==================== decode_module
`src/rtl/decode_module.sv`:
```
// ID stage: field decode, 2R1W register file with write-back bypass, control
// generation, load-use stall detection and the registered ID/EX operand bank.
module decode_module #(
  parameter int DATA_W = 32,
  parameter int NREGS  = 32
) (
  input  logic              clk,
  input  logic              rst_n,
  input  logic [31:0]       instr_in,
  input  logic              instr_valid,
  input  logic              flush,
  input  logic              wb_en,
  input  logic [4:0]        wb_addr,
  input  logic [DATA_W-1:0] wb_data,
  output logic              stall,
  output logic [DATA_W-1:0] rs_data,
  output logic [DATA_W-1:0] rt_data,
  output logic [DATA_W-1:0] imm_ext,
  output logic [4:0]        rs_idx,
  output logic [4:0]        rt_idx,
  output logic [4:0]        dest_idx,
  output logic [5:0]        opcode,
  output logic [5:0]        funct,
  output logic              reg_write,
  output logic              mem_read,
  output logic              mem_write,
  output logic              branch,
  output logic              alu_src,
  output logic              mem_to_reg,
  output logic              valid_out,
  output logic              illegal
);

  localparam logic [5:0] OP_R    = 6'h00;
  localparam logic [5:0] OP_LW   = 6'h23;
  localparam logic [5:0] OP_SW   = 6'h2B;
  localparam logic [5:0] OP_BEQ  = 6'h04;
  localparam logic [5:0] OP_ADDI = 6'h08;

  typedef struct packed {
    logic reg_write;
    logic mem_read;
    logic mem_write;
    logic branch;
    logic alu_src;
    logic mem_to_reg;
    logic illegal;
  } ctl_t;

  logic [NREGS-1:0][DATA_W-1:0] regs;

  logic [5:0]        op_f, fn_f;
  logic [4:0]        rs_f, rt_f, rd_f, dst_f;
  logic [DATA_W-1:0] imm_f, rs_rd, rt_rd;
  ctl_t              ctl_d, ctl_q;
  logic              uses_rt, load, vld_q;

  assign op_f  = instr_in[31:26];
  assign rs_f  = instr_in[25:21];
  assign rt_f  = instr_in[20:16];
  assign rd_f  = instr_in[15:11];
  assign fn_f  = instr_in[5:0];
  assign imm_f = {{(DATA_W-16){instr_in[15]}}, instr_in[15:0]};

  always_comb begin
    ctl_d   = '0;
    dst_f   = rt_f;
    uses_rt = 1'b0;
    case (op_f)
      OP_R: begin
        ctl_d.reg_write = 1'b1;
        dst_f           = rd_f;
        uses_rt         = 1'b1;
      end
      OP_LW: begin
        ctl_d.reg_write  = 1'b1;
        ctl_d.mem_read   = 1'b1;
        ctl_d.alu_src    = 1'b1;
        ctl_d.mem_to_reg = 1'b1;
      end
      OP_SW: begin
        ctl_d.mem_write = 1'b1;
        ctl_d.alu_src   = 1'b1;
        uses_rt         = 1'b1;
      end
      OP_BEQ: begin
        ctl_d.branch = 1'b1;
        uses_rt      = 1'b1;
      end
      OP_ADDI: begin
        ctl_d.reg_write = 1'b1;
        ctl_d.alu_src   = 1'b1;
      end
      default: ctl_d.illegal = 1'b1;
    endcase
  end

  // Register 0 is hard-wired; a matching write-back this cycle wins over the array.
  always_comb begin
    rs_rd = '0;
    rt_rd = '0;
    if (rs_f != '0) rs_rd = (wb_en && wb_addr == rs_f) ? wb_data : regs[rs_f];
    if (rt_f != '0) rt_rd = (wb_en && wb_addr == rt_f) ? wb_data : regs[rt_f];
  end

  // Load-use hazard against the load currently sitting in ID/EX.
  assign stall = instr_valid & ctl_q.mem_read & (dest_idx != '0) &
                 ((dest_idx == rs_f) | (uses_rt & (dest_idx == rt_f)));

  assign load = instr_valid & ~flush & ~stall;

  always_ff @(posedge clk or negedge rst_n) begin
    if (!rst_n) begin
      regs <= '0;
    end else if (wb_en && wb_addr != '0) begin
      regs[wb_addr] <= wb_data;
    end
  end

  // Data fields load every cycle; only controls are forced to a bubble.
  always_ff @(posedge clk or negedge rst_n) begin
    if (!rst_n) begin
      rs_data  <= '0;
      rt_data  <= '0;
      imm_ext  <= '0;
      rs_idx   <= '0;
      rt_idx   <= '0;
      dest_idx <= '0;
      opcode   <= '0;
      funct    <= '0;
      ctl_q    <= '0;
      vld_q    <= 1'b0;
    end else begin
      rs_data  <= rs_rd;
      rt_data  <= rt_rd;
      imm_ext  <= imm_f;
      rs_idx   <= rs_f;
      rt_idx   <= rt_f;
      dest_idx <= dst_f;
      opcode   <= op_f;
      funct    <= fn_f;
      ctl_q    <= load ? ctl_d : '0;
      vld_q    <= load;
    end
  end

  assign reg_write  = ctl_q.reg_write;
  assign mem_read   = ctl_q.mem_read;
  assign mem_write  = ctl_q.mem_write;
  assign branch     = ctl_q.branch;
  assign alu_src    = ctl_q.alu_src;
  assign mem_to_reg = ctl_q.mem_to_reg;
  assign illegal    = ctl_q.illegal;
  assign valid_out  = vld_q;

endmodule

```
`config.mk`:
```
export PLATFORM = sky130hd
export DESIGN_NAME = decode_module
export DESIGN_NICKNAME = d
export VERILOG_FILES = /design/src/rtl/decode_module.sv
export SDC_FILE = /design/constraint.sdc
export NUM_CORES = 2
export LEC_CHECK = 0
export ABC_CLOCK_PERIOD_IN_PS = 5060
export CORE_AREA = 2 2 337 272
export CTS_CLUSTER_SIZE = 16
export DETAILED_ROUTE_END_ITERATION = 12
export DIE_AREA = 0 0 339 274
export GPL_ROUTABILITY_DRIVEN = 0
export PLACE_DENSITY = 0.84
export SLEW_MARGIN = 20
export SYNTH_ARGS = -nofsm -noshare
export SYNTH_HDL_FRONTEND = slang
export SYNTH_SLANG_ARGS = --single-unit
```
`constraint.sdc`:
```
create_clock -name clk -period 5.06 [get_ports clk]
set_clock_uncertainty 0.15 [all_clocks]
set_input_delay 0.759 -clock clk [delete_from_list [all_inputs] [get_ports clk]]
set_output_delay 0.759 -clock clk [all_outputs]
set_load 0.005 [all_outputs]
```
==================== tr_pulse_ramp
==> config.mk <==
export PLATFORM = sky130hd
export DESIGN_NAME = tr_pulse_ramp
export DESIGN_NICKNAME = d
export VERILOG_FILES = /design/src/rtl/tr_pulse_ramp.sv
export SDC_FILE = /design/constraint.sdc
export NUM_CORES = 1
export LEC_CHECK = 0
export CORE_UTILIZATION = 62
export DETAILED_ROUTE_END_ITERATION = 8
export PLACE_DENSITY = 0.93
export SLEW_MARGIN = 20
export SYNTH_ARGS = -nofsm -noshare
export SYNTH_HDL_FRONTEND = slang
export SYNTH_SLANG_ARGS = --single-unit
==> constraint.sdc <==
create_clock -name clk -period 6.6 [get_ports clk]
set_clock_uncertainty 0.1 [all_clocks]
set_input_delay 1.32 -clock clk [delete_from_list [all_inputs] [get_ports clk]]
set_output_delay 1.32 -clock clk [all_outputs]
set_load 0.02 [all_outputs]
==> src/rtl/tr_pulse_ramp.sv <==
// tr_pulse_ramp
// Multi-channel stepper pulse generator. Each channel converts a target step
// period (counted in d_v ticks) into a fixed-width step pulse train, keeps a
// signed position count and only reverses direction while the axis is stopped.
//
// Optional feature macro: TR_PULSE_RAMP_EN
//   defined   : the period slews by RAMP_STEP per step between N_START and the
//               target; stopping and reversing decelerate to N_START first.
//   undefined : the period jumps straight to the target; stop and reversal
//               take effect at the next step.
//
// Ports
//   clk         system clock (50 MHz)
//   rst         synchronous reset, active-low
//   d_v         timebase tick strobe, one clk wide
//   drv_en_SM   per-channel enable
//   drv_dir_in  per-channel requested direction (1 = forward)
//   n           per-channel target period, unsigned, 0 = stop
//   drv_step    per-channel step pulse, PULSE_W clk high
//   drv_dir     per-channel applied direction
//   step_cnt    per-channel signed position, wraps two's complement
//   busy        per-channel "not idle" flag
module tr_pulse_ramp #(
    parameter int CH        = 2,
    parameter int PERIOD_W  = 17,
    parameter int CNT_W     = 32,
    parameter int N_START   = 100,
    parameter int N_MIN     = 10,
    parameter int RAMP_STEP = 10,
    parameter int PULSE_W   = 2
) (
    input  logic                   clk,
    input  logic                   rst,
    input  logic                   d_v,
    input  logic [CH-1:0]          drv_en_SM,
    input  logic [CH-1:0]          drv_dir_in,
    input  logic [CH*PERIOD_W-1:0] n,
    output logic [CH-1:0]          drv_step,
    output logic [CH-1:0]          drv_dir,
    output logic [CH*CNT_W-1:0]    step_cnt,
    output logic [CH-1:0]          busy
);

    // Period arithmetic is done one bit wider so that additions saturate
    // instead of wrapping.
    localparam int EXT_W = PERIOD_W + 1;
    localparam logic [EXT_W-1:0]    START_X = EXT_W'(N_START);
    localparam logic [EXT_W-1:0]    MIN_X   = EXT_W'(N_MIN);
    localparam logic [PERIOD_W-1:0] START_P = PERIOD_W'(N_START);
    localparam int PT_W = $clog2(PULSE_W + 1);
    localparam logic [PT_W-1:0]     PULSE_X = PT_W'(PULSE_W);

`ifdef TR_PULSE_RAMP_EN
    typedef enum logic [1:0] {IDLE, RUN, STOP, REV} state_t;
    localparam logic [EXT_W-1:0]    STEP_X  = EXT_W'(RAMP_STEP);

    function automatic logic [EXT_W-1:0] sat_add(input logic [EXT_W-1:0] a,
                                                 input logic [EXT_W-1:0] b);
        logic [EXT_W:0] s;
        s = {1'b0, a} + {1'b0, b};
        return s[EXT_W] ? '1 : s[EXT_W-1:0];
    endfunction

    function automatic logic [EXT_W-1:0] sat_sub(input logic [EXT_W-1:0] a,
                                                 input logic [EXT_W-1:0] b);
        return (a > b) ? (a - b) : '0;
    endfunction

    // One ramp step of the current period toward t, never overshooting t.
    // The result never exceeds max(c, t), so it fits back into PERIOD_W.
    function automatic logic [PERIOD_W-1:0] ramp(input logic [PERIOD_W-1:0] c_in,
                                                 input logic [EXT_W-1:0]    t);
        logic [EXT_W-1:0] c;
        logic [EXT_W-1:0] r;
        c = {1'b0, c_in};
        if (c > t) begin
            r = sat_sub(c, STEP_X);
            if (r < t) r = t;
        end else begin
            r = sat_add(c, STEP_X);
            if (r > t) r = t;
        end
        return PERIOD_W'(r);
    endfunction
`else
    typedef enum logic [0:0] {IDLE, RUN} state_t;
`endif

    // Clamp a nonzero request into [N_MIN, N_START]; 0 maps to N_START.
    function automatic logic [EXT_W-1:0] clamp_tgt(input logic [PERIOD_W-1:0] n_in);
        logic [EXT_W-1:0] v;
        v = {1'b0, n_in};
        if (v == '0)          return START_X;
        else if (v < MIN_X)   return MIN_X;
        else if (v > START_X) return START_X;
        else                  return v;
    endfunction

    for (genvar g = 0; g < CH; g++) begin : g_ch
        state_t              state, state_nx;
        logic [PERIOD_W-1:0] cnt, cnt_nx;
        logic [PERIOD_W-1:0] cur, cur_nx;
        logic [PT_W-1:0]     ptmr, ptmr_nx;
        logic [CNT_W-1:0]    pos, pos_nx;
        logic                dir, dir_nx;
        logic                busy_q, busy_nx;
        logic [PERIOD_W-1:0] n_ch;
        logic [EXT_W-1:0]    tgt;
        logic                stop_req, rev_req, step_ev;

        assign n_ch     = n[g*PERIOD_W +: PERIOD_W];
        assign tgt      = clamp_tgt(n_ch);
        assign stop_req = (n_ch == '0);
        assign rev_req  = (drv_dir_in[g] != dir);
        assign step_ev  = d_v && (state != IDLE) && (cnt == cur - PERIOD_W'(1));

        always_comb begin
            state_nx = state;
            cnt_nx   = cnt;
            cur_nx   = cur;
            ptmr_nx  = (ptmr != '0) ? ptmr - PT_W'(1) : '0;
            pos_nx   = pos;
            dir_nx   = dir;

            if (!drv_en_SM[g]) begin
                // Disable kills the pulse at once but keeps the position.
                state_nx = IDLE;
                cnt_nx   = '0;
                cur_nx   = START_P;
                ptmr_nx  = '0;
            end else if (state == IDLE) begin
                cnt_nx = '0;
                cur_nx = START_P;
                if (!stop_req) begin
                    // Direction is only ever changed while stopped.
                    dir_nx   = drv_dir_in[g];
                    state_nx = RUN;
`ifndef TR_PULSE_RAMP_EN
                    cur_nx   = PERIOD_W'(tgt);
`endif
                end
            end else begin
                if (d_v) cnt_nx = step_ev ? '0 : cnt + PERIOD_W'(1);
                if (step_ev) begin
                    // A step during a live pulse reloads the timer; pulses merge.
                    ptmr_nx = PULSE_X;
                    pos_nx  = dir ? pos + CNT_W'(1) : pos - CNT_W'(1);
                end
`ifdef TR_PULSE_RAMP_EN
                case (state)
                    RUN: begin
                        if (step_ev) begin
                            // Stop and reversal both decelerate toward N_START.
                            cur_nx = ramp(cur, (stop_req || rev_req) ? START_X : tgt);
                            if (stop_req)     state_nx = STOP;
                            else if (rev_req) state_nx = REV;
                        end
                    end
                    STOP: begin
                        if (step_ev) begin
                            if (cur == START_P && stop_req) state_nx = IDLE;
                            else                            cur_nx   = ramp(cur, START_X);
                        end
                        if (!stop_req) state_nx = RUN;
                    end
                    REV: begin
                        if (step_ev) begin
                            if (cur == START_P) begin
                                state_nx = IDLE;
                                dir_nx   = drv_dir_in[g];
                            end else begin
                                cur_nx = ramp(cur, START_X);
                            end
                        end
                    end
                    default: state_nx = IDLE;
                endcase
`else
                if (step_ev) begin
                    if (stop_req || rev_req) begin
                        state_nx = IDLE;
                        cur_nx   = START_P;
                        if (rev_req) dir_nx = drv_dir_in[g];
                    end else begin
                        cur_nx = PERIOD_W'(tgt);
                    end
                end
`endif
            end
            busy_nx = (state_nx != IDLE);
        end

        always_ff @(posedge clk) begin
            if (!rst) begin
                state  <= IDLE;
                cnt    <= '0;
                cur    <= START_P;
                ptmr   <= '0;
                pos    <= '0;
                dir    <= 1'b1;
                busy_q <= 1'b0;
            end else begin
                state  <= state_nx;
                cnt    <= cnt_nx;
                cur    <= cur_nx;
                ptmr   <= ptmr_nx;
                pos    <= pos_nx;
                dir    <= dir_nx;
                busy_q <= busy_nx;
            end
        end

        assign drv_step[g]                = (ptmr != '0);
        assign drv_dir[g]                 = dir;
        assign busy[g]                    = busy_q;
        assign step_cnt[g*CNT_W +: CNT_W] = pos;
    end

endmodule

==================== rr_arb_mux
--- src/rtl/rr_arb_mux.sv ---
// N-channel arbitrating multiplexer: one requester per cycle is granted
// (round-robin or fixed priority) into a single registered output stage.
module rr_arb_mux #(
  parameter int NCH   = 4,
  parameter int WIDTH = 32,
  parameter int MODE  = 0,
  parameter int SELW  = (NCH > 1) ? $clog2(NCH) : 1
) (
  input  logic                 clock,
  input  logic                 reset_n,
  input  logic [NCH-1:0]       in_valid,
  input  logic [NCH*WIDTH-1:0] in_data,
  output logic [NCH-1:0]       in_ready,
  output logic                 out_valid,
  output logic [WIDTH-1:0]     out_data,
  output logic [SELW-1:0]      out_sel,
  input  logic                 out_ready
);

  // Handshake: a word moves on channel i when in_valid[i] & in_ready[i];
  // the output word retires when out_valid & out_ready. in_ready never
  // depends on itself, and the stage accepts only when empty or retiring.

  logic             out_valid_q;
  logic [WIDTH-1:0] out_data_q;
  logic [SELW-1:0]  out_sel_q;
  logic [SELW-1:0]  ptr_q, ptr_d;
  logic [SELW-1:0]  grant;
  logic             found;
  logic             load;
  logic             any_valid;
  int               scan_idx;

  assign load      = !out_valid_q || out_ready;
  assign any_valid = |in_valid;

  // Scan upward from the pointer, wrapping, and take the first requester.
  always_comb begin
    grant    = '0;
    found    = 1'b0;
    scan_idx = 0;
    for (int k = 0; k < NCH; k++) begin
      scan_idx = int'(ptr_q) + k;
      if (scan_idx >= NCH) scan_idx = scan_idx - NCH;
      if (!found && in_valid[scan_idx]) begin
        grant = SELW'(scan_idx);
        found = 1'b1;
      end
    end
  end

  // Held low during reset so no producer sees an accept it cannot complete.
  always_comb begin
    in_ready = '0;
    if (reset_n && load && any_valid) in_ready[grant] = 1'b1;
  end

  always_comb begin
    ptr_d = ptr_q;
    if (MODE == 0 && load && any_valid) begin
      ptr_d = (grant == SELW'(NCH - 1)) ? '0 : grant + SELW'(1);
    end
  end

  always_ff @(posedge clock or negedge reset_n) begin
    if (!reset_n) begin
      out_valid_q <= 1'b0;
      out_data_q  <= '0;
      out_sel_q   <= '0;
      ptr_q       <= '0;
    end else begin
      ptr_q <= ptr_d;
      if (load) begin
        if (any_valid) begin
          out_valid_q <= 1'b1;
          out_data_q  <= in_data[int'(grant)*WIDTH +: WIDTH];
          out_sel_q   <= grant;
        end else begin
          out_valid_q <= 1'b0;
        end
      end
    end
  end

  assign out_valid = out_valid_q;
  assign out_data  = out_data_q;
  assign out_sel   = out_sel_q;

endmodule

--- config.mk ---
export PLATFORM = sky130hd
export DESIGN_NAME = rr_arb_mux
export DESIGN_NICKNAME = d
export VERILOG_FILES = /design/src/rtl/rr_arb_mux.sv
export SDC_FILE = /design/constraint.sdc
export NUM_CORES = 1
export LEC_CHECK = 0
export ABC_AREA = 1
export CAP_MARGIN = 5
export CORE_MARGIN = 2
export CORE_UTILIZATION = 42
export CTS_CLUSTER_DIAMETER = 30
export DETAILED_ROUTE_END_ITERATION = 8
export GPL_TIMING_DRIVEN = 0
export HOLD_SLACK_MARGIN = 0.12
export PLACE_DENSITY_LB_ADDON = 0.1
export SETUP_SLACK_MARGIN = 0.05
export SYNTH_ARGS = -nofsm -noshare
export SYNTH_HDL_FRONTEND = slang
export SYNTH_SLANG_ARGS = --single-unit
--- constraint.sdc ---
create_clock -name clock -period 5.57 [get_ports clock]
set_input_delay 1.114 -clock clock [delete_from_list [all_inputs] [get_ports clock]]
set_output_delay 1.114 -clock clock [all_outputs]
set_load 0.03 [all_outputs]
### Layout detail, rr_arb_mux

Region (29, 47) to (59, 77) µm. Cells in gray, sequential cells in the stronger gray; small squares are vias.
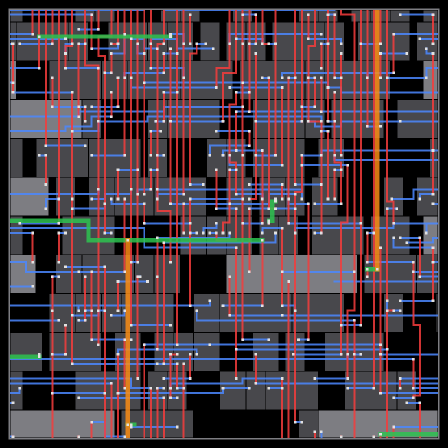
- green: met3
- orange: met4
- blue: met1
- red: met2
- netlist names of flops here include: out_data (4)
- most frequent: clkdlybuf4s50_1 (24), nand2_1 (21), nand3_1 (9)
- cells with their middle in the window: 88
- sequential cells in the window: 4

==> impl_metrics.csv, rr_arb_mux <==
group,metric,value,unit
run_status,status,"finished clean",
global_route,grt_util_met1,33.5,%
synth,synth_area,2980,µm²
clocking,cts_buffers,5,
power_and_ir_drop,comb_power,2.38,mW
power_and_ir_drop,power.total,3.06,mW
clocking,cts_root_buffer,"clkbuf_8",
final_layout,sh_comb_area,34.0,%
final_timing,tightest_slew,0.890,ns
detailed_routing,wl_met2,5120,µm
power_and_ir_drop,top_power_group,"combinational logic",
final_layout,num_antenna_cells,0,
final_timing,fin_skew,0.00785,ns
synth,top_cells_by_area,"dfrtp_1 (31%), nand2_1 (29%), nand3_1 (13%), inv_1 (6.4%), o211ai_2 (4.2%)",
detailed_routing,wl_met1,4490,µm
critical_path,cp_max_fo,10,
final_layout,num-multi-input-gates,359,
final_timing,period_minus_slack,4.86,ns
detailed_routing,top_layer,"met4",
detailed_routing,wl_per_cell,13.9,µm
global_route,grt-busiest-layer,"met2",
min_path,holdPathEnd,"out_data[9]",
final_layout,inverters,57,
floorplanning,die_h,88.2,µm
synth,edf_count,0,
==> rr_arb_mux: worst max-delay path by stage <==
| stage | startpoint | endpoint | slack, ns |
|---|---|---|---|
| after global placement | reset_n | in_ready[1] | 0.29 |
| after detailed placement | in_valid[3] | in_ready[3] | 0.73 |
| after global routing | in_valid[2] | in_ready[3] | 0.52 |
| after floorplan | in_valid[3] | in_ready[1] | 1.73 |
| after CTS | in_valid[3] | in_ready[3] | 0.72 |
| final | in_valid[3] | in_ready[3] | 0.71 |
==> rr_arb_mux: registers in the layout, indices dropped and copies added, names as in the netlist <==
name,cells
out_data,32
out_sel,2
out_valid,1
ptr_q,2
### Signal wires by layer, tr_pulse_ramp

Scale: 3 px per µm. Only two layers are drawn.
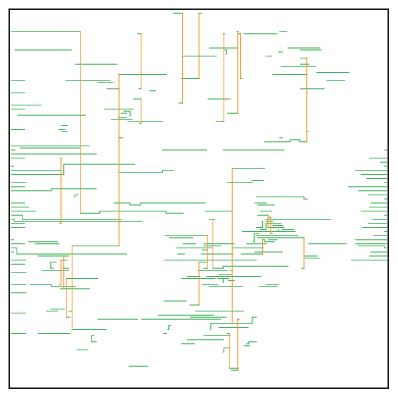
- orange: met4 (wire length 523 µm)
- green: met3 (wire length 1750 µm)

==> impl_metrics.csv, tr_pulse_ramp <==
group,metric,value,unit
final_layout,final_cell_mix,"nor2_1 (162), dfxtp_1 (140), clkdlybuf4s50_1 (110), nand2_1 (106), a21oi_1 (94)",
detailed_routing,drt_iter0_markers,715,
detailed_routing,wl_met2,11800,µm
run_status,status,"finished clean",
global_route,met3_usage,6.92,%
final_layout,seqCellArea,2800,µm²
final_timing,setup_viol_count_final,0,
power_and_ir_drop,seq_cell_power,0.854,mW
final_timing,tightest_slew,0.994,ns
final_layout,nClkBuffers,17,
critical_path,end_kind,"flip-flop",
final_layout,logic_area,6350,µm²
critical_path,cp_num_cells,11,
final_layout,final_nets,1402,
critical_path,crit_type,"in2reg",
power_and_ir_drop,clkPwrFrac,49.7,%
power_and_ir_drop,p_leak,4.62,nW
final_timing,fmax,211,MHz
clocking,numClockSinks,140,
final_layout,sh_comb_area,56.3,%
critical_path,cpMostUsedCell,"or4_1",
detailed_routing,drc,0,
detailed_routing,vias_per_cell,6.20,
min_path,hold_path.class,"reg2reg",
power_and_ir_drop,top_power_group,"the clock network",
place,io_buffers,110,
-- tr_pulse_ramp: per-stage QoR --
stage               power [mW]  utilization [%]  instances  instance area (µm²)  worst slack (ns)
floorplan                0.976                -       1205                 9510              2.55
global placement          1.02             72.3       1460                10700              1.57
detailed placement        1.03             72.3       1460                10700              1.52
CTS                       2.02             76.4       1492                11300              1.89
global route              2.07             76.4       1492                11300              1.72
finish                    2.02             76.4       1492                11300              1.86
### Logic cells by family, decode_module

Scale: 1.5 px per µm.
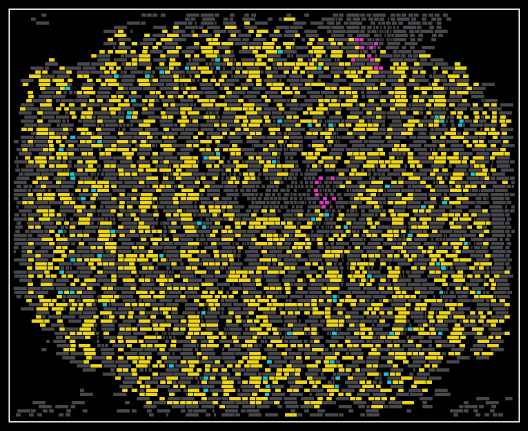
- magenta: XOR/XNOR gates (cells 20; most used xnor2_1)
- cyan: AND-OR and OR-AND gates (cells 74; most used a221o_1; where spread over the die)
- yellow: multiplexers (cells 1655; most used mux2_2; where spread over the die)
fin cells: 5290
most frequent logic cell in the layout: dfrtp_1
multi-input combinational area share: 42.8%

==> impl_metrics.csv, decode_module <==
group,metric,value,unit
critical_path,r2r_end,"rt_data[26]",
detailed_routing,drc,0,
critical_path,slowest_delay,0.54,ns
critical_path,endpoint,"stall",
critical_path,cp_num_cells,6,
floorplanning,taps,1212,
detailed_routing,wl_met2,79900,µm
clocking,cts_tree,"built",
critical_path,rrSetupSlack,2.59,ns
global_route,gr-usage-all-layers,40.4,%
critical_path,path_cells,"clkdlybuf4s50_1, nor4_1, o211ai_1, a21oi_2, and2_1, clkdlybuf4s50_1",
final_timing,holdWs,-0.0258,ns
place,hpwl,111000,µm
final_layout,num-multi-input-gates,2362,
final_timing,final-hold-violation-count,4,
clocking,cts_root_buffer,"clkbuf_16",
final_timing,fin_tns_setup,0,ns
global_route,grt-busiest-layer,"met2",
run_status,violations,"negative hold slack",
final_layout,buffer_area_share,5.42,%
final_layout,layout-drive-gt1-share,46.3,%
run_status,status,"finished, violations left",
detailed_routing,vias_per_cell,7.51,
detailed_routing,wl_met1,68300,µm
place,preCtsSetupSlack,1.19,ns
detailed_routing,wl_met3,24400,µm
synth,ys.warnings.count,0,
detailed_routing,firstDrtPassIters,8,
clocking,numClockSinks,1132,
final_layout,fin_area,65500,µm²
-- decode_module: power by group --
part,switching (mW),leakage [nW],internal [mW]
Sequential,1.30,14.5,10.7
Combinational,2.14,12.0,3.05
Clock,3.70,1.99,5.48
Total,7.14,28.4,19.2
-- decode_module: cells in the mapped netlist, drive strengths merged, types with 12 or more instances --
master and instances:
clkbuf 188, nor2 70, a221o 41, a22oi 67, nor3 26, mux2 1025, o22a 12, a22o 13
a21oi 55, o211ai 14, buf 266, o21ai 54, mux2i 209, a211oi 45, nor3b 18, nor2b 28
o22ai 63, mux4 421, dfrtp 1132, a221oi 43, nand2 58

==================== perceptron_trainer_flat
### Layout detail, perceptron_trainer_flat

Region (138, 199) to (168, 229) µm. Cells in gray, sequential cells in the stronger gray; small squares are vias.
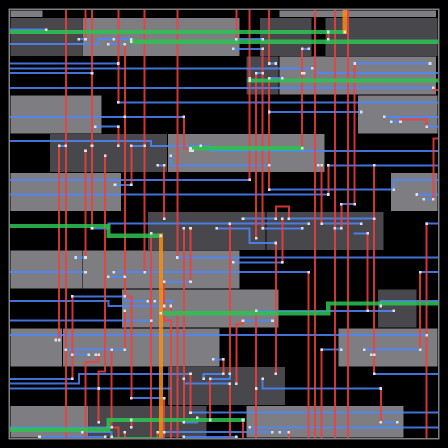

===== config.mk =====
export PLATFORM = sky130hd
export DESIGN_NAME = perceptron_trainer_flat
export DESIGN_NICKNAME = d
export VERILOG_FILES = /design/src/rtl/perceptron_trainer_if.sv /design/src/rtl/perceptron_trainer.sv /design/src/flat_wrapper.sv
export SDC_FILE = /design/constraint.sdc
export NUM_CORES = 1
export LEC_CHECK = 0
export CORE_MARGIN = 2
export CORE_UTILIZATION = 35
export CTS_CLUSTER_SIZE = 8
export DETAILED_ROUTE_END_ITERATION = 8
export SETUP_SLACK_MARGIN = 0.15
export SYNTH_ARGS = -nofsm -noshare
export SYNTH_HDL_FRONTEND = slang
export SYNTH_SLANG_ARGS = --single-unit

===== constraint.sdc =====
create_clock -name clk -period 7.5 [get_ports clk]
set_clock_uncertainty 0.2 [all_clocks]
set_input_delay 1.5 -clock clk [delete_from_list [all_inputs] [get_ports clk]]
set_output_delay 1.5 -clock clk [all_outputs]
set_load 0.03 [all_outputs]

===== src/rtl/perceptron_trainer_if.sv =====
// -----------------------------------------------------------------------------
// perceptron_trainer_if
// Groups the dataset-load handshake and the perceptron sample bus used by
// perceptron_trainer.
//   slave  : the trainer (receives dataset samples, drives the perceptron)
//   master : the environment (dataset loader + perceptron instance)
// Signals
//   load_valid/load_ready/load_values/load_expected/load_last : dataset channel
//   p_rst/p_training/p_values/p_expected/p_learning_rate      : to perceptron
//   p_prediction                                              : from perceptron
// Values are signed fixed point (sfp), SFP_W bits wide.
// -----------------------------------------------------------------------------
interface perceptron_trainer_if #(
  parameter int INPUT_UNITS = 2,
  parameter int SFP_W       = 16
);
  logic                               load_valid;
  logic                               load_ready;
  logic [INPUT_UNITS-1:0][SFP_W-1:0]  load_values;
  logic [SFP_W-1:0]                   load_expected;
  logic                               load_last;

  logic                               p_rst;
  logic                               p_training;
  logic [INPUT_UNITS-1:0][SFP_W-1:0]  p_values;
  logic [SFP_W-1:0]                   p_expected;
  logic [SFP_W-1:0]                   p_learning_rate;
  logic [SFP_W-1:0]                   p_prediction;

  modport master (
    output load_valid, load_values, load_expected, load_last, p_prediction,
    input  load_ready, p_rst, p_training, p_values, p_expected, p_learning_rate
  );

  modport slave (
    input  load_valid, load_values, load_expected, load_last, p_prediction,
    output load_ready, p_rst, p_training, p_values, p_expected, p_learning_rate
  );
endinterface


===== src/rtl/perceptron_trainer.sv =====
// -----------------------------------------------------------------------------
// perceptron_trainer
// Training sequencer for one perceptron. Buffers a labelled dataset, then
// replays it in epochs (one sample per cycle with p_training=1), counts
// misclassifications from the returned prediction and stops on a zero-error
// epoch or after MAX_EPOCHS epochs.
//
// Ports
//   clk            clock
//   rst            asynchronous, active-low reset
//   bus            perceptron_trainer_if.slave (dataset load + perceptron bus)
//   start          begin training (pulse)
//   learning_rate  captured on start (in CLEAR)
//   busy           CLEAR/TRAIN/EVAL (and VERIFY/VEVAL) active
//   done           1-cycle pulse at end of training
//   converged      last run ended on a zero-error epoch
//   epoch_count    epochs completed in current/last run
//   epoch_errors   error count of the last completed epoch
//
// Optional feature: define PERCEPTRON_TRAINER_VERIFY_EN to add a read-only
// verification pass after a zero-error epoch.
//
// state  | meaning
// -------+--------------------------------------------------------------
// IDLE   | waiting for a sample or a start
// LOAD   | dataset load in progress
// CLEAR  | p_rst to perceptron, clear counters, latch learning rate
// TRAIN  | replay sample idx with p_training=1, accumulate errors
// EVAL   | close epoch, decide converge / give up / next epoch
// VERIFY | (optional) replay samples with p_training=0, count errors
// VEVAL  | (optional) publish verify result
// DONE   | done pulse, back to IDLE
// -----------------------------------------------------------------------------
module perceptron_trainer #(
  parameter int INPUT_UNITS = 2,
  parameter int MAX_SAMPLES = 16,
  parameter int MAX_EPOCHS  = 255,
  parameter int SFP_W       = 16,
  localparam int CNT_W      = $clog2(MAX_SAMPLES + 1),
  localparam int EPC_W      = $clog2(MAX_EPOCHS + 1)
) (
  input  logic                        clk,
  input  logic                        rst,
  perceptron_trainer_if.slave         bus,
  input  logic                        start,
  input  logic [SFP_W-1:0]            learning_rate,
  output logic                        busy,
  output logic                        done,
  output logic                        converged,
  output logic [EPC_W-1:0]            epoch_count,
  output logic [CNT_W-1:0]            epoch_errors
);

  localparam int IDX_W = (MAX_SAMPLES > 1) ? $clog2(MAX_SAMPLES) : 1;

  typedef logic [INPUT_UNITS-1:0][SFP_W-1:0] vec_t;

  typedef enum logic [2:0] {
    S_IDLE,
    S_LOAD,
    S_CLEAR,
    S_TRAIN,
    S_EVAL,
    S_DONE
`ifdef PERCEPTRON_TRAINER_VERIFY_EN
    , S_VERIFY,
    S_VEVAL
`endif
  } state_t;

  state_t             state_q, state_d;
  logic [CNT_W-1:0]   sample_count_q, sample_count_d;
  logic               complete_q, complete_d;
  logic [IDX_W-1:0]   idx_q, idx_d;
  logic [CNT_W-1:0]   acc_q, acc_d;
  logic [EPC_W-1:0]   epoch_count_q, epoch_count_d;
  logic [CNT_W-1:0]   epoch_errors_q, epoch_errors_d;
  logic               converged_q, converged_d;
  logic [SFP_W-1:0]   lr_q, lr_d;
  // Holds load_ready low while in reset and until the first clock after release.
  logic               ready_en_q;

  vec_t               val_mem [MAX_SAMPLES];
  logic [SFP_W-1:0]   exp_mem [MAX_SAMPLES];

  logic               load_ready;
  logic               xfer;
  logic               restart;
  logic [IDX_W-1:0]   wr_idx;
  logic [CNT_W-1:0]   count_after;
  logic               ends_dataset;
  logic               replay;
  logic               mismatch;
  logic               last_idx;

  // ---------------------------------------------------------------------------
  // Dataset buffer
  // ---------------------------------------------------------------------------
  assign load_ready = ready_en_q
                    && (state_q == S_IDLE || state_q == S_LOAD)
                    && (sample_count_q < CNT_W'(MAX_SAMPLES));
  assign xfer       = bus.load_valid && load_ready;

  // A new transfer in IDLE after a finished dataset overwrites from index 0.
  assign restart      = (state_q == S_IDLE) && complete_q;
  assign wr_idx       = restart ? '0 : sample_count_q[IDX_W-1:0];
  assign count_after  = restart ? CNT_W'(1) : sample_count_q + CNT_W'(1);
  assign ends_dataset = bus.load_last || (count_after == CNT_W'(MAX_SAMPLES));

  always_ff @(posedge clk) begin
    if (xfer) begin
      val_mem[wr_idx] <= bus.load_values;
      exp_mem[wr_idx] <= bus.load_expected;
    end
  end

  // ---------------------------------------------------------------------------
  // Replay datapath
  // ---------------------------------------------------------------------------
`ifdef PERCEPTRON_TRAINER_VERIFY_EN
  assign replay = (state_q == S_TRAIN) || (state_q == S_VERIFY);
`else
  assign replay = (state_q == S_TRAIN);
`endif

  // Prediction is compared against the label before the perceptron updates.
  assign mismatch = (bus.p_prediction != exp_mem[idx_q]);
  assign last_idx = (CNT_W'(idx_q) == (sample_count_q - CNT_W'(1)));

  // ---------------------------------------------------------------------------
  // FSM: state register
  // ---------------------------------------------------------------------------
  always_ff @(posedge clk or negedge rst) begin
    if (!rst) begin
      state_q        <= S_IDLE;
      sample_count_q <= '0;
      complete_q     <= 1'b0;
      idx_q          <= '0;
      acc_q          <= '0;
      epoch_count_q  <= '0;
      epoch_errors_q <= '0;
      converged_q    <= 1'b0;
      lr_q           <= '0;
      ready_en_q     <= 1'b0;
    end else begin
      state_q        <= state_d;
      sample_count_q <= sample_count_d;
      complete_q     <= complete_d;
      idx_q          <= idx_d;
      acc_q          <= acc_d;
      epoch_count_q  <= epoch_count_d;
      epoch_errors_q <= epoch_errors_d;
      converged_q    <= converged_d;
      lr_q           <= lr_d;
      ready_en_q     <= 1'b1;
    end
  end

  // ---------------------------------------------------------------------------
  // FSM: next state
  // ---------------------------------------------------------------------------
  always_comb begin
    state_d        = state_q;
    sample_count_d = sample_count_q;
    complete_d     = complete_q;
    idx_d          = idx_q;
    acc_d          = acc_q;
    epoch_count_d  = epoch_count_q;
    epoch_errors_d = epoch_errors_q;
    converged_d    = converged_q;
    lr_d           = lr_q;

    case (state_q)
      S_IDLE: begin
        // A load transfer takes priority over a coincident start.
        if (xfer) begin
          sample_count_d = count_after;
          complete_d     = ends_dataset;
          state_d        = ends_dataset ? S_IDLE : S_LOAD;
        end else if (start && (sample_count_q != '0)) begin
          state_d = S_CLEAR;
        end
      end

      S_LOAD: begin
        if (xfer) begin
          sample_count_d = count_after;
          if (ends_dataset) begin
            complete_d = 1'b1;
            state_d    = S_IDLE;
          end
        end
      end

      S_CLEAR: begin
        epoch_count_d  = '0;
        epoch_errors_d = '0;
        converged_d    = 1'b0;
        acc_d          = '0;
        idx_d          = '0;
        lr_d           = learning_rate;
        state_d        = S_TRAIN;
      end

      S_TRAIN: begin
        acc_d = acc_q + CNT_W'(mismatch);
        if (last_idx) begin
          idx_d   = '0;
          state_d = S_EVAL;
        end else begin
          idx_d = idx_q + IDX_W'(1);
        end
      end

      S_EVAL: begin
        epoch_errors_d = acc_q;
        epoch_count_d  = epoch_count_q + EPC_W'(1);
        acc_d          = '0;
        if (acc_q == '0) begin
`ifdef PERCEPTRON_TRAINER_VERIFY_EN
          state_d = S_VERIFY;
`else
          converged_d = 1'b1;
          state_d     = S_DONE;
`endif
        end else if (epoch_count_q == EPC_W'(MAX_EPOCHS - 1)) begin
          converged_d = 1'b0;
          state_d     = S_DONE;
        end else begin
          state_d = S_TRAIN;
        end
      end

`ifdef PERCEPTRON_TRAINER_VERIFY_EN
      S_VERIFY: begin
        acc_d = acc_q + CNT_W'(mismatch);
        if (last_idx) begin
          idx_d   = '0;
          state_d = S_VEVAL;
        end else begin
          idx_d = idx_q + IDX_W'(1);
        end
      end

      S_VEVAL: begin
        epoch_errors_d = acc_q;
        converged_d    = (acc_q == '0);
        acc_d          = '0;
        state_d        = S_DONE;
      end
`endif

      S_DONE: begin
        state_d = S_IDLE;
      end

      default: begin
        state_d = S_IDLE;
      end
    endcase
  end

  // ---------------------------------------------------------------------------
  // Outputs
  // ---------------------------------------------------------------------------
  assign bus.load_ready      = load_ready;
  assign bus.p_rst           = (state_q == S_CLEAR);
  assign bus.p_training      = (state_q == S_TRAIN);
  assign bus.p_values        = replay ? val_mem[idx_q] : '0;
  assign bus.p_expected      = replay ? exp_mem[idx_q] : '0;
  assign bus.p_learning_rate = lr_q;

  assign busy         = !(state_q == S_IDLE || state_q == S_LOAD || state_q == S_DONE);
  assign done         = (state_q == S_DONE);
  assign converged    = converged_q;
  assign epoch_count  = epoch_count_q;
  assign epoch_errors = epoch_errors_q;

endmodule


===== src/flat_wrapper.sv =====
// flat-port wrapper written by rule: the top's interface ports become plain ports
module perceptron_trainer_flat 
#(
  parameter int INPUT_UNITS = 2,
  parameter int MAX_SAMPLES = 16,
  parameter int MAX_EPOCHS  = 255,
  parameter int SFP_W       = 16,
  localparam int CNT_W      = $clog2(MAX_SAMPLES + 1),
  localparam int EPC_W      = $clog2(MAX_EPOCHS + 1)
)
  (clk, rst, start, learning_rate, busy, done, converged, epoch_count, epoch_errors, bus_load_valid, bus_load_values, bus_load_expected, bus_load_last, bus_p_prediction, bus_load_ready, bus_p_rst, bus_p_training, bus_p_values, bus_p_expected, bus_p_learning_rate);
  perceptron_trainer_if #(.INPUT_UNITS(INPUT_UNITS), .SFP_W(SFP_W)) bus_i ();
  input  logic clk;
  input  logic rst;
  input  logic start;
  input  logic [SFP_W-1:0] learning_rate;
  output logic busy;
  output logic done;
  output logic converged;
  output logic [EPC_W-1:0] epoch_count;
  output logic [CNT_W-1:0] epoch_errors;
  input wire logic [$bits(bus_i.load_valid)-1:0] bus_load_valid;
  input wire logic [$bits(bus_i.load_values)-1:0] bus_load_values;
  input wire logic [$bits(bus_i.load_expected)-1:0] bus_load_expected;
  input wire logic [$bits(bus_i.load_last)-1:0] bus_load_last;
  input wire logic [$bits(bus_i.p_prediction)-1:0] bus_p_prediction;
  output wire logic [$bits(bus_i.load_ready)-1:0] bus_load_ready;
  output wire logic [$bits(bus_i.p_rst)-1:0] bus_p_rst;
  output wire logic [$bits(bus_i.p_training)-1:0] bus_p_training;
  output wire logic [$bits(bus_i.p_values)-1:0] bus_p_values;
  output wire logic [$bits(bus_i.p_expected)-1:0] bus_p_expected;
  output wire logic [$bits(bus_i.p_learning_rate)-1:0] bus_p_learning_rate;
  assign bus_i.load_valid = bus_load_valid;
  assign bus_i.load_values = bus_load_values;
  assign bus_i.load_expected = bus_load_expected;
  assign bus_i.load_last = bus_load_last;
  assign bus_i.p_prediction = bus_p_prediction;
  assign bus_load_ready = bus_i.load_ready;
  assign bus_p_rst = bus_i.p_rst;
  assign bus_p_training = bus_i.p_training;
  assign bus_p_values = bus_i.p_values;
  assign bus_p_expected = bus_i.p_expected;
  assign bus_p_learning_rate = bus_i.p_learning_rate;
  perceptron_trainer #(.INPUT_UNITS(INPUT_UNITS), .MAX_SAMPLES(MAX_SAMPLES), .MAX_EPOCHS(MAX_EPOCHS), .SFP_W(SFP_W)) u_core (.clk(clk), .rst(rst), .bus(bus_i), .start(start), .learning_rate(learning_rate), .busy(busy), .done(done), .converged(converged), .epoch_count(epoch_count), .epoch_errors(epoch_errors));
endmodule

==================== timer_bank
File: src/rtl/timer_bank.sv
// Multi-channel programmable down-counting timer bank with a per-channel register window.
// Each channel has a reload value, a prescaler, one-shot/periodic modes, a tick pulse and a sticky pending flag.
module timer_bank #(
  parameter int NCH = 4,
  parameter int CW  = 16,
  parameter int DW  = 16,
  parameter int PW  = 8,
  parameter int AW  = $clog2(NCH) + 2
) (
  input  logic           clk,
  input  logic           reset,
  input  logic           we,
  input  logic [AW-1:0]  addr,
  input  logic [DW-1:0]  wdata,
  output logic [DW-1:0]  rdata,
  output logic [NCH-1:0] tick,
  output logic [NCH-1:0] irq,
  output logic           irq_any
);

  logic [CW-1:0]  load_r  [NCH];
  logic [CW-1:0]  count_r [NCH];
  logic [PW-1:0]  pre_r   [NCH];
  logic [PW-1:0]  psc_r   [NCH];
  logic [NCH-1:0] en_r, per_r, ie_r, pending_r, tick_r;

  logic [AW-1:0]  ch_s;
  logic [1:0]     sel_s;
  logic [NCH-1:0] wr_load_s, wr_ctrl_s, wr_count_s, wr_stat_s;
  logic [NCH-1:0] step_s, term_s;
  logic [DW-1:0]  rd_ch_s [NCH];
  logic [DW-1:0]  rdata_s;
  logic           unused_wdata_s;

  // Not every wdata bit maps to a field for all parameter sets.
  assign unused_wdata_s = ^wdata;

  // Address decode, write strobes and prescale/terminal detection per channel.
  always_comb begin
    ch_s       = addr >> 2'd2;
    sel_s      = addr[1:0];
    wr_load_s  = '0;
    wr_ctrl_s  = '0;
    wr_count_s = '0;
    wr_stat_s  = '0;
    step_s     = '0;
    term_s     = '0;
    for (int i = 0; i < NCH; i++) begin
      wr_load_s[i]  = we && (ch_s == AW'(i)) && (sel_s == 2'd0);
      wr_ctrl_s[i]  = we && (ch_s == AW'(i)) && (sel_s == 2'd1);
      wr_count_s[i] = we && (ch_s == AW'(i)) && (sel_s == 2'd2);
      wr_stat_s[i]  = we && (ch_s == AW'(i)) && (sel_s == 2'd3);
      step_s[i]     = en_r[i] && (psc_r[i] == pre_r[i]);
      // A direct COUNT write discards the step landing on the same edge.
      term_s[i]     = step_s[i] && (count_r[i] == '0) && !wr_count_s[i];
    end
  end

  // Per-channel read views, then an AND-OR mux so out-of-range channels read 0.
  always_comb begin
    rdata_s = '0;
    for (int i = 0; i < NCH; i++) begin
      rd_ch_s[i] = '0;
      case (sel_s)
        2'd0: rd_ch_s[i][CW-1:0] = load_r[i];
        2'd1: begin
          rd_ch_s[i][0]      = en_r[i];
          rd_ch_s[i][1]      = per_r[i];
          rd_ch_s[i][2]      = ie_r[i];
          rd_ch_s[i][8 +: PW] = pre_r[i];
        end
        2'd2: rd_ch_s[i][CW-1:0] = count_r[i];
        2'd3: rd_ch_s[i][0] = pending_r[i];
        default: rd_ch_s[i] = '0;
      endcase
      rdata_s = rdata_s | (rd_ch_s[i] & {DW{ch_s == AW'(i)}});
    end
  end

  // Channel state: registers, prescaler, down-counter, tick and sticky pending.
  always_ff @(posedge clk or posedge reset) begin
    if (reset) begin
      for (int i = 0; i < NCH; i++) begin
        load_r[i]  <= '0;
        count_r[i] <= '0;
        pre_r[i]   <= '0;
        psc_r[i]   <= '0;
      end
      en_r      <= '0;
      per_r     <= '0;
      ie_r      <= '0;
      pending_r <= '0;
      tick_r    <= '0;
    end else begin
      for (int i = 0; i < NCH; i++) begin
        tick_r[i] <= term_s[i];
        if (term_s[i]) begin
          pending_r[i] <= 1'b1;
        end else if (wr_stat_s[i] && wdata[0]) begin
          pending_r[i] <= 1'b0;
        end
        if (wr_load_s[i]) begin
          load_r[i] <= wdata[CW-1:0];
        end
        // A CTRL write overrides the one-shot auto-disable on the same edge.
        if (wr_ctrl_s[i]) begin
          en_r[i]  <= wdata[0];
          per_r[i] <= wdata[1];
          ie_r[i]  <= wdata[2];
          pre_r[i] <= wdata[8 +: PW];
        end else if (term_s[i] && !per_r[i]) begin
          en_r[i] <= 1'b0;
        end
        if (wr_count_s[i]) begin
          count_r[i] <= wdata[CW-1:0];
          psc_r[i]   <= '0;
        end else begin
          if (wr_ctrl_s[i]) begin
            psc_r[i] <= '0;
          end else if (en_r[i]) begin
            psc_r[i] <= step_s[i] ? '0 : psc_r[i] + PW'(1'b1);
          end
          if (wr_ctrl_s[i] && wdata[0] && !en_r[i]) begin
            count_r[i] <= load_r[i];
          end else if (step_s[i]) begin
            if (count_r[i] != '0) begin
              count_r[i] <= count_r[i] - CW'(1'b1);
            end else if (per_r[i]) begin
              count_r[i] <= load_r[i];
            end
          end
        end
      end
    end
  end

  assign rdata   = rdata_s;
  assign tick    = tick_r;
  assign irq     = pending_r & ie_r;
  assign irq_any = |irq;

endmodule

File: config.mk
export PLATFORM = sky130hd
export DESIGN_NAME = timer_bank
export DESIGN_NICKNAME = d
export VERILOG_FILES = /design/src/rtl/timer_bank.sv
export SDC_FILE = /design/constraint.sdc
export NUM_CORES = 1
export LEC_CHECK = 0
export CAP_MARGIN = 15
export CORE_MARGIN = 8
export CORE_UTILIZATION = 50
export DETAILED_ROUTE_END_ITERATION = 8
export GPL_TIMING_DRIVEN = 0
export HOLD_SLACK_MARGIN = 0.03
export PLACE_DENSITY = 0.7
export RECOVER_POWER = 50
export SETUP_SLACK_MARGIN = 0.2
export SYNTH_ARGS = -nofsm -noshare
export SYNTH_HDL_FRONTEND = slang
export SYNTH_SLANG_ARGS = --single-unit
File: constraint.sdc
create_clock -name clk -period 9.2 [get_ports clk]
set_input_delay 1.84 -clock clk [delete_from_list [all_inputs] [get_ports clk]]
set_output_delay 1.84 -clock clk [all_outputs]
set_load 0.01 [all_outputs]
==================== uart_rx
**config.mk**
```make
export PLATFORM = sky130hd
export DESIGN_NAME = uart_rx
export DESIGN_NICKNAME = d
export VERILOG_FILES = /design/src/rtl/uart_rx.sv
export SDC_FILE = /design/constraint.sdc
export NUM_CORES = 1
export LEC_CHECK = 0
export CORE_UTILIZATION = 62
export CTS_CLUSTER_SIZE = 24
export DETAILED_ROUTE_END_ITERATION = 8
export GPL_ROUTABILITY_DRIVEN = 0
export GPL_TIMING_DRIVEN = 1
export PLACE_DENSITY = 0.84
export SLEW_MARGIN = 40
export SYNTH_ARGS = -nofsm -noshare
export SYNTH_HDL_FRONTEND = slang
export SYNTH_SLANG_ARGS = --single-unit
```
**constraint.sdc**
```tcl
create_clock -name clk -period 6.3 [get_ports clk]
set_input_delay 1.575 -clock clk [delete_from_list [all_inputs] [get_ports clk]]
set_output_delay 1.575 -clock clk [all_outputs]
set_load 0.02 [all_outputs]
```
**src/rtl/uart_rx.sv**
```systemverilog
// uart_rx: 16x-oversampled UART receiver with runtime baud, parity, stop-bit and length selection.
// Define UART_RX_MAJORITY_EN to decide each bit by 2-of-3 vote over ticks 7, 8 and 9.

module uart_rx #(
    parameter int CLK_FREQ = 50000000
) (
    input  logic       clk,
    input  logic       arst_n,
    input  logic       rx,
    input  logic [1:0] baud_rate,
    input  logic [1:0] parity_type,
    input  logic       stop_bits,
    input  logic       data_length,
    output logic [7:0] data_out,
    output logic       rx_active,
    output logic       rx_done,
    output logic       parity_error,
    output logic       framing_error
);

    localparam int DIV_2400  = CLK_FREQ / (2400 * 16);
    localparam int DIV_4800  = CLK_FREQ / (4800 * 16);
    localparam int DIV_9600  = CLK_FREQ / (9600 * 16);
    localparam int DIV_19200 = CLK_FREQ / (19200 * 16);
    localparam int DIV_W     = $clog2(DIV_2400 + 1);

`ifdef UART_RX_MAJORITY_EN
    localparam logic [3:0] DECIDE_IDX = 4'd9;
`else
    localparam logic [3:0] DECIDE_IDX = 4'd7;
`endif

    typedef enum logic [2:0] {
        IDLE,
        START,
        DATA,
        PARITY,
        STOP1,
        STOP2,
        WAIT_HIGH
    } state_t;

    state_t state, state_next;

    logic             rx_meta, rx_s, rx_prev;
    logic [1:0]       cfg_baud, cfg_parity;
    logic             cfg_stop2, cfg_len8;
    logic [DIV_W-1:0] div_cnt, div_last;
    logic [3:0]       tick_cnt;
    logic [2:0]       bit_cnt;
    logic [7:0]       shreg, data_word;
    logic             stop_err, par_err;
    logic             start_edge, in_frame, tick, sample_now, bit_val;
    logic             parity_en, last_bit, exp_par, finish;

`ifdef UART_RX_MAJORITY_EN
    logic samp7, samp8;
    assign bit_val = (samp7 & samp8) | (samp7 & rx_s) | (samp8 & rx_s);
`else
    assign bit_val = rx_s;
`endif

    always_comb begin
        div_last = DIV_W'(DIV_9600 - 1);
        case (cfg_baud)
            2'b00: div_last = DIV_W'(DIV_2400 - 1);
            2'b01: div_last = DIV_W'(DIV_4800 - 1);
            2'b10: div_last = DIV_W'(DIV_9600 - 1);
            2'b11: div_last = DIV_W'(DIV_19200 - 1);
        endcase
    end

    // Tick index keeps running across bit boundaries, so every bit is sampled at the same index.
    assign start_edge = rx_prev & ~rx_s;
    assign in_frame   = (state == START) || (state == DATA) || (state == PARITY) ||
                        (state == STOP1) || (state == STOP2);
    assign tick       = in_frame && (div_cnt == div_last);
    assign sample_now = tick && (tick_cnt == DECIDE_IDX);
    assign parity_en  = (cfg_parity == 2'b01) || (cfg_parity == 2'b10);
    assign last_bit   = (bit_cnt == (cfg_len8 ? 3'd7 : 3'd6));
    assign data_word  = cfg_len8 ? shreg : {1'b0, shreg[7:1]};
    assign exp_par    = (cfg_parity == 2'b01) ? ~(^data_word) : ^data_word;
    assign rx_active  = in_frame;

    always_comb begin
        state_next = state;
        finish     = 1'b0;
        case (state)
            IDLE:      if (start_edge) state_next = START;
            START:     if (sample_now) state_next = bit_val ? IDLE : DATA;
            DATA:      if (sample_now && last_bit) state_next = parity_en ? PARITY : STOP1;
            PARITY:    if (sample_now) state_next = STOP1;
            STOP1: begin
                if (sample_now) begin
                    if (cfg_stop2) begin
                        state_next = STOP2;
                    end else begin
                        finish     = 1'b1;
                        state_next = rx_s ? IDLE : WAIT_HIGH;
                    end
                end
            end
            STOP2: begin
                if (sample_now) begin
                    finish     = 1'b1;
                    state_next = rx_s ? IDLE : WAIT_HIGH;
                end
            end
            WAIT_HIGH: if (rx_s) state_next = IDLE;
            default:   state_next = IDLE;
        endcase
    end

    always_ff @(posedge clk or negedge arst_n) begin
        if (!arst_n) begin
            state   <= IDLE;
            rx_meta <= 1'b1;
            rx_s    <= 1'b1;
            rx_prev <= 1'b1;
        end else begin
            state   <= state_next;
            rx_meta <= rx;
            rx_s    <= rx_meta;
            rx_prev <= rx_s;
        end
    end

    // Results are registered from the final stop sample, so they appear one cycle later with rx_done.
    always_ff @(posedge clk or negedge arst_n) begin
        if (!arst_n) begin
            cfg_baud      <= '0;
            cfg_parity    <= '0;
            cfg_stop2     <= 1'b0;
            cfg_len8      <= 1'b0;
            div_cnt       <= '0;
            tick_cnt      <= '0;
            bit_cnt       <= '0;
            shreg         <= '0;
            stop_err      <= 1'b0;
            par_err       <= 1'b0;
            data_out      <= '0;
            rx_done       <= 1'b0;
            parity_error  <= 1'b0;
            framing_error <= 1'b0;
`ifdef UART_RX_MAJORITY_EN
            samp7         <= 1'b0;
            samp8         <= 1'b0;
`endif
        end else begin
            rx_done <= finish;
            if (state == IDLE && start_edge) begin
                cfg_baud   <= baud_rate;
                cfg_parity <= parity_type;
                cfg_stop2  <= stop_bits;
                cfg_len8   <= data_length;
                div_cnt    <= '0;
                tick_cnt   <= '0;
                bit_cnt    <= '0;
                shreg      <= '0;
                stop_err   <= 1'b0;
                par_err    <= 1'b0;
            end else if (in_frame) begin
                div_cnt <= tick ? '0 : div_cnt + 1'b1;
                if (tick) tick_cnt <= tick_cnt + 4'd1;
            end else begin
                div_cnt  <= '0;
                tick_cnt <= '0;
            end
`ifdef UART_RX_MAJORITY_EN
            if (tick && tick_cnt == 4'd7) samp7 <= rx_s;
            if (tick && tick_cnt == 4'd8) samp8 <= rx_s;
`endif
            if (sample_now) begin
                case (state)
                    DATA: begin
                        shreg   <= {bit_val, shreg[7:1]};
                        bit_cnt <= bit_cnt + 3'd1;
                    end
                    PARITY:  par_err <= (bit_val != exp_par);
                    STOP1:   if (!bit_val) stop_err <= 1'b1;
                    default: ;
                endcase
            end
            if (finish) begin
                data_out      <= data_word;
                parity_error  <= par_err;
                framing_error <= stop_err | ~bit_val;
            end
        end
    end

endmodule

```

==> screenshots <==
Signal wires by layer.
Plate I
Scale: 2 px per µm. Only two layers are drawn.
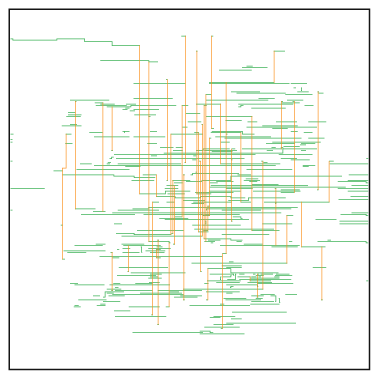
Plate II
Scale: 6 px per µm. Only two layers are drawn.
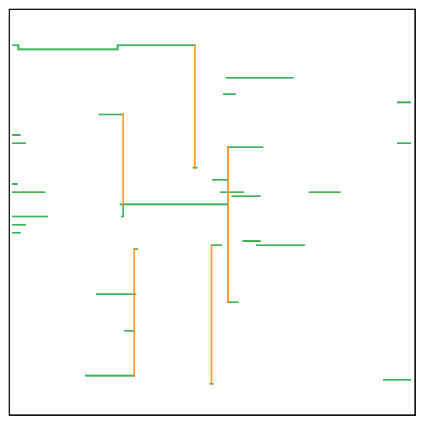
Plate III
Scale: 1 px per µm. Only two layers are drawn.
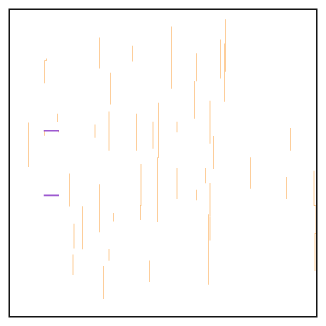
- largest die: Plate III
| from | picture |
|---|---|
| perceptron_trainer_flat | Plate III |
| timer_bank | Plate I |
| uart_rx | Plate II |

### Layout detail, timer_bank

Region (75, 111) to (105, 141) µm. Cells in gray, sequential cells in the stronger gray; small squares are vias.
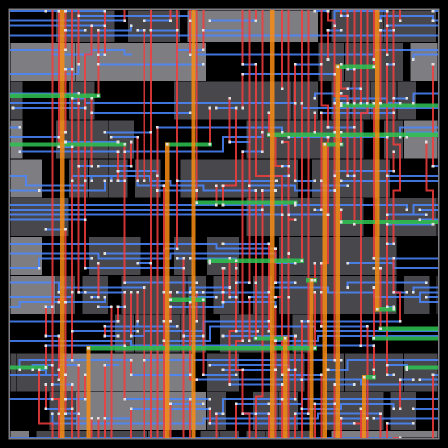
- green: met3
- blue: met1
- orange: met4
- red: met2
- most frequent: o21ai_0 (12), nand2_1 (11), mux2i_1 (7)
- sequential cells in the window: 4
- cells with their middle in the window: 59

### Logic cells by family, timer_bank

Scale: 3 px per µm.
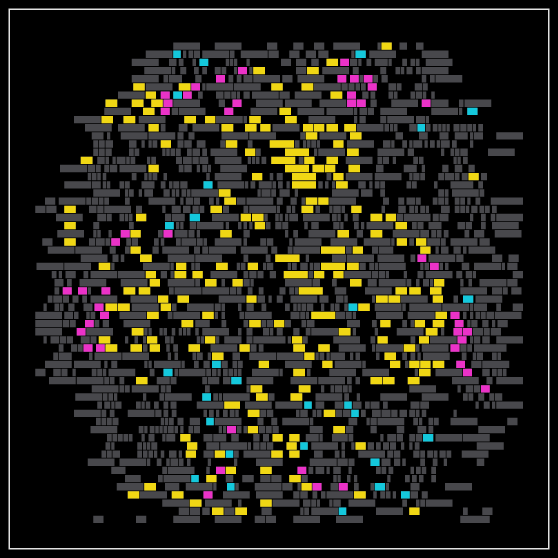
- yellow: multiplexers (cells 190; most used mux2_2)
- cyan: AND-OR and OR-AND gates (cells 28; most used o21a_1)
- magenta: XOR/XNOR gates (cells 47; most used xnor2_1; where spread over the die)
most frequent logic cell in the layout: dfrtp_1
fin cells: 1850

==> impl_metrics.csv, timer_bank <==
group,metric,value,unit
final_timing,slew_viol_final,90,
final_layout,final_util,57.8,%
synth,top_area_cell,"dfrtp_1",
critical_path,end_kind,"output port",
power_and_ir_drop,seq_cell_power,1.47,mW
critical_path,crit_path_start,"addr[1]",
synth,top_cells_by_count,"dfrtp_1 (212), nand2_1 (151), o21ai_0 (112), mux2_2 (106), nor2_1 (89)",
final_timing,holdWs,0.525,ns
critical_path,crit_type,"in2out",
final_layout,num_antenna_cells,3,
min_path,hold_path.class,"reg2reg",
run,maxCapViolations,1,
global_route,grt_max_degree,124,
final_timing,period_used_share,75.9,%
place,gp_congestion,0.992,
synth,ys_sh_simple,19.8,%
synth,top_cell,"dfrtp_1",
synth,netlist_instances,1422,
run_status,violations,"max-capacitance violations, max-slew violations",
final_layout,final_cell_mix,"dfrtp_1 (212), nand2_1 (151), o21ai_0 (112), mux2_2 (106), nor2_1 (89)",
power_and_ir_drop,power_frac_seq,40.3,%
detailed_routing,wl_per_cell,24.7,µm
synth,yosys-dominant-comb-family,"simple AND/OR/NAND/NOR gates",
final_timing,final-hold-violation-count,0,
run,warnings,33,
critical_path,cpMostUsedCell,"buf_1",
synth,synth.cellmix.adderShare,1.13,%
floorplanning,fp.dieW,179,µm
final_layout,nClkBuffers,32,
floorplanning,taps,335,
synth,ys.warnings.count,0,
final_layout,non_clock_buffer_count,143,
critical_path,r2r_end,"count_r[26]",
run_status,status,"finished, violations left",
power_and_ir_drop,p_leak,6.36,nW
final_timing,setup_viol_count_final,0,
final_timing,period_minus_slack,6.98,ns
power_and_ir_drop,p_comb_share,30.8,%
final_layout,inverters,22,
detailed_routing,drt_iter0_markers,1303,
final_layout,sh_comb_area,49.4,%
## timer_bank: how the worst max path moves through the flow
stage | end | slack [ns] | depth (start not counted)
after floorplan | count_r[0] | 1.57 | 1
after global placement | psc_r[1] | -1.44 | 2
after detailed placement | rdata[6] | 2.45 | 8
after CTS | rdata[6] | 2.44 | 8
after global routing | rdata[6] | 2.13 | 8
final | rdata[6] | 2.22 | 8
## timer_bank: per-layer routing
layer	GRT usage (%)	wire (µm)	up-vias	part of all wire [%]
met5	0	0	-	0
met4	11.9	1970	0	4.3
met3	6.11	4420	109	9.7
met2	43.7	20500	661	45
met1	38.8	18900	6097	41
li1	-	-	5402	-
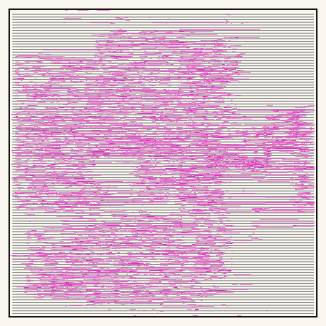
*Signal wires on met1, perceptron_trainer_flat*
Scale: 1 px per µm. Supply wires on this layer in gray.
- longest straight run: 126 µm
- main direction: horizontal
- nets with wire on the layer: 1692
Routed WL: 76200 µm
M1 GR Usage: 22.8%
via count: 15400

### Logic cells by family, perceptron_trainer_flat

Scale: 1.5 px per µm.
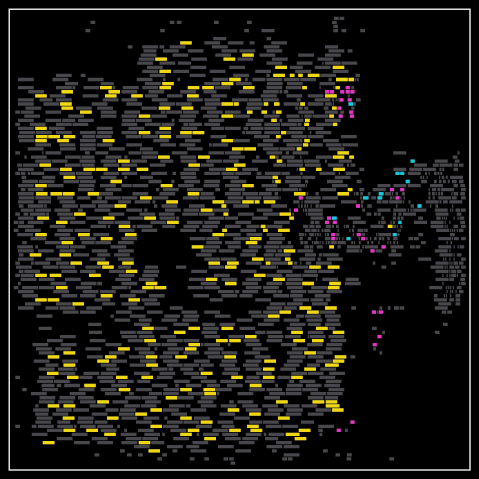
- cyan: AND-OR and OR-AND gates (cells 13; most used a22o_1; where middle right)
- magenta: XOR/XNOR gates (cells 33; most used xnor2_1)
- yellow: multiplexers (cells 261; most used mux4_2)
most frequent logic cell in the layout: edfxtp_1
fin cells: 2914
multi-input combinational area share: 19.2%

Notes on 'Layout detail' of perceptron_trainer_flat above:
- red: met2
- orange: met4
- green: met3
- blue: met1
- netlist names of flops here include: u_core.val_mem (10), u_core.exp_mem (2)
- cells with their middle in the window: 22
- sequential cells in the window: 12
- most frequent: edfxtp_1 (12), mux4_2 (5), clkbuf_16 (2)

==> impl_metrics.csv, perceptron_trainer_flat <==
group,metric,value,unit
critical_path,rr_startpoint,"u_core.idx_q[0]",
critical_path,crit_path_start,"u_core.idx_q[0]",
floorplanning,die_h,306,µm
power_and_ir_drop,internal-power,7.78,mW
synth,synth.cellmix.adderShare,0.313,%
clocking,cts.repair.resized,0,
detailed_routing,wl_met1,34200,µm
final_timing,fmax,174,MHz
final_timing,rsz0062_at_grt,"false",
synth,synth.avg_cell_area,21.6,µm²
final_layout,non_clock_buffer_count,200,
clocking,cts_setup_buffers,0,
clocking,clk_latency,0.67,ns
final_timing,final-hold-violation-count,0,
final_timing,tightest_slew,1.10,ns
synth,async_flop_share,6.00,%
power_and_ir_drop,seq_cell_power,5.01,mW
final_layout,buffer_area_share,5.17,%
power_and_ir_drop,top_power_group,"registers",
synth,xor_area_share,0.905,%
place,postPlaceCellArea,35100,µm²
min_path,min_from,"u_core.bus.p_learning_rate[7]",
floorplanning,core_area,90300,µm²
synth,fp_nets,1574,
power_and_ir_drop,clkPwrFrac,46.8,%
power_and_ir_drop,power_frac_seq,52.0,%
synth,aoi_share,1.48,%
min_path,hold_depth,2,
min_path,hold_path.class,"reg2reg",
synth,synthMuxAreaShare,16.8,%
synth,top_area_cell,"edfxtp_1",
critical_path,cp_max_fo,56,
power_and_ir_drop,p_comb_share,1.2,%
clocking,cts_buffers,113,
clocking,max-clock-path-buffers,3,
run_status,status,"finished clean",
floorplanning,taps,1176,
global_route,grt-busiest-layer,"met2",
synth,ys_sh_simple,3.09,%
==> perceptron_trainer_flat: state kept, by name, indices dropped and copies added, names as in the netlist <==
signal                      cells
u_core.state_q                  3
u_core.exp_mem                256
u_core.val_mem                512
u_core.epoch_count              8
u_core.complete_q               1
u_core.acc_q                    5
u_core.ready_en_q               1
u_core.epoch_errors             5
u_core.bus.p_learning_rate     16
u_core.sample_count_q           5
u_core.converged                1
u_core.idx_q                    4
==> perceptron_trainer_flat: critical path: stages (launching register included) <==
cell and delay (ns):
dfrtp_4 0.94, buf_12 0.44, mux4_2 0.58, mux4_2 0.48, and2_1 0.23, clkdlybuf4s50_1 0.61
### Routing congestion, uart_rx

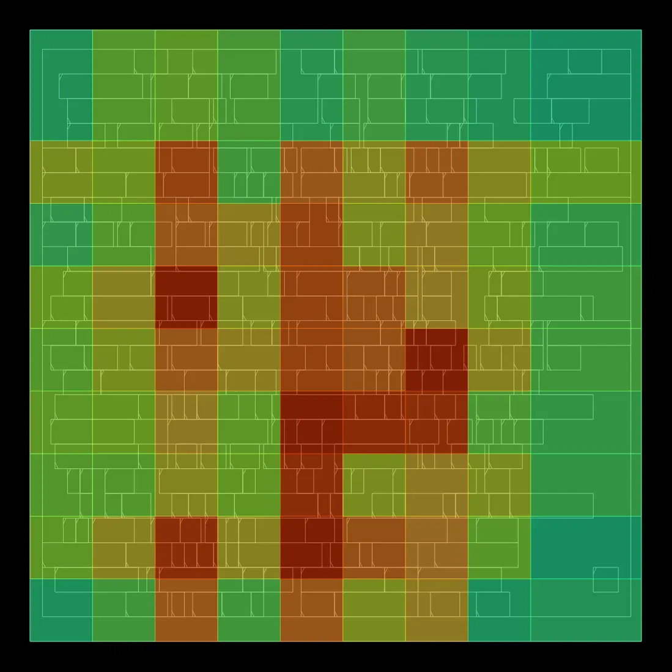
Finished Core Util: 74.1%
wire per inst: 15.2 µm
met2 Usage GRT: 37.5%
M3 GR Usage: 4.05%
busiest grt layer: met2

==> impl_metrics.csv, uart_rx <==
group,metric,value,unit
run_status,status,"finished clean",
final_timing,setup_viol_count_final,0,
min_path,min_from,"rx_meta",
critical_path,critPathRequiredTime,4.72,ns
synth,top_cells_by_area,"dfrtp_1 (45%), mux2_2 (9.8%), mux2i_1 (5.3%), xnor2_1 (4.6%), ha_1 (3.8%)",
critical_path,end_kind,"output port",
final_layout,logic_area,1280,µm²
clocking,clk_latency,0.31,ns
detailed_routing,firstDrtPassIters,4,
critical_path,crit_type,"reg2out",
power_and_ir_drop,clkPwrFrac,27.0,%
final_layout,flops,51,
synth,synth_stat.cells,242,
place,io_buffers,20,
power_and_ir_drop,p_clk,0.263,mW
critical_path,crit_arrival,1.93,ns
synth,synth_area,2650,µm²
critical_path,rr_startpoint,"cfg_baud[0]",
floorplanning,taps,50,
power_and_ir_drop,power.total,0.973,mW
final_layout,stdcell_count,312,
power_and_ir_drop,top_power_group,"registers",
critical_path,slowest_delay,0.61,ns
place,postPlaceCellArea,2870,µm²
detailed_routing,wl_met1,2220,µm
synth,yosys_area,2650,µm²
synth,yosysUniqueCellTypes,42,
global_route,grt.overflow.total,0,
synth,top_cells_by_count,"dfrtp_1 (48), mux2_2 (23), nand2_1 (21), nor2_1 (21), inv_1 (15)",
global_route,grt_pass1_vias,1696,
==> uart_rx: worst paths after layout <==
path / slack (ns) / depth (start not counted) / to
min: 0.36 / 0 / bit_val
max: 2.79 / 4 / rx_active
max in group asynchronous: 4.59 / 1 / data_out[4]
min in group asynchronous: 1.28 / 1 / tick_cnt[1]
min reg2reg: 0.36 / 0 / bit_val
max reg2reg: 3.47 / 7 / shreg[1]
==> uart_rx: sequential cells by signal (all words and copies together), names as in the netlist, 2 cells and up <==
register and count:
bit_cnt 3, cfg_baud 2, cfg_parity 2, data_out 8, div_cnt 11, shreg 8, state 3, tick_cnt 4

==================== mux_n_reg
--- src/rtl/mux_n_reg.sv ---
// mux_n_reg: N-input WIDTH-bit mux feeding its own destination register,
// with illegal-select detection, a sticky error flag and a saturating error count.
module mux_n_reg #(
    parameter int              WIDTH       = 32,
    parameter int              N_INPUTS    = 5,
    parameter int              SEL_W       = 3,
    parameter logic [WIDTH-1:0] RESET_VALUE = '0,
    parameter int              ERR_CNT_W   = 4
) (
    input  logic                      clk,
    input  logic                      reset,
    input  logic [SEL_W-1:0]          selector,
    input  logic [N_INPUTS*WIDTH-1:0] Data_in,
    input  logic                      load,
    input  logic                      clear,
    output logic [WIDTH-1:0]          Data_out,
    output logic                      valid,
    output logic                      sel_err,
    output logic [SEL_W-1:0]          err_sel,
    output logic [ERR_CNT_W-1:0]      err_cnt
);
    localparam int N_SLOTS = 1 << SEL_W;

    if (N_INPUTS < 2 || N_INPUTS > 16 || N_SLOTS < N_INPUTS) begin : g_bad_params
        $error("mux_n_reg: N_INPUTS must be 2..16 and fit in SEL_W bits");
    end

    // Unused slots above N_INPUTS read as zero so the index never leaves the array.
    logic [WIDTH-1:0] in_arr [N_SLOTS];
    for (genvar i = 0; i < N_SLOTS; i++) begin : g_slot
        if (i < N_INPUTS) begin : g_used
            assign in_arr[i] = Data_in[i*WIDTH +: WIDTH];
        end else begin : g_unused
            assign in_arr[i] = '0;
        end
    end

    logic [WIDTH-1:0]     data_q, data_d;
    logic                 valid_q, valid_d;
    logic                 sel_err_q, sel_err_d;
    logic [SEL_W-1:0]     err_sel_q, err_sel_d;
    logic [ERR_CNT_W-1:0] err_cnt_q, err_cnt_d;
    logic                 legal, good_load, bad_load;

    always_comb begin
        legal     = 32'(selector) < N_INPUTS;
        good_load = load && legal;
        bad_load  = load && !legal;
        data_d    = clear ? RESET_VALUE : good_load ? in_arr[selector] : data_q;
        valid_d   = clear ? 1'b0 : good_load ? 1'b1 : valid_q;
        sel_err_d = clear ? 1'b0 : bad_load ? 1'b1 : sel_err_q;
        err_sel_d = clear ? '0 : bad_load ? selector : err_sel_q;
        err_cnt_d = clear ? '0 : (bad_load && err_cnt_q != '1) ? err_cnt_q + 1'b1 : err_cnt_q;
    end

    always_ff @(posedge clk or posedge reset) begin
        if (reset) begin
            data_q    <= RESET_VALUE;
            valid_q   <= 1'b0;
            sel_err_q <= 1'b0;
            err_sel_q <= '0;
            err_cnt_q <= '0;
        end else begin
            data_q    <= data_d;
            valid_q   <= valid_d;
            sel_err_q <= sel_err_d;
            err_sel_q <= err_sel_d;
            err_cnt_q <= err_cnt_d;
        end
    end

    assign Data_out = data_q;
    assign valid    = valid_q;
    assign sel_err  = sel_err_q;
    assign err_sel  = err_sel_q;
    assign err_cnt  = err_cnt_q;
endmodule

--- config.mk ---
export PLATFORM = sky130hd
export DESIGN_NAME = mux_n_reg
export DESIGN_NICKNAME = d
export VERILOG_FILES = /design/src/rtl/mux_n_reg.sv
export SDC_FILE = /design/constraint.sdc
export NUM_CORES = 1
export LEC_CHECK = 0
export CORE_MARGIN = 2
export CORE_UTILIZATION = 33
export DETAILED_ROUTE_END_ITERATION = 7
export PLACE_DENSITY = 0.81
export SETUP_SLACK_MARGIN = 0.02
export SYNTH_ARGS = -nofsm -noshare
export SYNTH_HDL_FRONTEND = slang
export SYNTH_SLANG_ARGS = --single-unit
--- constraint.sdc ---
create_clock -name clk -period 1.67 [get_ports clk]
set_input_delay 0.4175 -clock clk [delete_from_list [all_inputs] [get_ports clk]]
set_output_delay 0.4175 -clock clk [all_outputs]
set_load 0.005 [all_outputs]
==================== gray_track_3bit
**config.mk**
```make
export PLATFORM = sky130hd
export DESIGN_NAME = gray_track_3bit
export DESIGN_NICKNAME = d
export VERILOG_FILES = /design/src/rtl/gray_track_3bit.sv
export SDC_FILE = /design/constraint.sdc
export NUM_CORES = 1
export LEC_CHECK = 0
export CAP_MARGIN = 20
export CORE_UTILIZATION = 25
export DETAILED_ROUTE_END_ITERATION = 10
export PLACE_DENSITY_LB_ADDON = 0.08
export SETUP_SLACK_MARGIN = 0.2
export SYNTH_ARGS = -nofsm -noshare
export SYNTH_HDL_FRONTEND = slang
export SYNTH_SLANG_ARGS = --single-unit
```
**constraint.sdc**
```tcl
create_clock -name clk -period 5.35 [get_ports clk]
set_input_delay 1.605 -clock clk [delete_from_list [all_inputs] [get_ports clk]]
set_output_delay 1.605 -clock clk [all_outputs]
set_load 0.01 [all_outputs]
```
**src/rtl/gray_track_3bit.sv**
```systemverilog
// gray_track_3bit: decodes a 3-bit Gray position word and tracks single-code moves.
//   clk      - rising-edge clock
//   rst_n    - asynchronous active-low reset
//   G        - Gray-coded position word, sampled when g_valid is high
//   g_valid  - qualifies G on a clock edge
//   clr      - synchronous clear of tracking state, pos and err_cnt
//   B        - registered binary decode of the last sampled G
//   step     - one-cycle pulse on a legal +/-1 move
//   dir      - direction of the last legal move (1 = up)
//   err      - one-cycle pulse on an illegal multi-code jump
//   err_cnt  - saturating count of illegal jumps
//   pos      - accumulated position, wraps modulo 2^POS_W
module gray_track_3bit #(
    parameter int POS_W = 8
) (
    input  logic             clk,
    input  logic             rst_n,
    input  logic [2:0]       G,
    input  logic             g_valid,
    input  logic             clr,
    output logic [2:0]       B,
    output logic             step,
    output logic             dir,
    output logic             err,
    output logic [3:0]       err_cnt,
    output logic [POS_W-1:0] pos
);
    typedef enum logic [1:0] {IDLE, TRACK, FAULT} state_t;

    state_t           state, state_nx;
    logic [2:0]       ref_code, ref_nx, b, b_nx;
    logic             step_nx, dir_nx, err_nx, up, down;
    logic [3:0]       cnt_nx;
    logic [POS_W-1:0] pos_nx;

    // Each binary bit is the XOR of all Gray bits at or above it.
    assign b    = {G[2], G[2] ^ G[1], G[2] ^ G[1] ^ G[0]};
    // 3-bit arithmetic makes 7->0 an up move and 0->7 a down move.
    assign up   = b == 3'(ref_code + 3'd1);
    assign down = b == 3'(ref_code - 3'd1);

    always_comb begin
        state_nx = state;
        ref_nx   = ref_code;
        b_nx     = B;
        step_nx  = 1'b0;
        err_nx   = 1'b0;
        dir_nx   = dir;
        cnt_nx   = err_cnt;
        pos_nx   = pos;
        if (clr) begin
            state_nx = IDLE;
            pos_nx   = '0;
            cnt_nx   = '0;
        end else if (g_valid) begin
            b_nx   = b;
            ref_nx = b;
            case (state)
                IDLE, FAULT: state_nx = TRACK;
                TRACK: begin
                    if (up) begin
                        step_nx = 1'b1;
                        dir_nx  = 1'b1;
                        pos_nx  = pos + POS_W'(1);
                    end else if (down) begin
                        step_nx = 1'b1;
                        dir_nx  = 1'b0;
                        pos_nx  = pos - POS_W'(1);
                    end else if (b != ref_code) begin
                        err_nx   = 1'b1;
                        cnt_nx   = (err_cnt == 4'd15) ? err_cnt : err_cnt + 4'd1;
                        state_nx = FAULT;
                    end
                end
                default: state_nx = IDLE;
            endcase
        end
    end

    always_ff @(posedge clk or negedge rst_n) begin
        if (!rst_n) begin
            state    <= IDLE;
            ref_code <= '0;
            B        <= '0;
            step     <= 1'b0;
            dir      <= 1'b0;
            err      <= 1'b0;
            err_cnt  <= '0;
            pos      <= '0;
        end else begin
            state    <= state_nx;
            ref_code <= ref_nx;
            B        <= b_nx;
            step     <= step_nx;
            dir      <= dir_nx;
            err      <= err_nx;
            err_cnt  <= cnt_nx;
            pos      <= pos_nx;
        end
    end
endmodule

```
==================== deserializer_align_ctrl
[config.mk]
export PLATFORM = sky130hd
export DESIGN_NAME = deserializer_align_ctrl
export DESIGN_NICKNAME = d
export VERILOG_FILES = /design/src/rtl/deserializer_align_pkg.sv /design/src/rtl/align_run_counter.sv /design/src/rtl/deserializer_align_ctrl.sv
export SDC_FILE = /design/constraint.sdc
export NUM_CORES = 1
export LEC_CHECK = 0
export CAP_MARGIN = 40
export CORE_ASPECT_RATIO = 0.6
export CORE_MARGIN = 2
export CORE_UTILIZATION = 47
export CTS_BUF_LIST = sky130_fd_sc_hd__clkbuf_4 sky130_fd_sc_hd__clkbuf_8
export DETAILED_ROUTE_END_ITERATION = 16
export PLACE_DENSITY = 0.83
export SLEW_MARGIN = 10
export SYNTH_ARGS = -nofsm -noshare
export SYNTH_HDL_FRONTEND = slang
export SYNTH_SLANG_ARGS = --single-unit
[constraint.sdc]
create_clock -name high_speed_clock -period 3.2 [get_ports high_speed_clock]
set_clock_uncertainty 0.2 [all_clocks]
set_input_delay 0.64 -clock high_speed_clock [delete_from_list [all_inputs] [get_ports high_speed_clock]]
set_output_delay 0.64 -clock high_speed_clock [all_outputs]
set_load 0.02 [all_outputs]
[src/rtl/deserializer_align_pkg.sv]
// Shared types and sizing helpers for the deserializer word-alignment controller.
// The optional lock-loss statistics counter is enabled with the ALIGN_STATS_EN macro.
package deserializer_align_pkg;

    // Controller states
    typedef enum logic [2:0] {
        ST_IDLE      = 3'd0,
        ST_SEARCH    = 3'd1,
        ST_SLIP_WAIT = 3'd2,
        ST_VERIFY    = 3'd3,
        ST_LOCKED    = 3'd4
    } align_state_t;

    // Default configuration of the controller
    localparam int unsigned DEF_D            = 8;
    localparam int unsigned DEF_S            = 4;
    localparam int unsigned DEF_LOCK_COUNT   = 8;
    localparam int unsigned DEF_UNLOCK_COUNT = 4;
    localparam int unsigned DEF_SLIP_SETTLE  = 2;

    // Counter widths for the default configuration
    localparam int unsigned MATCH_CNT_W = $clog2(DEF_LOCK_COUNT + 1);
    localparam int unsigned MISS_CNT_W  = $clog2(DEF_UNLOCK_COUNT + 1);
    localparam int unsigned TRIES_CNT_W = $clog2(DEF_S + 1);

    // A slip request lasts exactly one high_speed_clock cycle
    localparam int unsigned SLIP_PULSE_W = 1;

    // Bits needed to hold the values 0..max_val (never less than one bit)
    function automatic int unsigned cnt_width(input int unsigned max_val);
        int unsigned w;
        if (max_val < 32'd1) begin
            w = 32'd1;
        end else begin
            w = $clog2(max_val + 32'd1);
        end
        return w;
    endfunction

endpackage

[src/rtl/align_run_counter.sv]
// Consecutive-event counter: clear restarts the run (counting the current event
// when increment is also high), increment saturates at THRESH, full flags the run length.
module align_run_counter
    import deserializer_align_pkg::*;
#(
    parameter int unsigned THRESH = 1,
    parameter int unsigned W      = cnt_width(THRESH)
) (
    input  logic         high_speed_clock,
    input  logic         reset,
    input  logic         clr_i,
    input  logic         inc_i,
    output logic [W-1:0] count_o,
    output logic         full_o
);

    logic [W-1:0] count_q;
    logic [W-1:0] count_d;

    // Next run length: restart, extend (saturating) or hold
    always_comb begin
        count_d = count_q;
        if (clr_i) begin
            count_d = inc_i ? W'(1'b1) : '0;
        end else if (inc_i && (count_q < W'(THRESH))) begin
            count_d = count_q + W'(1'b1);
        end else begin
            count_d = count_q;
        end
    end

    // Run-length register
    always_ff @(posedge high_speed_clock) begin
        if (reset) begin
            count_q <= '0;
        end else begin
            count_q <= count_d;
        end
    end

    assign count_o = count_q;
    assign full_o  = (count_q >= W'(THRESH));

endmodule

[src/rtl/deserializer_align_ctrl.sv]
// Word-alignment controller for the 1:S lane deserializer. Searches for TRAIN_PATTERN
// by slipping the word boundary one lane at a time, verifies LOCK_COUNT consecutive
// matches, then forwards aligned words. Define ALIGN_STATS_EN to build the
// saturating lock_loss_count statistic; otherwise that port is tied to zero.
module deserializer_align_ctrl
    import deserializer_align_pkg::*;
#(
    parameter int unsigned     D             = DEF_D,
    parameter int unsigned     S             = DEF_S,
    parameter logic [D*S-1:0]  TRAIN_PATTERN = 32'hA1B2_C3D4,
    parameter int unsigned     LOCK_COUNT    = DEF_LOCK_COUNT,
    parameter int unsigned     UNLOCK_COUNT  = DEF_UNLOCK_COUNT,
    parameter int unsigned     SLIP_SETTLE   = DEF_SLIP_SETTLE
) (
    input  logic                 reset,
    input  logic                 high_speed_clock,
    input  logic                 enable,
    input  logic                 word_valid,
    input  logic [D*S-1:0]       word_in,
    input  logic                 train_mode,
    input  logic                 retrain,
    output logic                 slip,
    output logic                 locked,
    output logic                 align_error,
    output logic [$clog2(S)-1:0] slip_count,
    output logic                 aligned_valid,
    output logic [D*S-1:0]       aligned_data,
    output logic [15:0]          lock_loss_count
);

    localparam int unsigned SC_W     = $clog2(S);
    localparam int unsigned MATCH_W  = cnt_width(LOCK_COUNT);
    localparam int unsigned MISS_W   = cnt_width(UNLOCK_COUNT);
    localparam int unsigned TRIES_W  = cnt_width(S);
    localparam int unsigned SETTLE_W = cnt_width(SLIP_SETTLE);

    align_state_t         state_q;
    logic                 slip_q;
    logic                 locked_q;
    logic                 align_error_q;
    logic [SC_W-1:0]      slip_count_q;
    logic                 aligned_valid_q;
    logic [D*S-1:0]       aligned_data_q;
    logic [TRIES_W-1:0]   tries_q;
    logic [SETTLE_W-1:0]  settle_q;

    logic                 word_match_s;
    logic                 match_clr_s;
    logic                 match_inc_s;
    logic                 miss_clr_s;
    logic                 miss_inc_s;
    logic [MATCH_W-1:0]   match_cnt_s;
    logic                 match_full_s;
    logic                 match_last_s;
    logic [MISS_W-1:0]    miss_cnt_s;
    logic                 miss_full_s;
    logic                 miss_last_s;
    logic                 loss_s;

    assign word_match_s = (word_in == TRAIN_PATTERN);
    assign match_last_s = (match_cnt_s == MATCH_W'(LOCK_COUNT - 1));
    assign miss_last_s  = (miss_cnt_s == MISS_W'(UNLOCK_COUNT - 1));
    // A training miss that completes the run drops lock
    assign loss_s       = miss_inc_s && (miss_last_s || miss_full_s);

    // Run-counter control: match runs live in SEARCH/VERIFY, miss runs in LOCKED
    always_comb begin
        match_clr_s = 1'b1;
        match_inc_s = 1'b0;
        miss_clr_s  = 1'b1;
        miss_inc_s  = 1'b0;
        if (enable && !retrain) begin
            case (state_q)
                ST_SEARCH: begin
                    match_inc_s = word_valid && word_match_s;
                end
                ST_VERIFY: begin
                    match_clr_s = word_valid && !word_match_s;
                    match_inc_s = word_valid && word_match_s;
                end
                ST_LOCKED: begin
                    miss_clr_s = train_mode && word_valid && word_match_s;
                    miss_inc_s = train_mode && word_valid && !word_match_s;
                end
                default: begin
                    match_clr_s = 1'b1;
                    miss_clr_s  = 1'b1;
                end
            endcase
        end else begin
            match_clr_s = 1'b1;
            match_inc_s = 1'b0;
            miss_clr_s  = 1'b1;
            miss_inc_s  = 1'b0;
        end
    end

    align_run_counter #(.THRESH(LOCK_COUNT), .W(MATCH_W)) u_match_cnt (
        .high_speed_clock (high_speed_clock),
        .reset            (reset),
        .clr_i            (match_clr_s),
        .inc_i            (match_inc_s),
        .count_o          (match_cnt_s),
        .full_o           (match_full_s)
    );

    align_run_counter #(.THRESH(UNLOCK_COUNT), .W(MISS_W)) u_miss_cnt (
        .high_speed_clock (high_speed_clock),
        .reset            (reset),
        .clr_i            (miss_clr_s),
        .inc_i            (miss_inc_s),
        .count_o          (miss_cnt_s),
        .full_o           (miss_full_s)
    );

    // Alignment FSM with registered slip/lock/error/data outputs
    always_ff @(posedge high_speed_clock) begin
        if (reset) begin
            state_q         <= ST_IDLE;
            slip_q          <= 1'b0;
            locked_q        <= 1'b0;
            align_error_q   <= 1'b0;
            slip_count_q    <= '0;
            aligned_valid_q <= 1'b0;
            aligned_data_q  <= '0;
            tries_q         <= '0;
            settle_q        <= '0;
        end else if (!enable) begin
            // Disable parks the controller; boundary offset and error history survive
            state_q         <= ST_IDLE;
            slip_q          <= 1'b0;
            locked_q        <= 1'b0;
            aligned_valid_q <= 1'b0;
            settle_q        <= '0;
        end else if (retrain && (state_q != ST_IDLE)) begin
            // Restart alignment from the current boundary; the pending word is dropped
            state_q         <= ST_SEARCH;
            slip_q          <= 1'b0;
            locked_q        <= 1'b0;
            aligned_valid_q <= 1'b0;
            align_error_q   <= 1'b0;
            tries_q         <= '0;
            settle_q        <= '0;
        end else begin
            slip_q          <= 1'b0;
            aligned_valid_q <= 1'b0;
            case (state_q)
                ST_IDLE: begin
                    state_q <= ST_SEARCH;
                end
                ST_SEARCH: begin
                    if (word_valid) begin
                        if (word_match_s) begin
                            state_q <= ST_VERIFY;
                        end else begin
                            slip_q       <= 1'b1;
                            slip_count_q <= (slip_count_q == SC_W'(S - 1)) ? '0
                                          : slip_count_q + SC_W'(1'b1);
                            if (tries_q == TRIES_W'(S - 1)) begin
                                align_error_q <= 1'b1;
                                tries_q       <= '0;
                            end else begin
                                tries_q <= tries_q + TRIES_W'(1'b1);
                            end
                            settle_q <= '0;
                            // Always pass through SLIP_WAIT so slips are never back-to-back
                            state_q  <= ST_SLIP_WAIT;
                        end
                    end
                end
                ST_SLIP_WAIT: begin
                    if (SLIP_SETTLE == 0) begin
                        state_q <= ST_SEARCH;
                    end else if (word_valid) begin
                        if (settle_q == SETTLE_W'(SLIP_SETTLE - 1)) begin
                            settle_q <= '0;
                            state_q  <= ST_SEARCH;
                        end else begin
                            settle_q <= settle_q + SETTLE_W'(1'b1);
                        end
                    end
                end
                ST_VERIFY: begin
                    // full is only already set here when LOCK_COUNT is 1
                    if (match_full_s || (word_valid && word_match_s && match_last_s)) begin
                        state_q       <= ST_LOCKED;
                        locked_q      <= 1'b1;
                        align_error_q <= 1'b0;
                        tries_q       <= '0;
                    end else if (word_valid && !word_match_s) begin
                        state_q <= ST_SEARCH;
                    end
                end
                ST_LOCKED: begin
                    if (loss_s) begin
                        locked_q <= 1'b0;
                        state_q  <= ST_SEARCH;
                    end else begin
                        aligned_valid_q <= word_valid;
                        if (word_valid) begin
                            aligned_data_q <= word_in;
                        end
                    end
                end
                default: begin
                    state_q  <= ST_IDLE;
                    locked_q <= 1'b0;
                end
            endcase
        end
    end

`ifdef ALIGN_STATS_EN
    logic [15:0] loss_cnt_q;

    // Saturating count of lock losses caused by training misses
    always_ff @(posedge high_speed_clock) begin
        if (reset) begin
            loss_cnt_q <= 16'h0000;
        end else if (loss_s && (loss_cnt_q != 16'hFFFF)) begin
            loss_cnt_q <= loss_cnt_q + 16'h0001;
        end
    end

    assign lock_loss_count = loss_cnt_q;
`else
    assign lock_loss_count = 16'h0000;
`endif

    assign slip          = slip_q;
    assign locked        = locked_q;
    assign align_error   = align_error_q;
    assign slip_count    = slip_count_q;
    assign aligned_valid = aligned_valid_q;
    assign aligned_data  = aligned_data_q;

endmodule
==================== apb_slave_wait_flat
### src/rtl/apb_slave_wait_if.sv
// APB4 bus bundle between a system master and the apb_slave_wait front-end.
interface apb_slave_wait_if #(
    parameter int ADDR_W = 12,
    parameter int DATA_W = 32
);
    logic                  psel;
    logic                  penable;
    logic                  pwrite;
    logic [ADDR_W-1:0]     paddr;
    logic [DATA_W-1:0]     pwdata;
    logic [DATA_W/8-1:0]   pstrb;
    logic                  pready;
    logic                  pslverr;
    logic [DATA_W-1:0]     prdata;

    modport master (
        output psel, penable, pwrite, paddr, pwdata, pstrb,
        input  pready, pslverr, prdata
    );

    modport slave (
        input  psel, penable, pwrite, paddr, pwdata, pstrb,
        output pready, pslverr, prdata
    );
endinterface

### src/rtl/apb_slave_wait.sv
// APB4 slave front-end with programmable wait states, driving one-cycle strobes into a register block.
// Optional APB_SLV_PSTRB_EN: honour pstrb byte lanes (otherwise every write is full width).
module apb_slave_wait #(
    parameter int ADDR_W   = 12,
    parameter int DATA_W   = 32,
    parameter int WAIT_CYC = 0
) (
    input  logic                  pclk,
    input  logic                  presetn,
    apb_slave_wait_if.slave       apb,
    output logic [ADDR_W-1:0]     reg_addr,
    output logic                  reg_we,
    output logic                  reg_re,
    output logic [DATA_W-1:0]     reg_wdata,
    output logic [DATA_W/8-1:0]   reg_wstrb,
    input  logic [DATA_W-1:0]     reg_rdata,
    input  logic                  reg_err
);
    localparam int STRB_W = DATA_W / 8;
    localparam int LSB_W  = $clog2(STRB_W);

    typedef enum logic {IDLE, ACCESS} state_t;

    state_t              state_reg, state_next;
    logic [ADDR_W-1:0]   addr_reg;
    logic                pwrite_reg;
    logic                err_reg;
    logic [3:0]          cnt_reg;
    logic [DATA_W-1:0]   wdata_reg;
    logic [STRB_W-1:0]   wstrb_reg;
    logic [DATA_W-1:0]   prdata_reg;

    logic                setup;
    logic                misaligned;
    logic                completion;
    logic                pready_int;
    logic [DATA_W-1:0]   wdata_in;
    logic [STRB_W-1:0]   wstrb_in;

    assign setup = (state_reg == IDLE) & apb.psel & ~apb.penable;

    generate
        if (LSB_W == 0) begin : g_no_align
            assign misaligned = 1'b0;
        end else begin : g_align
            assign misaligned = |apb.paddr[LSB_W-1:0];
        end
    endgenerate

`ifdef APB_SLV_PSTRB_EN
    // Disabled lanes are zeroed so the register block never sees stale bytes.
    assign wstrb_in = apb.pstrb;
    generate
        for (genvar gi = 0; gi < STRB_W; gi++) begin : g_lane
            assign wdata_in[gi*8 +: 8] = apb.pstrb[gi] ? apb.pwdata[gi*8 +: 8] : 8'h00;
        end
    endgenerate
`else
    logic unused_pstrb;
    assign unused_pstrb = ^apb.pstrb;
    assign wstrb_in     = apb.pwrite ? {STRB_W{1'b1}} : {STRB_W{1'b0}};
    assign wdata_in     = apb.pwdata;
`endif

    always_ff @(posedge pclk or negedge presetn) begin
        if (!presetn) begin
            state_reg <= IDLE;
        end else begin
            state_reg <= state_next;
        end
    end

    always_comb begin
        state_next = state_reg;
        pready_int = 1'b0;
        completion = 1'b0;
        reg_re     = 1'b0;
        case (state_reg)
            IDLE: begin
                // Read strobe fires even for bad addresses; data is sampled here, not at completion.
                reg_re = apb.psel & ~apb.penable & ~apb.pwrite;
                if (apb.psel && !apb.penable) begin
                    state_next = ACCESS;
                end
            end
            ACCESS: begin
                pready_int = (cnt_reg == 4'd0);
                if (!apb.psel) begin
                    state_next = IDLE;
                end else if (pready_int && apb.penable) begin
                    completion = 1'b1;
                    state_next = IDLE;
                end
            end
            default: state_next = IDLE;
        endcase
    end

    always_ff @(posedge pclk or negedge presetn) begin
        if (!presetn) begin
            addr_reg   <= '0;
            pwrite_reg <= 1'b0;
            err_reg    <= 1'b0;
            cnt_reg    <= 4'd0;
            wdata_reg  <= '0;
            wstrb_reg  <= '0;
            prdata_reg <= '0;
        end else begin
            if (setup) begin
                addr_reg   <= apb.paddr;
                pwrite_reg <= apb.pwrite;
                err_reg    <= reg_err | misaligned;
                cnt_reg    <= 4'(WAIT_CYC);
                wdata_reg  <= wdata_in;
                wstrb_reg  <= wstrb_in;
            end else if (state_reg == ACCESS && cnt_reg != 4'd0) begin
                cnt_reg <= cnt_reg - 4'd1;
            end
            if (reg_re) begin
                prdata_reg <= reg_rdata;
            end
        end
    end

    assign reg_addr    = (state_reg == IDLE) ? apb.paddr : addr_reg;
    assign reg_wdata   = wdata_reg;
    assign reg_wstrb   = wstrb_reg;
    assign reg_we      = completion & pwrite_reg & ~err_reg & (|wstrb_reg);
    assign apb.pready  = pready_int;
    assign apb.pslverr = pready_int & err_reg;
    assign apb.prdata  = (pready_int & ~pwrite_reg & ~err_reg) ? prdata_reg : '0;
endmodule

### src/flat_wrapper.sv
// flat-port wrapper written by rule: the top's interface ports become plain ports
module apb_slave_wait_flat 
#(
    parameter int ADDR_W   = 12,
    parameter int DATA_W   = 32,
    parameter int WAIT_CYC = 0
)
  (pclk, presetn, reg_addr, reg_we, reg_re, reg_wdata, reg_wstrb, reg_rdata, reg_err, apb_psel, apb_penable, apb_pwrite, apb_paddr, apb_pwdata, apb_pstrb, apb_pready, apb_pslverr, apb_prdata);
  apb_slave_wait_if #(.ADDR_W(ADDR_W), .DATA_W(DATA_W)) apb_i ();
  input  logic pclk;
  input  logic presetn;
  output logic [ADDR_W-1:0] reg_addr;
  output logic reg_we;
  output logic reg_re;
  output logic [DATA_W-1:0] reg_wdata;
  output logic [DATA_W/8-1:0] reg_wstrb;
  input  logic [DATA_W-1:0] reg_rdata;
  input  logic reg_err;
  input wire logic [$bits(apb_i.psel)-1:0] apb_psel;
  input wire logic [$bits(apb_i.penable)-1:0] apb_penable;
  input wire logic [$bits(apb_i.pwrite)-1:0] apb_pwrite;
  input wire logic [$bits(apb_i.paddr)-1:0] apb_paddr;
  input wire logic [$bits(apb_i.pwdata)-1:0] apb_pwdata;
  input wire logic [$bits(apb_i.pstrb)-1:0] apb_pstrb;
  output wire logic [$bits(apb_i.pready)-1:0] apb_pready;
  output wire logic [$bits(apb_i.pslverr)-1:0] apb_pslverr;
  output wire logic [$bits(apb_i.prdata)-1:0] apb_prdata;
  assign apb_i.psel = apb_psel;
  assign apb_i.penable = apb_penable;
  assign apb_i.pwrite = apb_pwrite;
  assign apb_i.paddr = apb_paddr;
  assign apb_i.pwdata = apb_pwdata;
  assign apb_i.pstrb = apb_pstrb;
  assign apb_pready = apb_i.pready;
  assign apb_pslverr = apb_i.pslverr;
  assign apb_prdata = apb_i.prdata;
  apb_slave_wait #(.ADDR_W(ADDR_W), .DATA_W(DATA_W), .WAIT_CYC(WAIT_CYC)) u_core (.pclk(pclk), .presetn(presetn), .apb(apb_i), .reg_addr(reg_addr), .reg_we(reg_we), .reg_re(reg_re), .reg_wdata(reg_wdata), .reg_wstrb(reg_wstrb), .reg_rdata(reg_rdata), .reg_err(reg_err));
endmodule
### config.mk
export PLATFORM = sky130hd
export DESIGN_NAME = apb_slave_wait_flat
export DESIGN_NICKNAME = d
export VERILOG_FILES = /design/src/rtl/apb_slave_wait_if.sv /design/src/rtl/apb_slave_wait.sv /design/src/flat_wrapper.sv
export SDC_FILE = /design/constraint.sdc
export NUM_CORES = 1
export LEC_CHECK = 0
export CAP_MARGIN = 0
export CORE_UTILIZATION = 38
export CTS_CLUSTER_SIZE = 25
export DETAILED_ROUTE_END_ITERATION = 12
export MAX_ROUTING_LAYER = met4
export PLACE_DENSITY = 0.79
export SETUP_SLACK_MARGIN = 0.5
export SLEW_MARGIN = 20
export SYNTH_ARGS = -nofsm -noshare
export SYNTH_HDL_FRONTEND = slang
export SYNTH_SLANG_ARGS = --single-unit
### constraint.sdc
create_clock -name pclk -period 1.7 [get_ports pclk]
set_input_delay 0.34 -clock pclk [delete_from_list [all_inputs] [get_ports pclk]]
set_output_delay 0.34 -clock pclk [all_outputs]
set_load 0.05 [all_outputs]
### Routing congestion, mux_n_reg

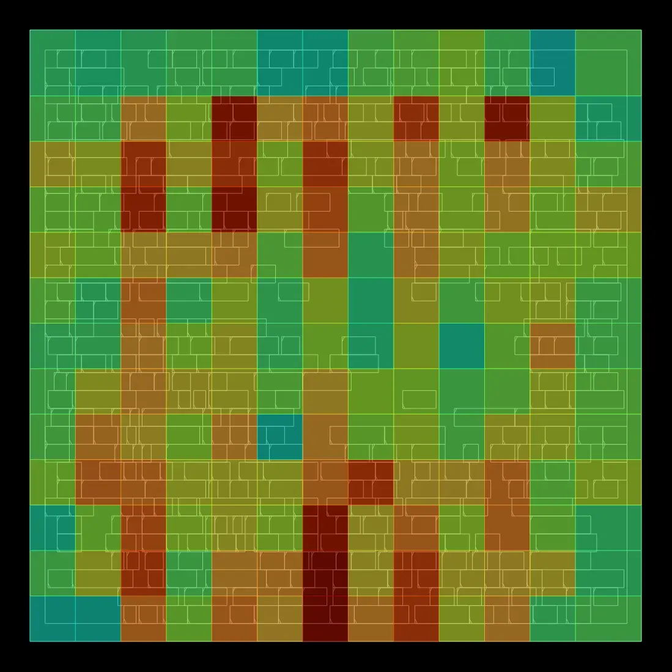
met2 Usage GRT: 41.8%
M1 GR Usage: 25.8%
wire per inst: 18.8 µm

==> impl_metrics.csv, mux_n_reg <==
group,metric,value,unit
detailed_routing,postRouteAntennaNets,0,
power_and_ir_drop,power_frac_seq,39.9,%
clocking,cts_tree,"built",
run_status,status,"finished clean",
synth,top_cells_by_area,"dfrtp_1 (39%), mux4_2 (23%), a221o_1 (12%), and2_1 (7.5%), mux4_1 (5.0%)",
floorplanning,die_h,92.8,µm
final_timing,holdWs,0.476,ns
clocking,h-tree-depth,2,
final_layout,synthToLayoutAreaGrowth,95.8,%
critical_path,crit_path_start,"Data_out[13]",
power_and_ir_drop,comb_power,0.930,mW
final_layout,num_antenna_cells,0,
critical_path,crit_arrival,1.19,ns
final_timing,fin_tns_setup,0,ns
power_and_ir_drop,p_comb_share,34.1,%
floorplanning,fp.dieW,92.8,µm
floorplanning,initial_core_util,33.9,%
detailed_routing,drc,0,
critical_path,path_cells,"clkdlybuf4s50_1",
synth,aoi_share,15.4,%
place,hpwl,7760,µm
critical_path,critPathRequiredTime,1.25,ns
critical_path,cp-start-kind,"flip-flop",
power_and_ir_drop,ir_drop,0.000319,V
final_layout,stdcell_count,515,
synth,synth_flops,41,
run,maxCapViolations,0,
synth,synth_stat.cells,190,
critical_path,crit_type,"reg2out",
synth,xor_area_share,0,%
global_route,grt-busiest-layer,"met2",
final_timing,fin_ws,0.0581,ns
final_timing,slew_headroom,68.3,%
critical_path,critPathTopFamily,"buffers and inverters",
power_and_ir_drop,p_switching,0.633,mW
synth,synthMuxAreaShare,28.4,%
synth,yosysUniqueCellTypes,26,
detailed_routing,num_vias,2680,
final_timing,period_used_share,96.5,%
==> mux_n_reg: cell type report <==
| cell class | instances | area, µm² | area share [%] |
|---|---|---|---|
| clock buffer | 7 | 96.3 | 1.89 |
| sequential | 41 | 1030 | 20.1 |
| inverter | 1 | 3.75 | 0.0737 |
| multi-input combinational | 130 | 1480 | 29.0 |
| timing repair buffer | 233 | 2360 | 46.3 |
| tap | 102 | 128 | 2.50 |
| clock inverter | 1 | 5.00 | 0.0982 |
==> mux_n_reg: worst min-delay path: cells and delay by family <==
| kind | cells | cell delay, ns |
|---|---|---|
| buffers and inverters | 3 | 0.71 |
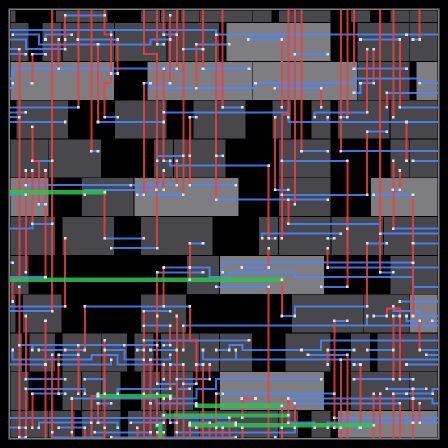
*Layout detail, deserializer_align_ctrl*
Region (35, 28) to (65, 58) µm. Cells in gray, sequential cells in the stronger gray; small squares are vias.
- red: met2
- green: met3
- blue: met1
- most frequent: clkdlybuf4s50_1 (15), nor2_1 (11), dfxtp_1 (9)
- sequential cells in the window: 9
- netlist names of flops here include: aligned_data (7)
- cells with their middle in the window: 71

==> impl_metrics.csv, deserializer_align_ctrl <==
group,metric,value,unit
run_status,status,"finished clean",
synth,xor_area_share,0.665,%
final_layout,final_cell_mix,"clkdlybuf4s50_1 (75), nor2_1 (55), dfxtp_1 (53), mux2i_1 (37), conb_1 (16)",
final_layout,largest_reg_flops,32,
place,postPlaceCellArea,3430,µm²
synth,top_cell,"nor2_1",
power_and_ir_drop,p_leak,1.53,nW
critical_path,crit_path_start,"word_in[26]",
critical_path,r2r_end,"align_error",
detailed_routing,wl_per_cell,14.5,µm
critical_path,rrSetupSlack,0.68,ns
place,hpwl,4780,µm
synth,synth_flops,53,
power_and_ir_drop,internal-power,1.04,mW
final_layout,seq_area_share,29.8,%
-- deserializer_align_ctrl: power by group through the flow --
| stage | logic [mW] | clock network, mW | registers (mW) |
|---|---|---|---|
| 2_1_floorplan | 0.0822 | 0 | 0.683 |
| 3_3_place_gp | 0.137 | 0 | 0.683 |
| 3_5_place_dp | 0.139 | 0 | 0.683 |
| 4_1_cts | 0.139 | 0.542 | 0.668 |
| 5_1_grt | 0.153 | 0.565 | 0.669 |
| 6_report | 0.140 | 0.531 | 0.668 |
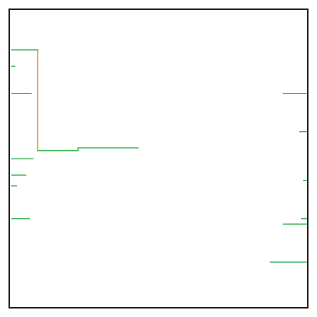
*Signal wires by layer, gray_track_3bit*
Scale: 4 px per µm. Only two layers are drawn.
- orange: met4 (wire length 25.2 µm)
- green: met3 (wire length 75.9 µm)
via count: 1056
wire per inst: 12.4 µm
Routed WL: 2860 µm
GRT Util Overall: 11.8%

==> impl_metrics.csv, gray_track_3bit <==
group,metric,value,unit
final_timing,fin_ws,0.775,ns
power_and_ir_drop,comb_power,0.242,mW
place,hpwl,2130,µm
final_layout,final_util,34.8,%
clocking,cts_hold_buf,0,
run_status,status,"finished clean",
final_timing,holdWs,0.538,ns
critical_path,rr_startpoint,"ref_code[0]",
power_and_ir_drop,power.total,0.544,mW
synth,synth_top_area_share,38.4,%
critical_path,crit_type,"in2reg",
final_layout,dominant_cells,"combinational gates",
critical_path,r2r_end,"pos[6]",
final_timing,period_used_share,85.5,%
synth,synth_area,1310,µm²
final_timing,slew_viol_final,0,
final_layout,mostFrequentLayoutCell,"clkdlybuf4s50_1",
place,preCtsSetupSlack,0.503,ns
place,gp_congestion,0.713,
critical_path,slowest_delay,0.51,ns
global_route,grt_util_met1,15.9,%
power_and_ir_drop,clkPwrFrac,21.9,%
place,io_buffers,24,
final_layout,buffer_area_share,15.9,%
final_timing,fmax,219,MHz
clocking,clk_pin_slew,0.08,ns
synth,top_area_cell,"dfrtp_1",
final_timing,slew_headroom,48.8,%
synth,async_flop_share,100,%
detailed_routing,drt_iter0_markers,27,
power_and_ir_drop,p_switching,0.192,mW
min_path,holdPathEnd,"pos[3]",
final_layout,layout-drive-gt1-share,11.0,%
power_and_ir_drop,seq_cell_power,0.182,mW
floorplanning,io_pins,25,
gray_track_3bit: logic make-up after synthesis:
group                      Yosys count  share of synthesized area, %
and+or+nand+nor                     42                          17.2
adders and majority gates           10                          10.2
xor gates and xnor gates            11                          7.96
muxes                                4                          3.45
DFF                                 20                          38.4
buffers and inverters               13                          3.93
AOI/OAI and AO/OA                   35                          19.0
gray_track_3bit: worst max-delay path, delay by kind of cell:
kind / cells / cell delay, ns
adders and majority gates: 1 / 0.35
xor gates and xnor gates: 1 / 0.23
buffers and inverters: 2 / 0.66
and+or+nand+nor: 3 / 0.91
AOI/OAI and AO/OA: 5 / 0.96
### Logic cells by family, apb_slave_wait_flat

Scale: 4 px per µm.
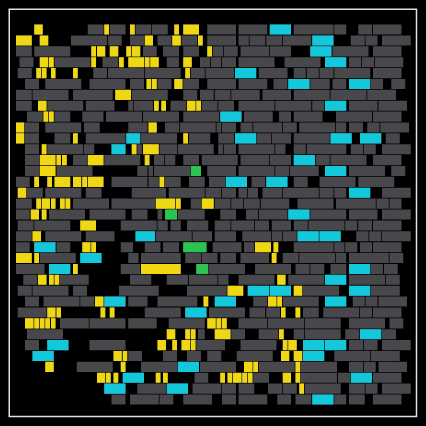
- green: inverting AOI/OAI gates (cells 4; where center)
- cyan: multiplexers (cells 47; most used mux2_4; where spread over the die)
- yellow: NAND gates (cells 140; most used nand2_1)
most frequent logic cell in the layout: dfrtp_1
multi-input combinational area share: 26.0%
fin cells: 700

==> impl_metrics.csv, apb_slave_wait_flat <==
group,metric,value,unit
critical_path,cp_max_fo,16,
power_and_ir_drop,internal-power,5.12,mW
clocking,cts_buffers,9,
synth,ys.warnings.count,0,
clocking,numClockSinks,83,
floorplanning,io_pins,170,
floorplanning,fp.dieW,101,µm
global_route,grt_max_degree,41,
final_timing,setup_viol_count_final,127,
min_path,min_from,"u_core.addr_reg[5]",
detailed_routing,vias_per_cell,4.83,
min_path,hold_depth,2,
final_timing,fin_ws,-0.514,ns
critical_path,endpoint,"apb_prdata[17]",
power_and_ir_drop,power_frac_seq,34.5,%
detailed_routing,wl,13500,µm
synth,xor_area_share,0,%
floorplanning,core_area,9420,µm²
run_status,violations,"negative setup slack",
final_timing,fin_tns_setup,-32.14,ns
synth,top_cell,"nand2_1",
run_status,status,"finished, violations left",
final_timing,final-hold-violation-count,0,
[apb_slave_wait_flat: critical path, stage by stage, from the launching register on]
cell and delay, ns:
dfrtp_1 0.40, inv_2 0.08, ha_4 0.16, nand4bb_4 0.14, nor3_4 0.15, buf_4 0.14
buf_12 0.14, and2_4 0.17, buf_12 0.13
[apb_slave_wait_flat: final cells by class]
type | instances | area, µm²
timing repair buffer | 231 | 3200
tap | 129 | 161
fill | 493 | 1770
sequential | 83 | 2080
inverter | 3 | 13.8
clock inverter | 5 | 61.3
clock buffer | 11 | 141
multi-input combinational | 238 | 1980

==> screenshots <==
Signal wires on met1.
Scale: 4 px per µm. Supply wires on this layer in gray.
image #1
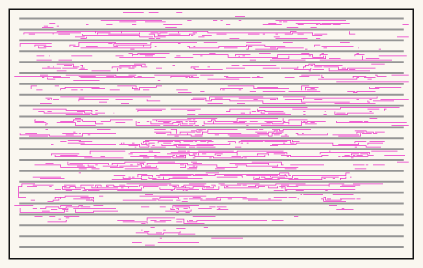
image #2
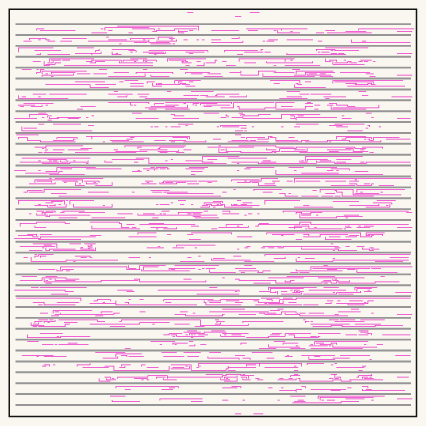
image #3
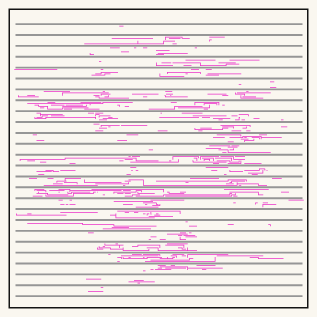
image #4
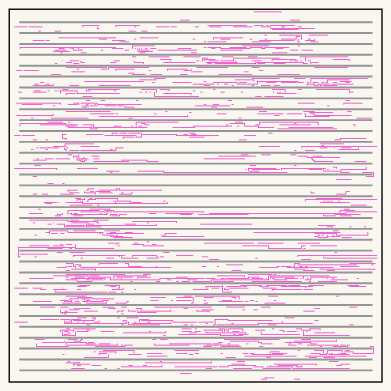
The one with the largest die is image #2.
image #4 -> mux_n_reg
image #2 -> apb_slave_wait_flat
image #3 -> gray_track_3bit
image #1 -> deserializer_align_ctrl

Key to image #4:
- longest straight run: 34.0 µm
- main direction: horizontal
- wire length on this layer: 3530 µm


==================== reg_file
### Signal wires by layer, reg_file

Scale: 3 px per µm. Only two layers are drawn.
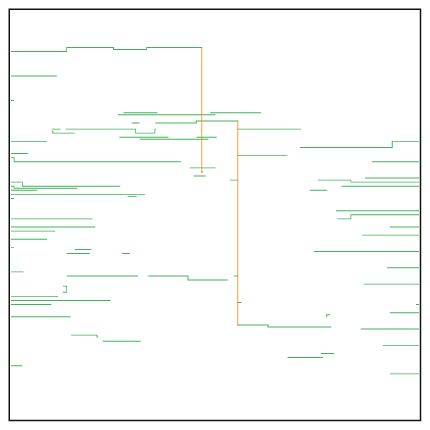

### config.mk
export PLATFORM = sky130hd
export DESIGN_NAME = reg_file
export DESIGN_NICKNAME = d
export VERILOG_FILES = /design/src/rtl/reg_file.sv
export SDC_FILE = /design/constraint.sdc
export NUM_CORES = 1
export LEC_CHECK = 0
export CAP_MARGIN = 0
export CORE_MARGIN = 3
export CORE_UTILIZATION = 35
export DETAILED_ROUTE_END_ITERATION = 10
export DONT_BUFFER_PORTS = 1
export GPL_ROUTABILITY_DRIVEN = 0
export GPL_TIMING_DRIVEN = 1
export PLACE_DENSITY = 0.5
export SKIP_LAST_GASP = 1
export SLEW_MARGIN = 25
export SYNTH_ARGS = -nofsm -noshare
export SYNTH_HDL_FRONTEND = slang
export SYNTH_SLANG_ARGS = --single-unit
### constraint.sdc
create_clock -name clk -period 6.01 [get_ports clk]
set_input_delay 1.202 -clock clk [delete_from_list [all_inputs] [get_ports clk]]
set_output_delay 1.202 -clock clk [all_outputs]
set_load 0.1 [all_outputs]
### src/rtl/reg_file.sv
// Eight-entry register file on a shared datapath bus, with a program-counter
// register that can self-increment and a sticky multi-driver conflict flag.
module reg_file #(
  parameter int                WIDTH    = 16,
  parameter int                PC_INDEX = 7,
  parameter logic [WIDTH-1:0]  RESET_PC = '0
) (
  input  logic             clk,
  input  logic             reset,
  input  logic [7:0]       regOes,
  input  logic [7:0]       regNotLoads,
  input  logic [WIDTH-1:0] dataIn,
  input  logic             pcInc,
  input  logic             clearConflict,
  output logic [WIDTH-1:0] dataOut,
  output logic             dataOutValid,
  output logic [WIDTH-1:0] pc,
  output logic             busConflict
);

  logic [WIDTH-1:0] r_regs [8];
  logic             r_conflict;
  logic [3:0]       w_oe_count;
  logic [WIDTH-1:0] w_bus;

  always_comb begin
    w_oe_count = '0;
    w_bus      = '0;
    for (int i = 0; i < 8; i++) begin
      w_oe_count = w_oe_count + {3'b000, regOes[i]};
      if (regOes[i]) w_bus = w_bus | r_regs[i];
    end
  end

  // Load has priority over increment; only the PC entry ever increments.
  always_ff @(posedge clk or posedge reset) begin
    if (reset) begin
      for (int i = 0; i < 8; i++) begin
        r_regs[i] <= (i == PC_INDEX) ? RESET_PC : '0;
      end
    end else begin
      for (int i = 0; i < 8; i++) begin
        if (!regNotLoads[i]) begin
          r_regs[i] <= dataIn;
        end else if ((i == PC_INDEX) && pcInc) begin
          r_regs[i] <= r_regs[i] + {{(WIDTH-1){1'b0}}, 1'b1};
        end
      end
    end
  end

  // A conflict seen on the same edge as a clear keeps the flag set.
  always_ff @(posedge clk or posedge reset) begin
    if (reset) begin
      r_conflict <= 1'b0;
    end else if (w_oe_count > 4'd1) begin
      r_conflict <= 1'b1;
    end else if (clearConflict) begin
      r_conflict <= 1'b0;
    end
  end

  assign dataOut      = w_bus;
  assign dataOutValid = (w_oe_count == 4'd1);
  assign pc           = r_regs[PC_INDEX];
  assign busConflict  = r_conflict;

endmodule

==================== parking_gate_ctrl
==> src/rtl/parking_gate_ctrl.sv <==
// rtl/parking_gate_ctrl.sv - single-barrier parking gate FSM with occupancy tracking (option: PARKING_DEBOUNCE_EN)
module parking_gate_ctrl #(
    parameter int CLK_FREQ        = 40_000_000,
    parameter int CAPACITY        = 16,
    parameter int CNT_W           = 5,
    parameter int PASS_TIMEOUT    = 10 * CLK_FREQ,
    parameter int DEBOUNCE_CYCLES = CLK_FREQ / 1000
) (
    input  logic             clk,
    input  logic             reset,
    input  logic             entry_req,
    input  logic             exit_req,
    input  logic             car_pass,
    output logic             door_open,
    output logic             full_parking,
    output logic             gate_open,
    output logic [CNT_W-1:0] occupancy,
    output logic             is_full,
    output logic             pass_timeout
);

    localparam int TMR_W = (PASS_TIMEOUT > 1) ? $clog2(PASS_TIMEOUT) : 1;

    localparam logic [TMR_W-1:0] TMR_LAST = TMR_W'(PASS_TIMEOUT - 1);
    localparam logic [CNT_W-1:0] CAP_V    = CNT_W'(CAPACITY);
    localparam logic [CNT_W-1:0] CAP_M1   = CNT_W'(CAPACITY - 1);

    localparam logic [2:0] S_IDLE      = 3'd0;
    localparam logic [2:0] S_OPEN_IN   = 3'd1;
    localparam logic [2:0] S_OPEN_OUT  = 3'd2;
    localparam logic [2:0] S_GUARD_IN  = 3'd3;
    localparam logic [2:0] S_GUARD_OUT = 3'd4;

    // Sensor bit order: [0] entry, [1] exit, [2] car_pass
    logic [2:0]       raw;
    logic [2:0]       sync_q1;
    logic [2:0]       sync_q2;
    logic [2:0]       clean;
    logic             entry_s;
    logic             exit_s;
    logic             pass_s;
    logic             pass_q;
    logic             pass_edge;
    logic             rej;
    logic [2:0]       state;
    logic [TMR_W-1:0] timer;

    assign raw = {car_pass, exit_req, entry_req};

    // Two-flop synchroniser for the asynchronous sensor levels
    always_ff @(posedge clk or posedge reset) begin
        if (reset) begin
            sync_q1 <= '0;
            sync_q2 <= '0;
        end else begin
            sync_q1 <= raw;
            sync_q2 <= sync_q1;
        end
    end

`ifdef PARKING_DEBOUNCE_EN
    localparam int DB_W = (DEBOUNCE_CYCLES > 1) ? $clog2(DEBOUNCE_CYCLES + 1) : 1;
    localparam logic [DB_W-1:0] DB_LAST = DB_W'(DEBOUNCE_CYCLES - 1);

    logic [2:0]      deb;
    logic [DB_W-1:0] db_cnt [3];

    // Output follows a sensor only after it has disagreed for DEBOUNCE_CYCLES straight samples
    always_ff @(posedge clk or posedge reset) begin
        if (reset) begin
            deb <= '0;
            for (int i = 0; i < 3; i++) db_cnt[i] <= '0;
        end else begin
            for (int i = 0; i < 3; i++) begin
                if (sync_q2[i] == deb[i]) begin
                    db_cnt[i] <= '0;
                end else if (db_cnt[i] == DB_LAST) begin
                    deb[i]    <= sync_q2[i];
                    db_cnt[i] <= '0;
                end else begin
                    db_cnt[i] <= db_cnt[i] + 1'b1;
                end
            end
        end
    end

    assign clean = deb;
`else
    logic unused_debounce_cfg;
    assign unused_debounce_cfg = (DEBOUNCE_CYCLES > 0);
    assign clean = sync_q2;
`endif

    assign entry_s   = clean[0];
    assign exit_s    = clean[1];
    assign pass_s    = clean[2];
    assign pass_edge = pass_s & ~pass_q;

    // Barrier FSM; outputs are registered so pulses are exactly one cycle wide
    always_ff @(posedge clk or posedge reset) begin
        if (reset) begin
            state        <= S_IDLE;
            timer        <= '0;
            pass_q       <= 1'b0;
            rej          <= 1'b0;
            door_open    <= 1'b0;
            full_parking <= 1'b0;
            pass_timeout <= 1'b0;
            gate_open    <= 1'b0;
            occupancy    <= '0;
            is_full      <= 1'b0;
        end else begin
            pass_q       <= pass_s;
            door_open    <= 1'b0;
            full_parking <= 1'b0;
            pass_timeout <= 1'b0;
            if (!entry_s) rej <= 1'b0;

            case (state)
                S_IDLE: begin
                    if (exit_s && occupancy != '0) begin
                        state     <= S_OPEN_OUT;
                        timer     <= '0;
                        door_open <= 1'b1;
                        gate_open <= 1'b1;
                    end else if (entry_s && !is_full) begin
                        state     <= S_OPEN_IN;
                        timer     <= '0;
                        door_open <= 1'b1;
                        gate_open <= 1'b1;
                    end else if (entry_s && is_full && !rej) begin
                        full_parking <= 1'b1;
                        rej          <= 1'b1;
                    end
                end
                S_OPEN_IN: begin
                    if (pass_edge) begin
                        if (occupancy < CAP_V) begin
                            occupancy <= occupancy + 1'b1;
                            is_full   <= (occupancy == CAP_M1);
                        end
                        state     <= S_GUARD_IN;
                        gate_open <= 1'b0;
                    end else if (timer == TMR_LAST) begin
                        pass_timeout <= 1'b1;
                        state        <= S_GUARD_IN;
                        gate_open    <= 1'b0;
                    end else begin
                        timer <= timer + 1'b1;
                    end
                end
                S_OPEN_OUT: begin
                    if (pass_edge) begin
                        if (occupancy != '0) begin
                            occupancy <= occupancy - 1'b1;
                            is_full   <= 1'b0;
                        end
                        state     <= S_GUARD_OUT;
                        gate_open <= 1'b0;
                    end else if (timer == TMR_LAST) begin
                        pass_timeout <= 1'b1;
                        state        <= S_GUARD_OUT;
                        gate_open    <= 1'b0;
                    end else begin
                        timer <= timer + 1'b1;
                    end
                end
                S_GUARD_IN: begin
                    if (!entry_s) state <= S_IDLE;
                end
                S_GUARD_OUT: begin
                    if (!exit_s) state <= S_IDLE;
                end
                default: begin
                    state     <= S_IDLE;
                    gate_open <= 1'b0;
                end
            endcase
        end
    end

endmodule

==> config.mk <==
export PLATFORM = sky130hd
export DESIGN_NAME = parking_gate_ctrl
export DESIGN_NICKNAME = d
export VERILOG_FILES = /design/src/rtl/parking_gate_ctrl.sv
export SDC_FILE = /design/constraint.sdc
export NUM_CORES = 1
export LEC_CHECK = 0
export ABC_AREA = 0
export CELL_PAD_IN_SITES_DETAIL_PLACEMENT = 0
export CELL_PAD_IN_SITES_GLOBAL_PLACEMENT = 1
export CORE_UTILIZATION = 46
export CTS_CLUSTER_SIZE = 8
export DETAILED_ROUTE_END_ITERATION = 10
export GPL_ROUTABILITY_DRIVEN = 0
export PLACE_DENSITY_LB_ADDON = 0.05
export SLEW_MARGIN = 20
export SYNTH_ARGS = -nofsm -noshare
export SYNTH_HDL_FRONTEND = slang
export SYNTH_SLANG_ARGS = --single-unit
==> constraint.sdc <==
create_clock -name clk -period 2.7 [get_ports clk]
set_clock_uncertainty 0.2 [all_clocks]
set_input_delay 0.675 -clock clk [delete_from_list [all_inputs] [get_ports clk]]
set_output_delay 0.675 -clock clk [all_outputs]
set_load 0.03 [all_outputs]
### Signal wires by layer, parking_gate_ctrl

Scale: 4 px per µm. Only two layers are drawn.
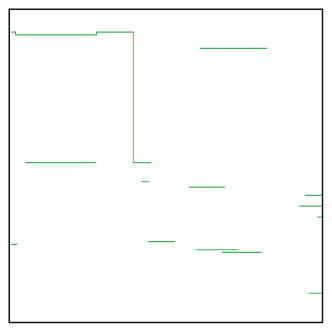
- green: met3 (wire length 121 µm)
- orange: met4 (wire length 32.6 µm)

==> impl_metrics.csv, parking_gate_ctrl <==
group,metric,value,unit
final_layout,sh_comb_area,44.3,%
power_and_ir_drop,ir_drop,0.000670,V
final_layout,final_nets,289,
clocking,clk_pin_slew,0.09,ns
place,preCtsSetupSlack,0.155,ns
synth,async_flop_share,100,%
synth,synth_flops,50,
global_route,grt_pass1_wl,10100,µm
global_route,grt_max_degree,38,
power_and_ir_drop,p_comb_share,44.1,%
synth,synth-main-ff-cell,"dfrtp_1",
critical_path,critPathRequiredTime,2.69,ns
final_timing,period_used_share,90.0,%
final_layout,reg_top3,"timer (29), occupancy (5)",
global_route,grt_antenna_before_repair,0,
clocking,cts_root_buffer,"clkbuf_8",
critical_path,crit_type,"reg2reg",
place,postPlaceCellArea,2900,µm²
final_layout,n_fill_cell,531,
critical_path,cp_max_fo,7,
run_status,status,"finished clean",
critical_path,crit_arrival,2.42,ns
final_timing,setup_viol_count_final,0,
critical_path,critPathTopFamily,"AND-OR/OR-AND gates",
clocking,cts_tree,"built",
clocking,max-clock-path-buffers,2,
synth,netlist_instances,262,
final_timing,tightest_slew,0.908,ns
critical_path,r2r_end,"state[1]",
clocking,cts_setup_buffers,0,
run,warnings,26,
detailed_routing,firstDrtPassIters,5,
final_layout,synthToLayoutAreaGrowth,12.9,%
clocking,cts_hold_buf,0,
final_layout,flops,50,
final_layout,clock_area_share,3.05,%
critical_path,path_buffers,0,
power_and_ir_drop,p_leak,1.50,nW
clocking,cts_buffers,5,
final_layout,fin_area,3000,µm²
final_layout,buffer_area_share,7.27,%
critical_path,rr_startpoint,"timer[0]",
## parking_gate_ctrl: cells by family (layout without fill, tap and decap cells)
family                     count (synthesis)  count (layout)  synth area share (%)
and+or+nand+nor                          128             128                  27.2
AOI/OAI and AO/OA                         52              52                  15.9
DFF                                       50              50                  47.1
buffers and inverters                     16              34                  3.06
xor gates and xnor gates                   6               6                  1.98
adders and majority gates                  5               5                  2.64
muxes                                      5               5                  2.07
## parking_gate_ctrl: layer usage
layer	GRT usage [%]	vias up	routed length [µm]
li1	-	1033	-
met1	31.1	998	3050
met2	31.8	20	2480
met3	4.00	2	120
met4	6.11	0	32
met5	0	-	0
### Routing congestion, reg_file

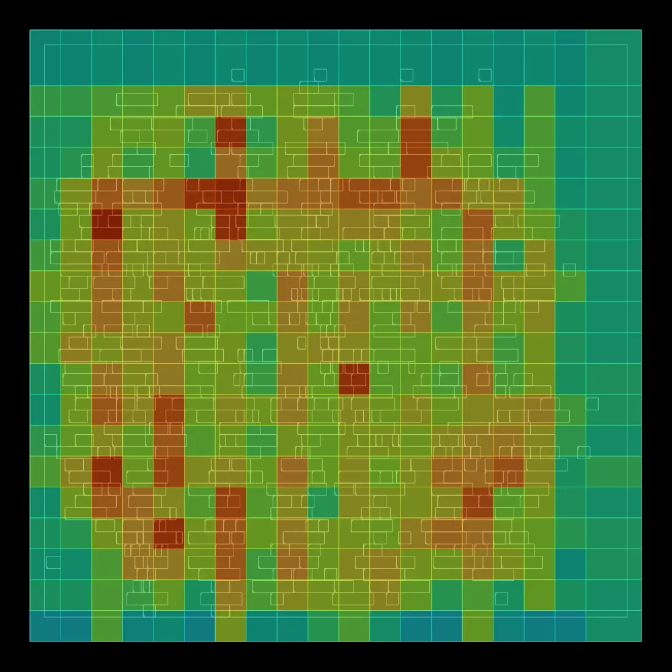
Finished Core Util: 40.9%
M1 GR Usage: 22.7%
met2 Usage GRT: 28.9%

### Layout detail, reg_file

Region (53, 81) to (83, 111) µm. Cells in gray, sequential cells in the stronger gray; small squares are vias.
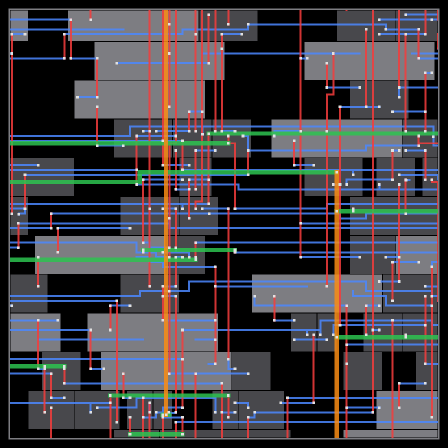
- blue: met1
- red: met2
- green: met3
- orange: met4
- most frequent: mux2_2 (9), dfrtp_1 (9), a22oi_1 (6)
- netlist names of flops here include: r_regs (7), pc (2)
- cells with their middle in the window: 39
- sequential cells in the window: 9

## Picture notes: 'Signal wires by layer' of reg_file
- green: met3 (wire length 1150 µm)
- orange: met4 (wire length 110 µm)
GRT Util Overall: 17.8%
Routed WL: 15500 µm
via count: 3834
wire per inst: 22.3 µm

==> impl_metrics.csv, reg_file <==
group,metric,value,unit
clocking,h-tree-depth,4,
detailed_routing,wl_met2,7510,µm
synth,synth_stat.cells,472,
floorplanning,dieArea,18700,µm²
final_layout,regMostFlops,"r_regs",
final_timing,rsz0062_at_grt,"false",
critical_path,crit_path_start,"regOes[0]",
detailed_routing,wl_met1,6740,µm
clocking,cts_root_buffer,"clkbuf_16",
final_timing,period_minus_slack,5.42,ns
synth,synth_flops,129,
detailed_routing,drt_iter0_markers,292,
detailed_routing,drc,0,
global_route,grt_pass1_vias,4097,
final_timing,fin_tns_setup,0,ns
final_timing,period_used_share,90.2,%
clocking,cts_tree,"built",
clocking,clk_pin_slew,0.05,ns
final_layout,n_fill_cell,1568,
floorplanning,rows,47,
final_timing,fin_ws,0.588,ns
detailed_routing,wl_met3,1150,µm
power_and_ir_drop,top_power_group,"the clock network",
detailed_routing,firstDrtPassIters,5,
critical_path,crit_arrival,4.22,ns
power_and_ir_drop,power_frac_seq,42.6,%
run_status,status,"finished clean",
final_layout,stdcell_count,696,
place,preCtsSetupSlack,0.567,ns
final_layout,seqCellArea,3230,µm²
clocking,cts.repair.resized,0,
critical_path,rrSetupSlack,3.45,ns
critical_path,cp_num_cells,11,
synth,top_area_cell,"dfrtp_1",
==> reg_file: cell families (layout without fill, tap and decap cells) <==
family,after synthesis,in the layout,share of synthesized area (%)
AND-OR/OR-AND,84,84,9.87
XOR/XNOR,13,13,1.91
adder cells (fa/ha/maj),8,8,2.18
buffers and inverters,64,68,5.05
flip-flops,129,129,54.1
multiplexers,114,114,21.5
AND/OR/NAND/NOR,60,60,5.43
==> reg_file: cell type report <==
cell class                 count  share of cell area, %
clock buffer                  22                   6.97
multi-input combinational    279                   35.8
inverter                      12                  0.735
tap                          220                   4.04
clock inverter                10                   2.30
sequential                   129                   47.5
timing repair buffer          24                   2.65

==> notes/layouts.md <==
Pictures saved along the way, in no particular order.

Logic cells by family.
picture 1
Scale: 3 px per µm.
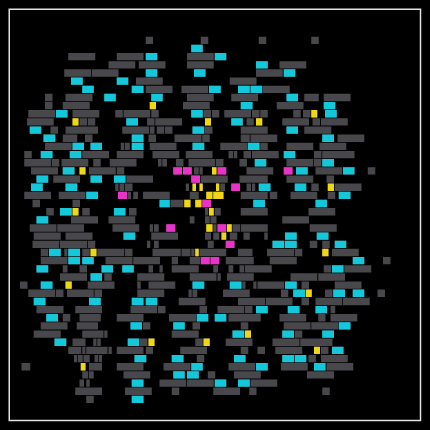
picture 2
Scale: 6 px per µm.
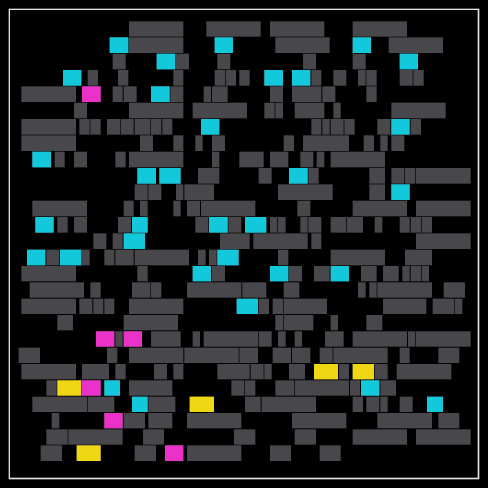
The one with the largest die is picture 1.
Picture 1 is reg_file.
Picture 2 is parking_gate_ctrl.

Key to picture 1:
- magenta: XOR/XNOR gates (cells 13; most used xnor2_1; where center)
- cyan: multiplexers (cells 114; most used mux2_2; where spread over the die)
- yellow: NAND gates (cells 30; most used nand4_1)



## Gallery

Routing congestion.
shot_01.png
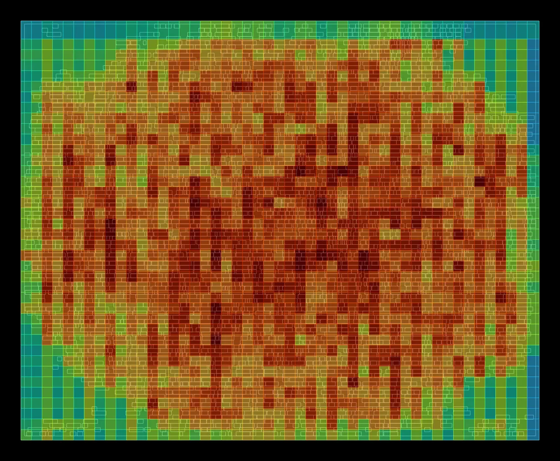
shot_02.png
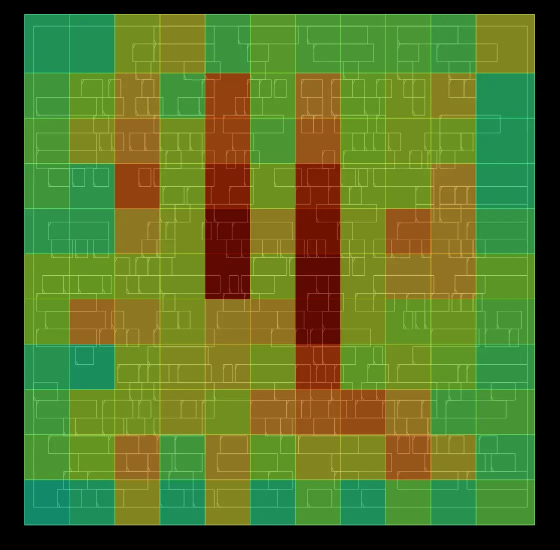
shot_03.png
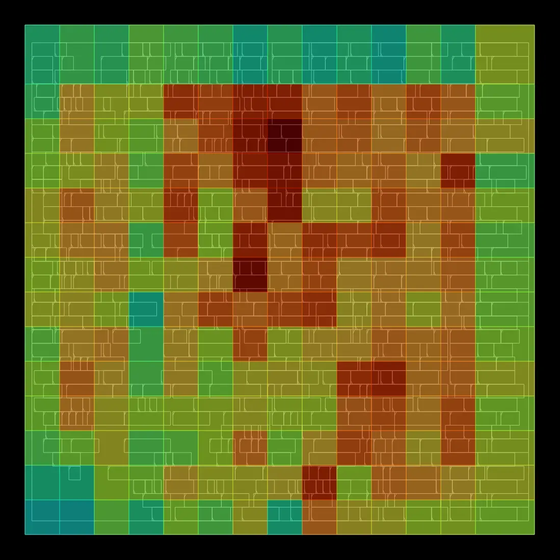
shot_04.png
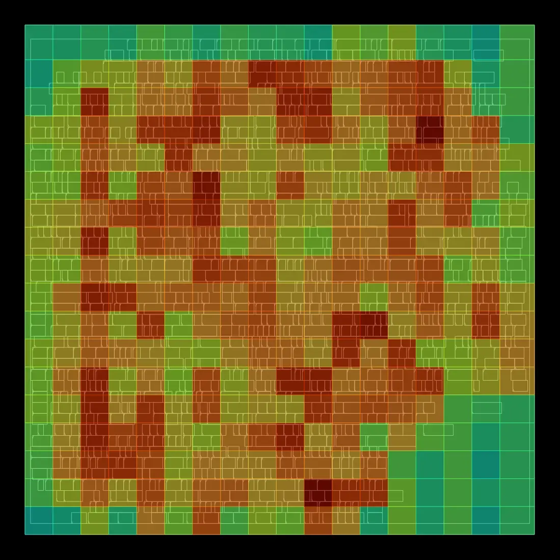
shot_05.png
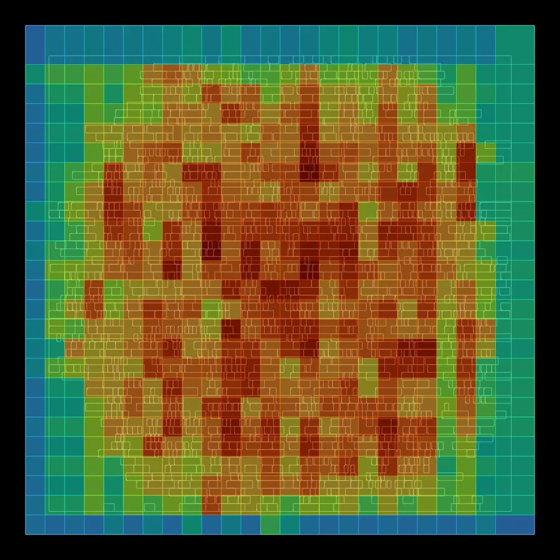
shot_06.png
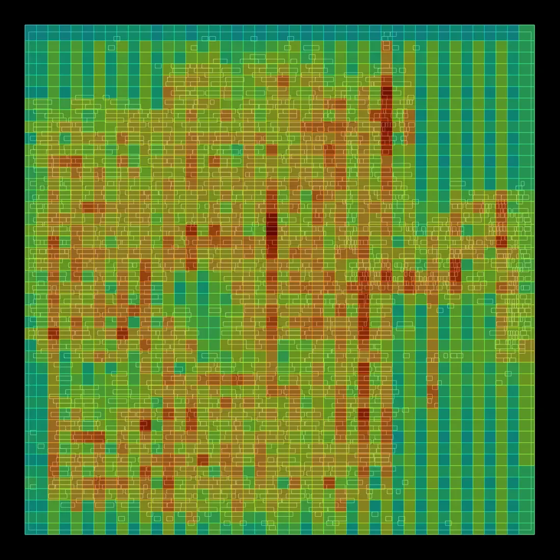
- most wire per cell: shot_01.png
- lowest utilization: shot_06.png
shot_05.png: timer_bank
shot_02.png: parking_gate_ctrl
shot_06.png: perceptron_trainer_flat
shot_03.png: apb_slave_wait_flat
shot_01.png: decode_module
shot_04.png: tr_pulse_ramp


==> notes/layouts.md <==
Pictures saved along the way, in no particular order.

Signal wires by layer.
(a)
Scale: 4 px per µm. Only two layers are drawn.
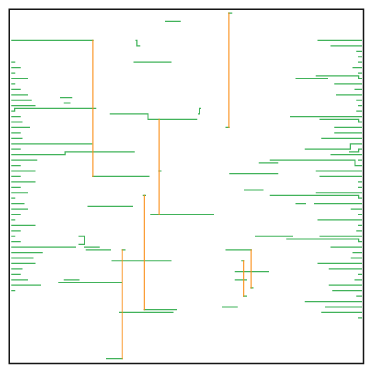
(b)
Scale: 4 px per µm. Only two layers are drawn.
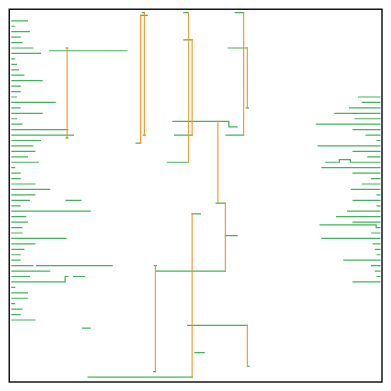
(c)
Scale: 1 px per µm. Only two layers are drawn.
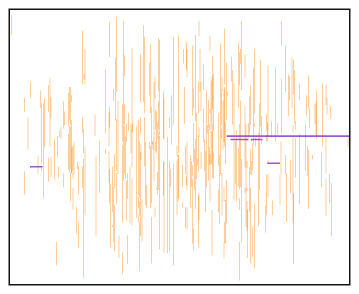
(d)
Scale: 4 px per µm. Only two layers are drawn.
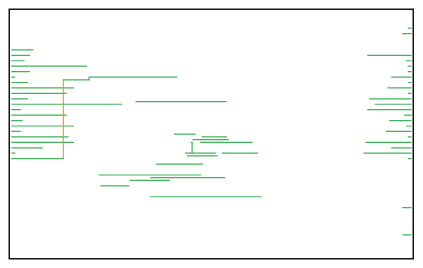
(e)
Scale: 4 px per µm. Only two layers are drawn.
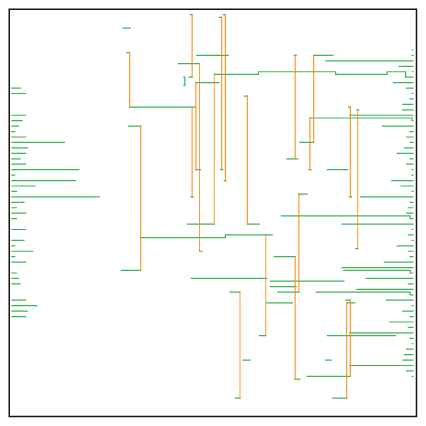
(a): rr_arb_mux
(e): apb_slave_wait_flat
(b): mux_n_reg
(c): decode_module
(d): deserializer_align_ctrl

Power and IR drop assume default switching activity.
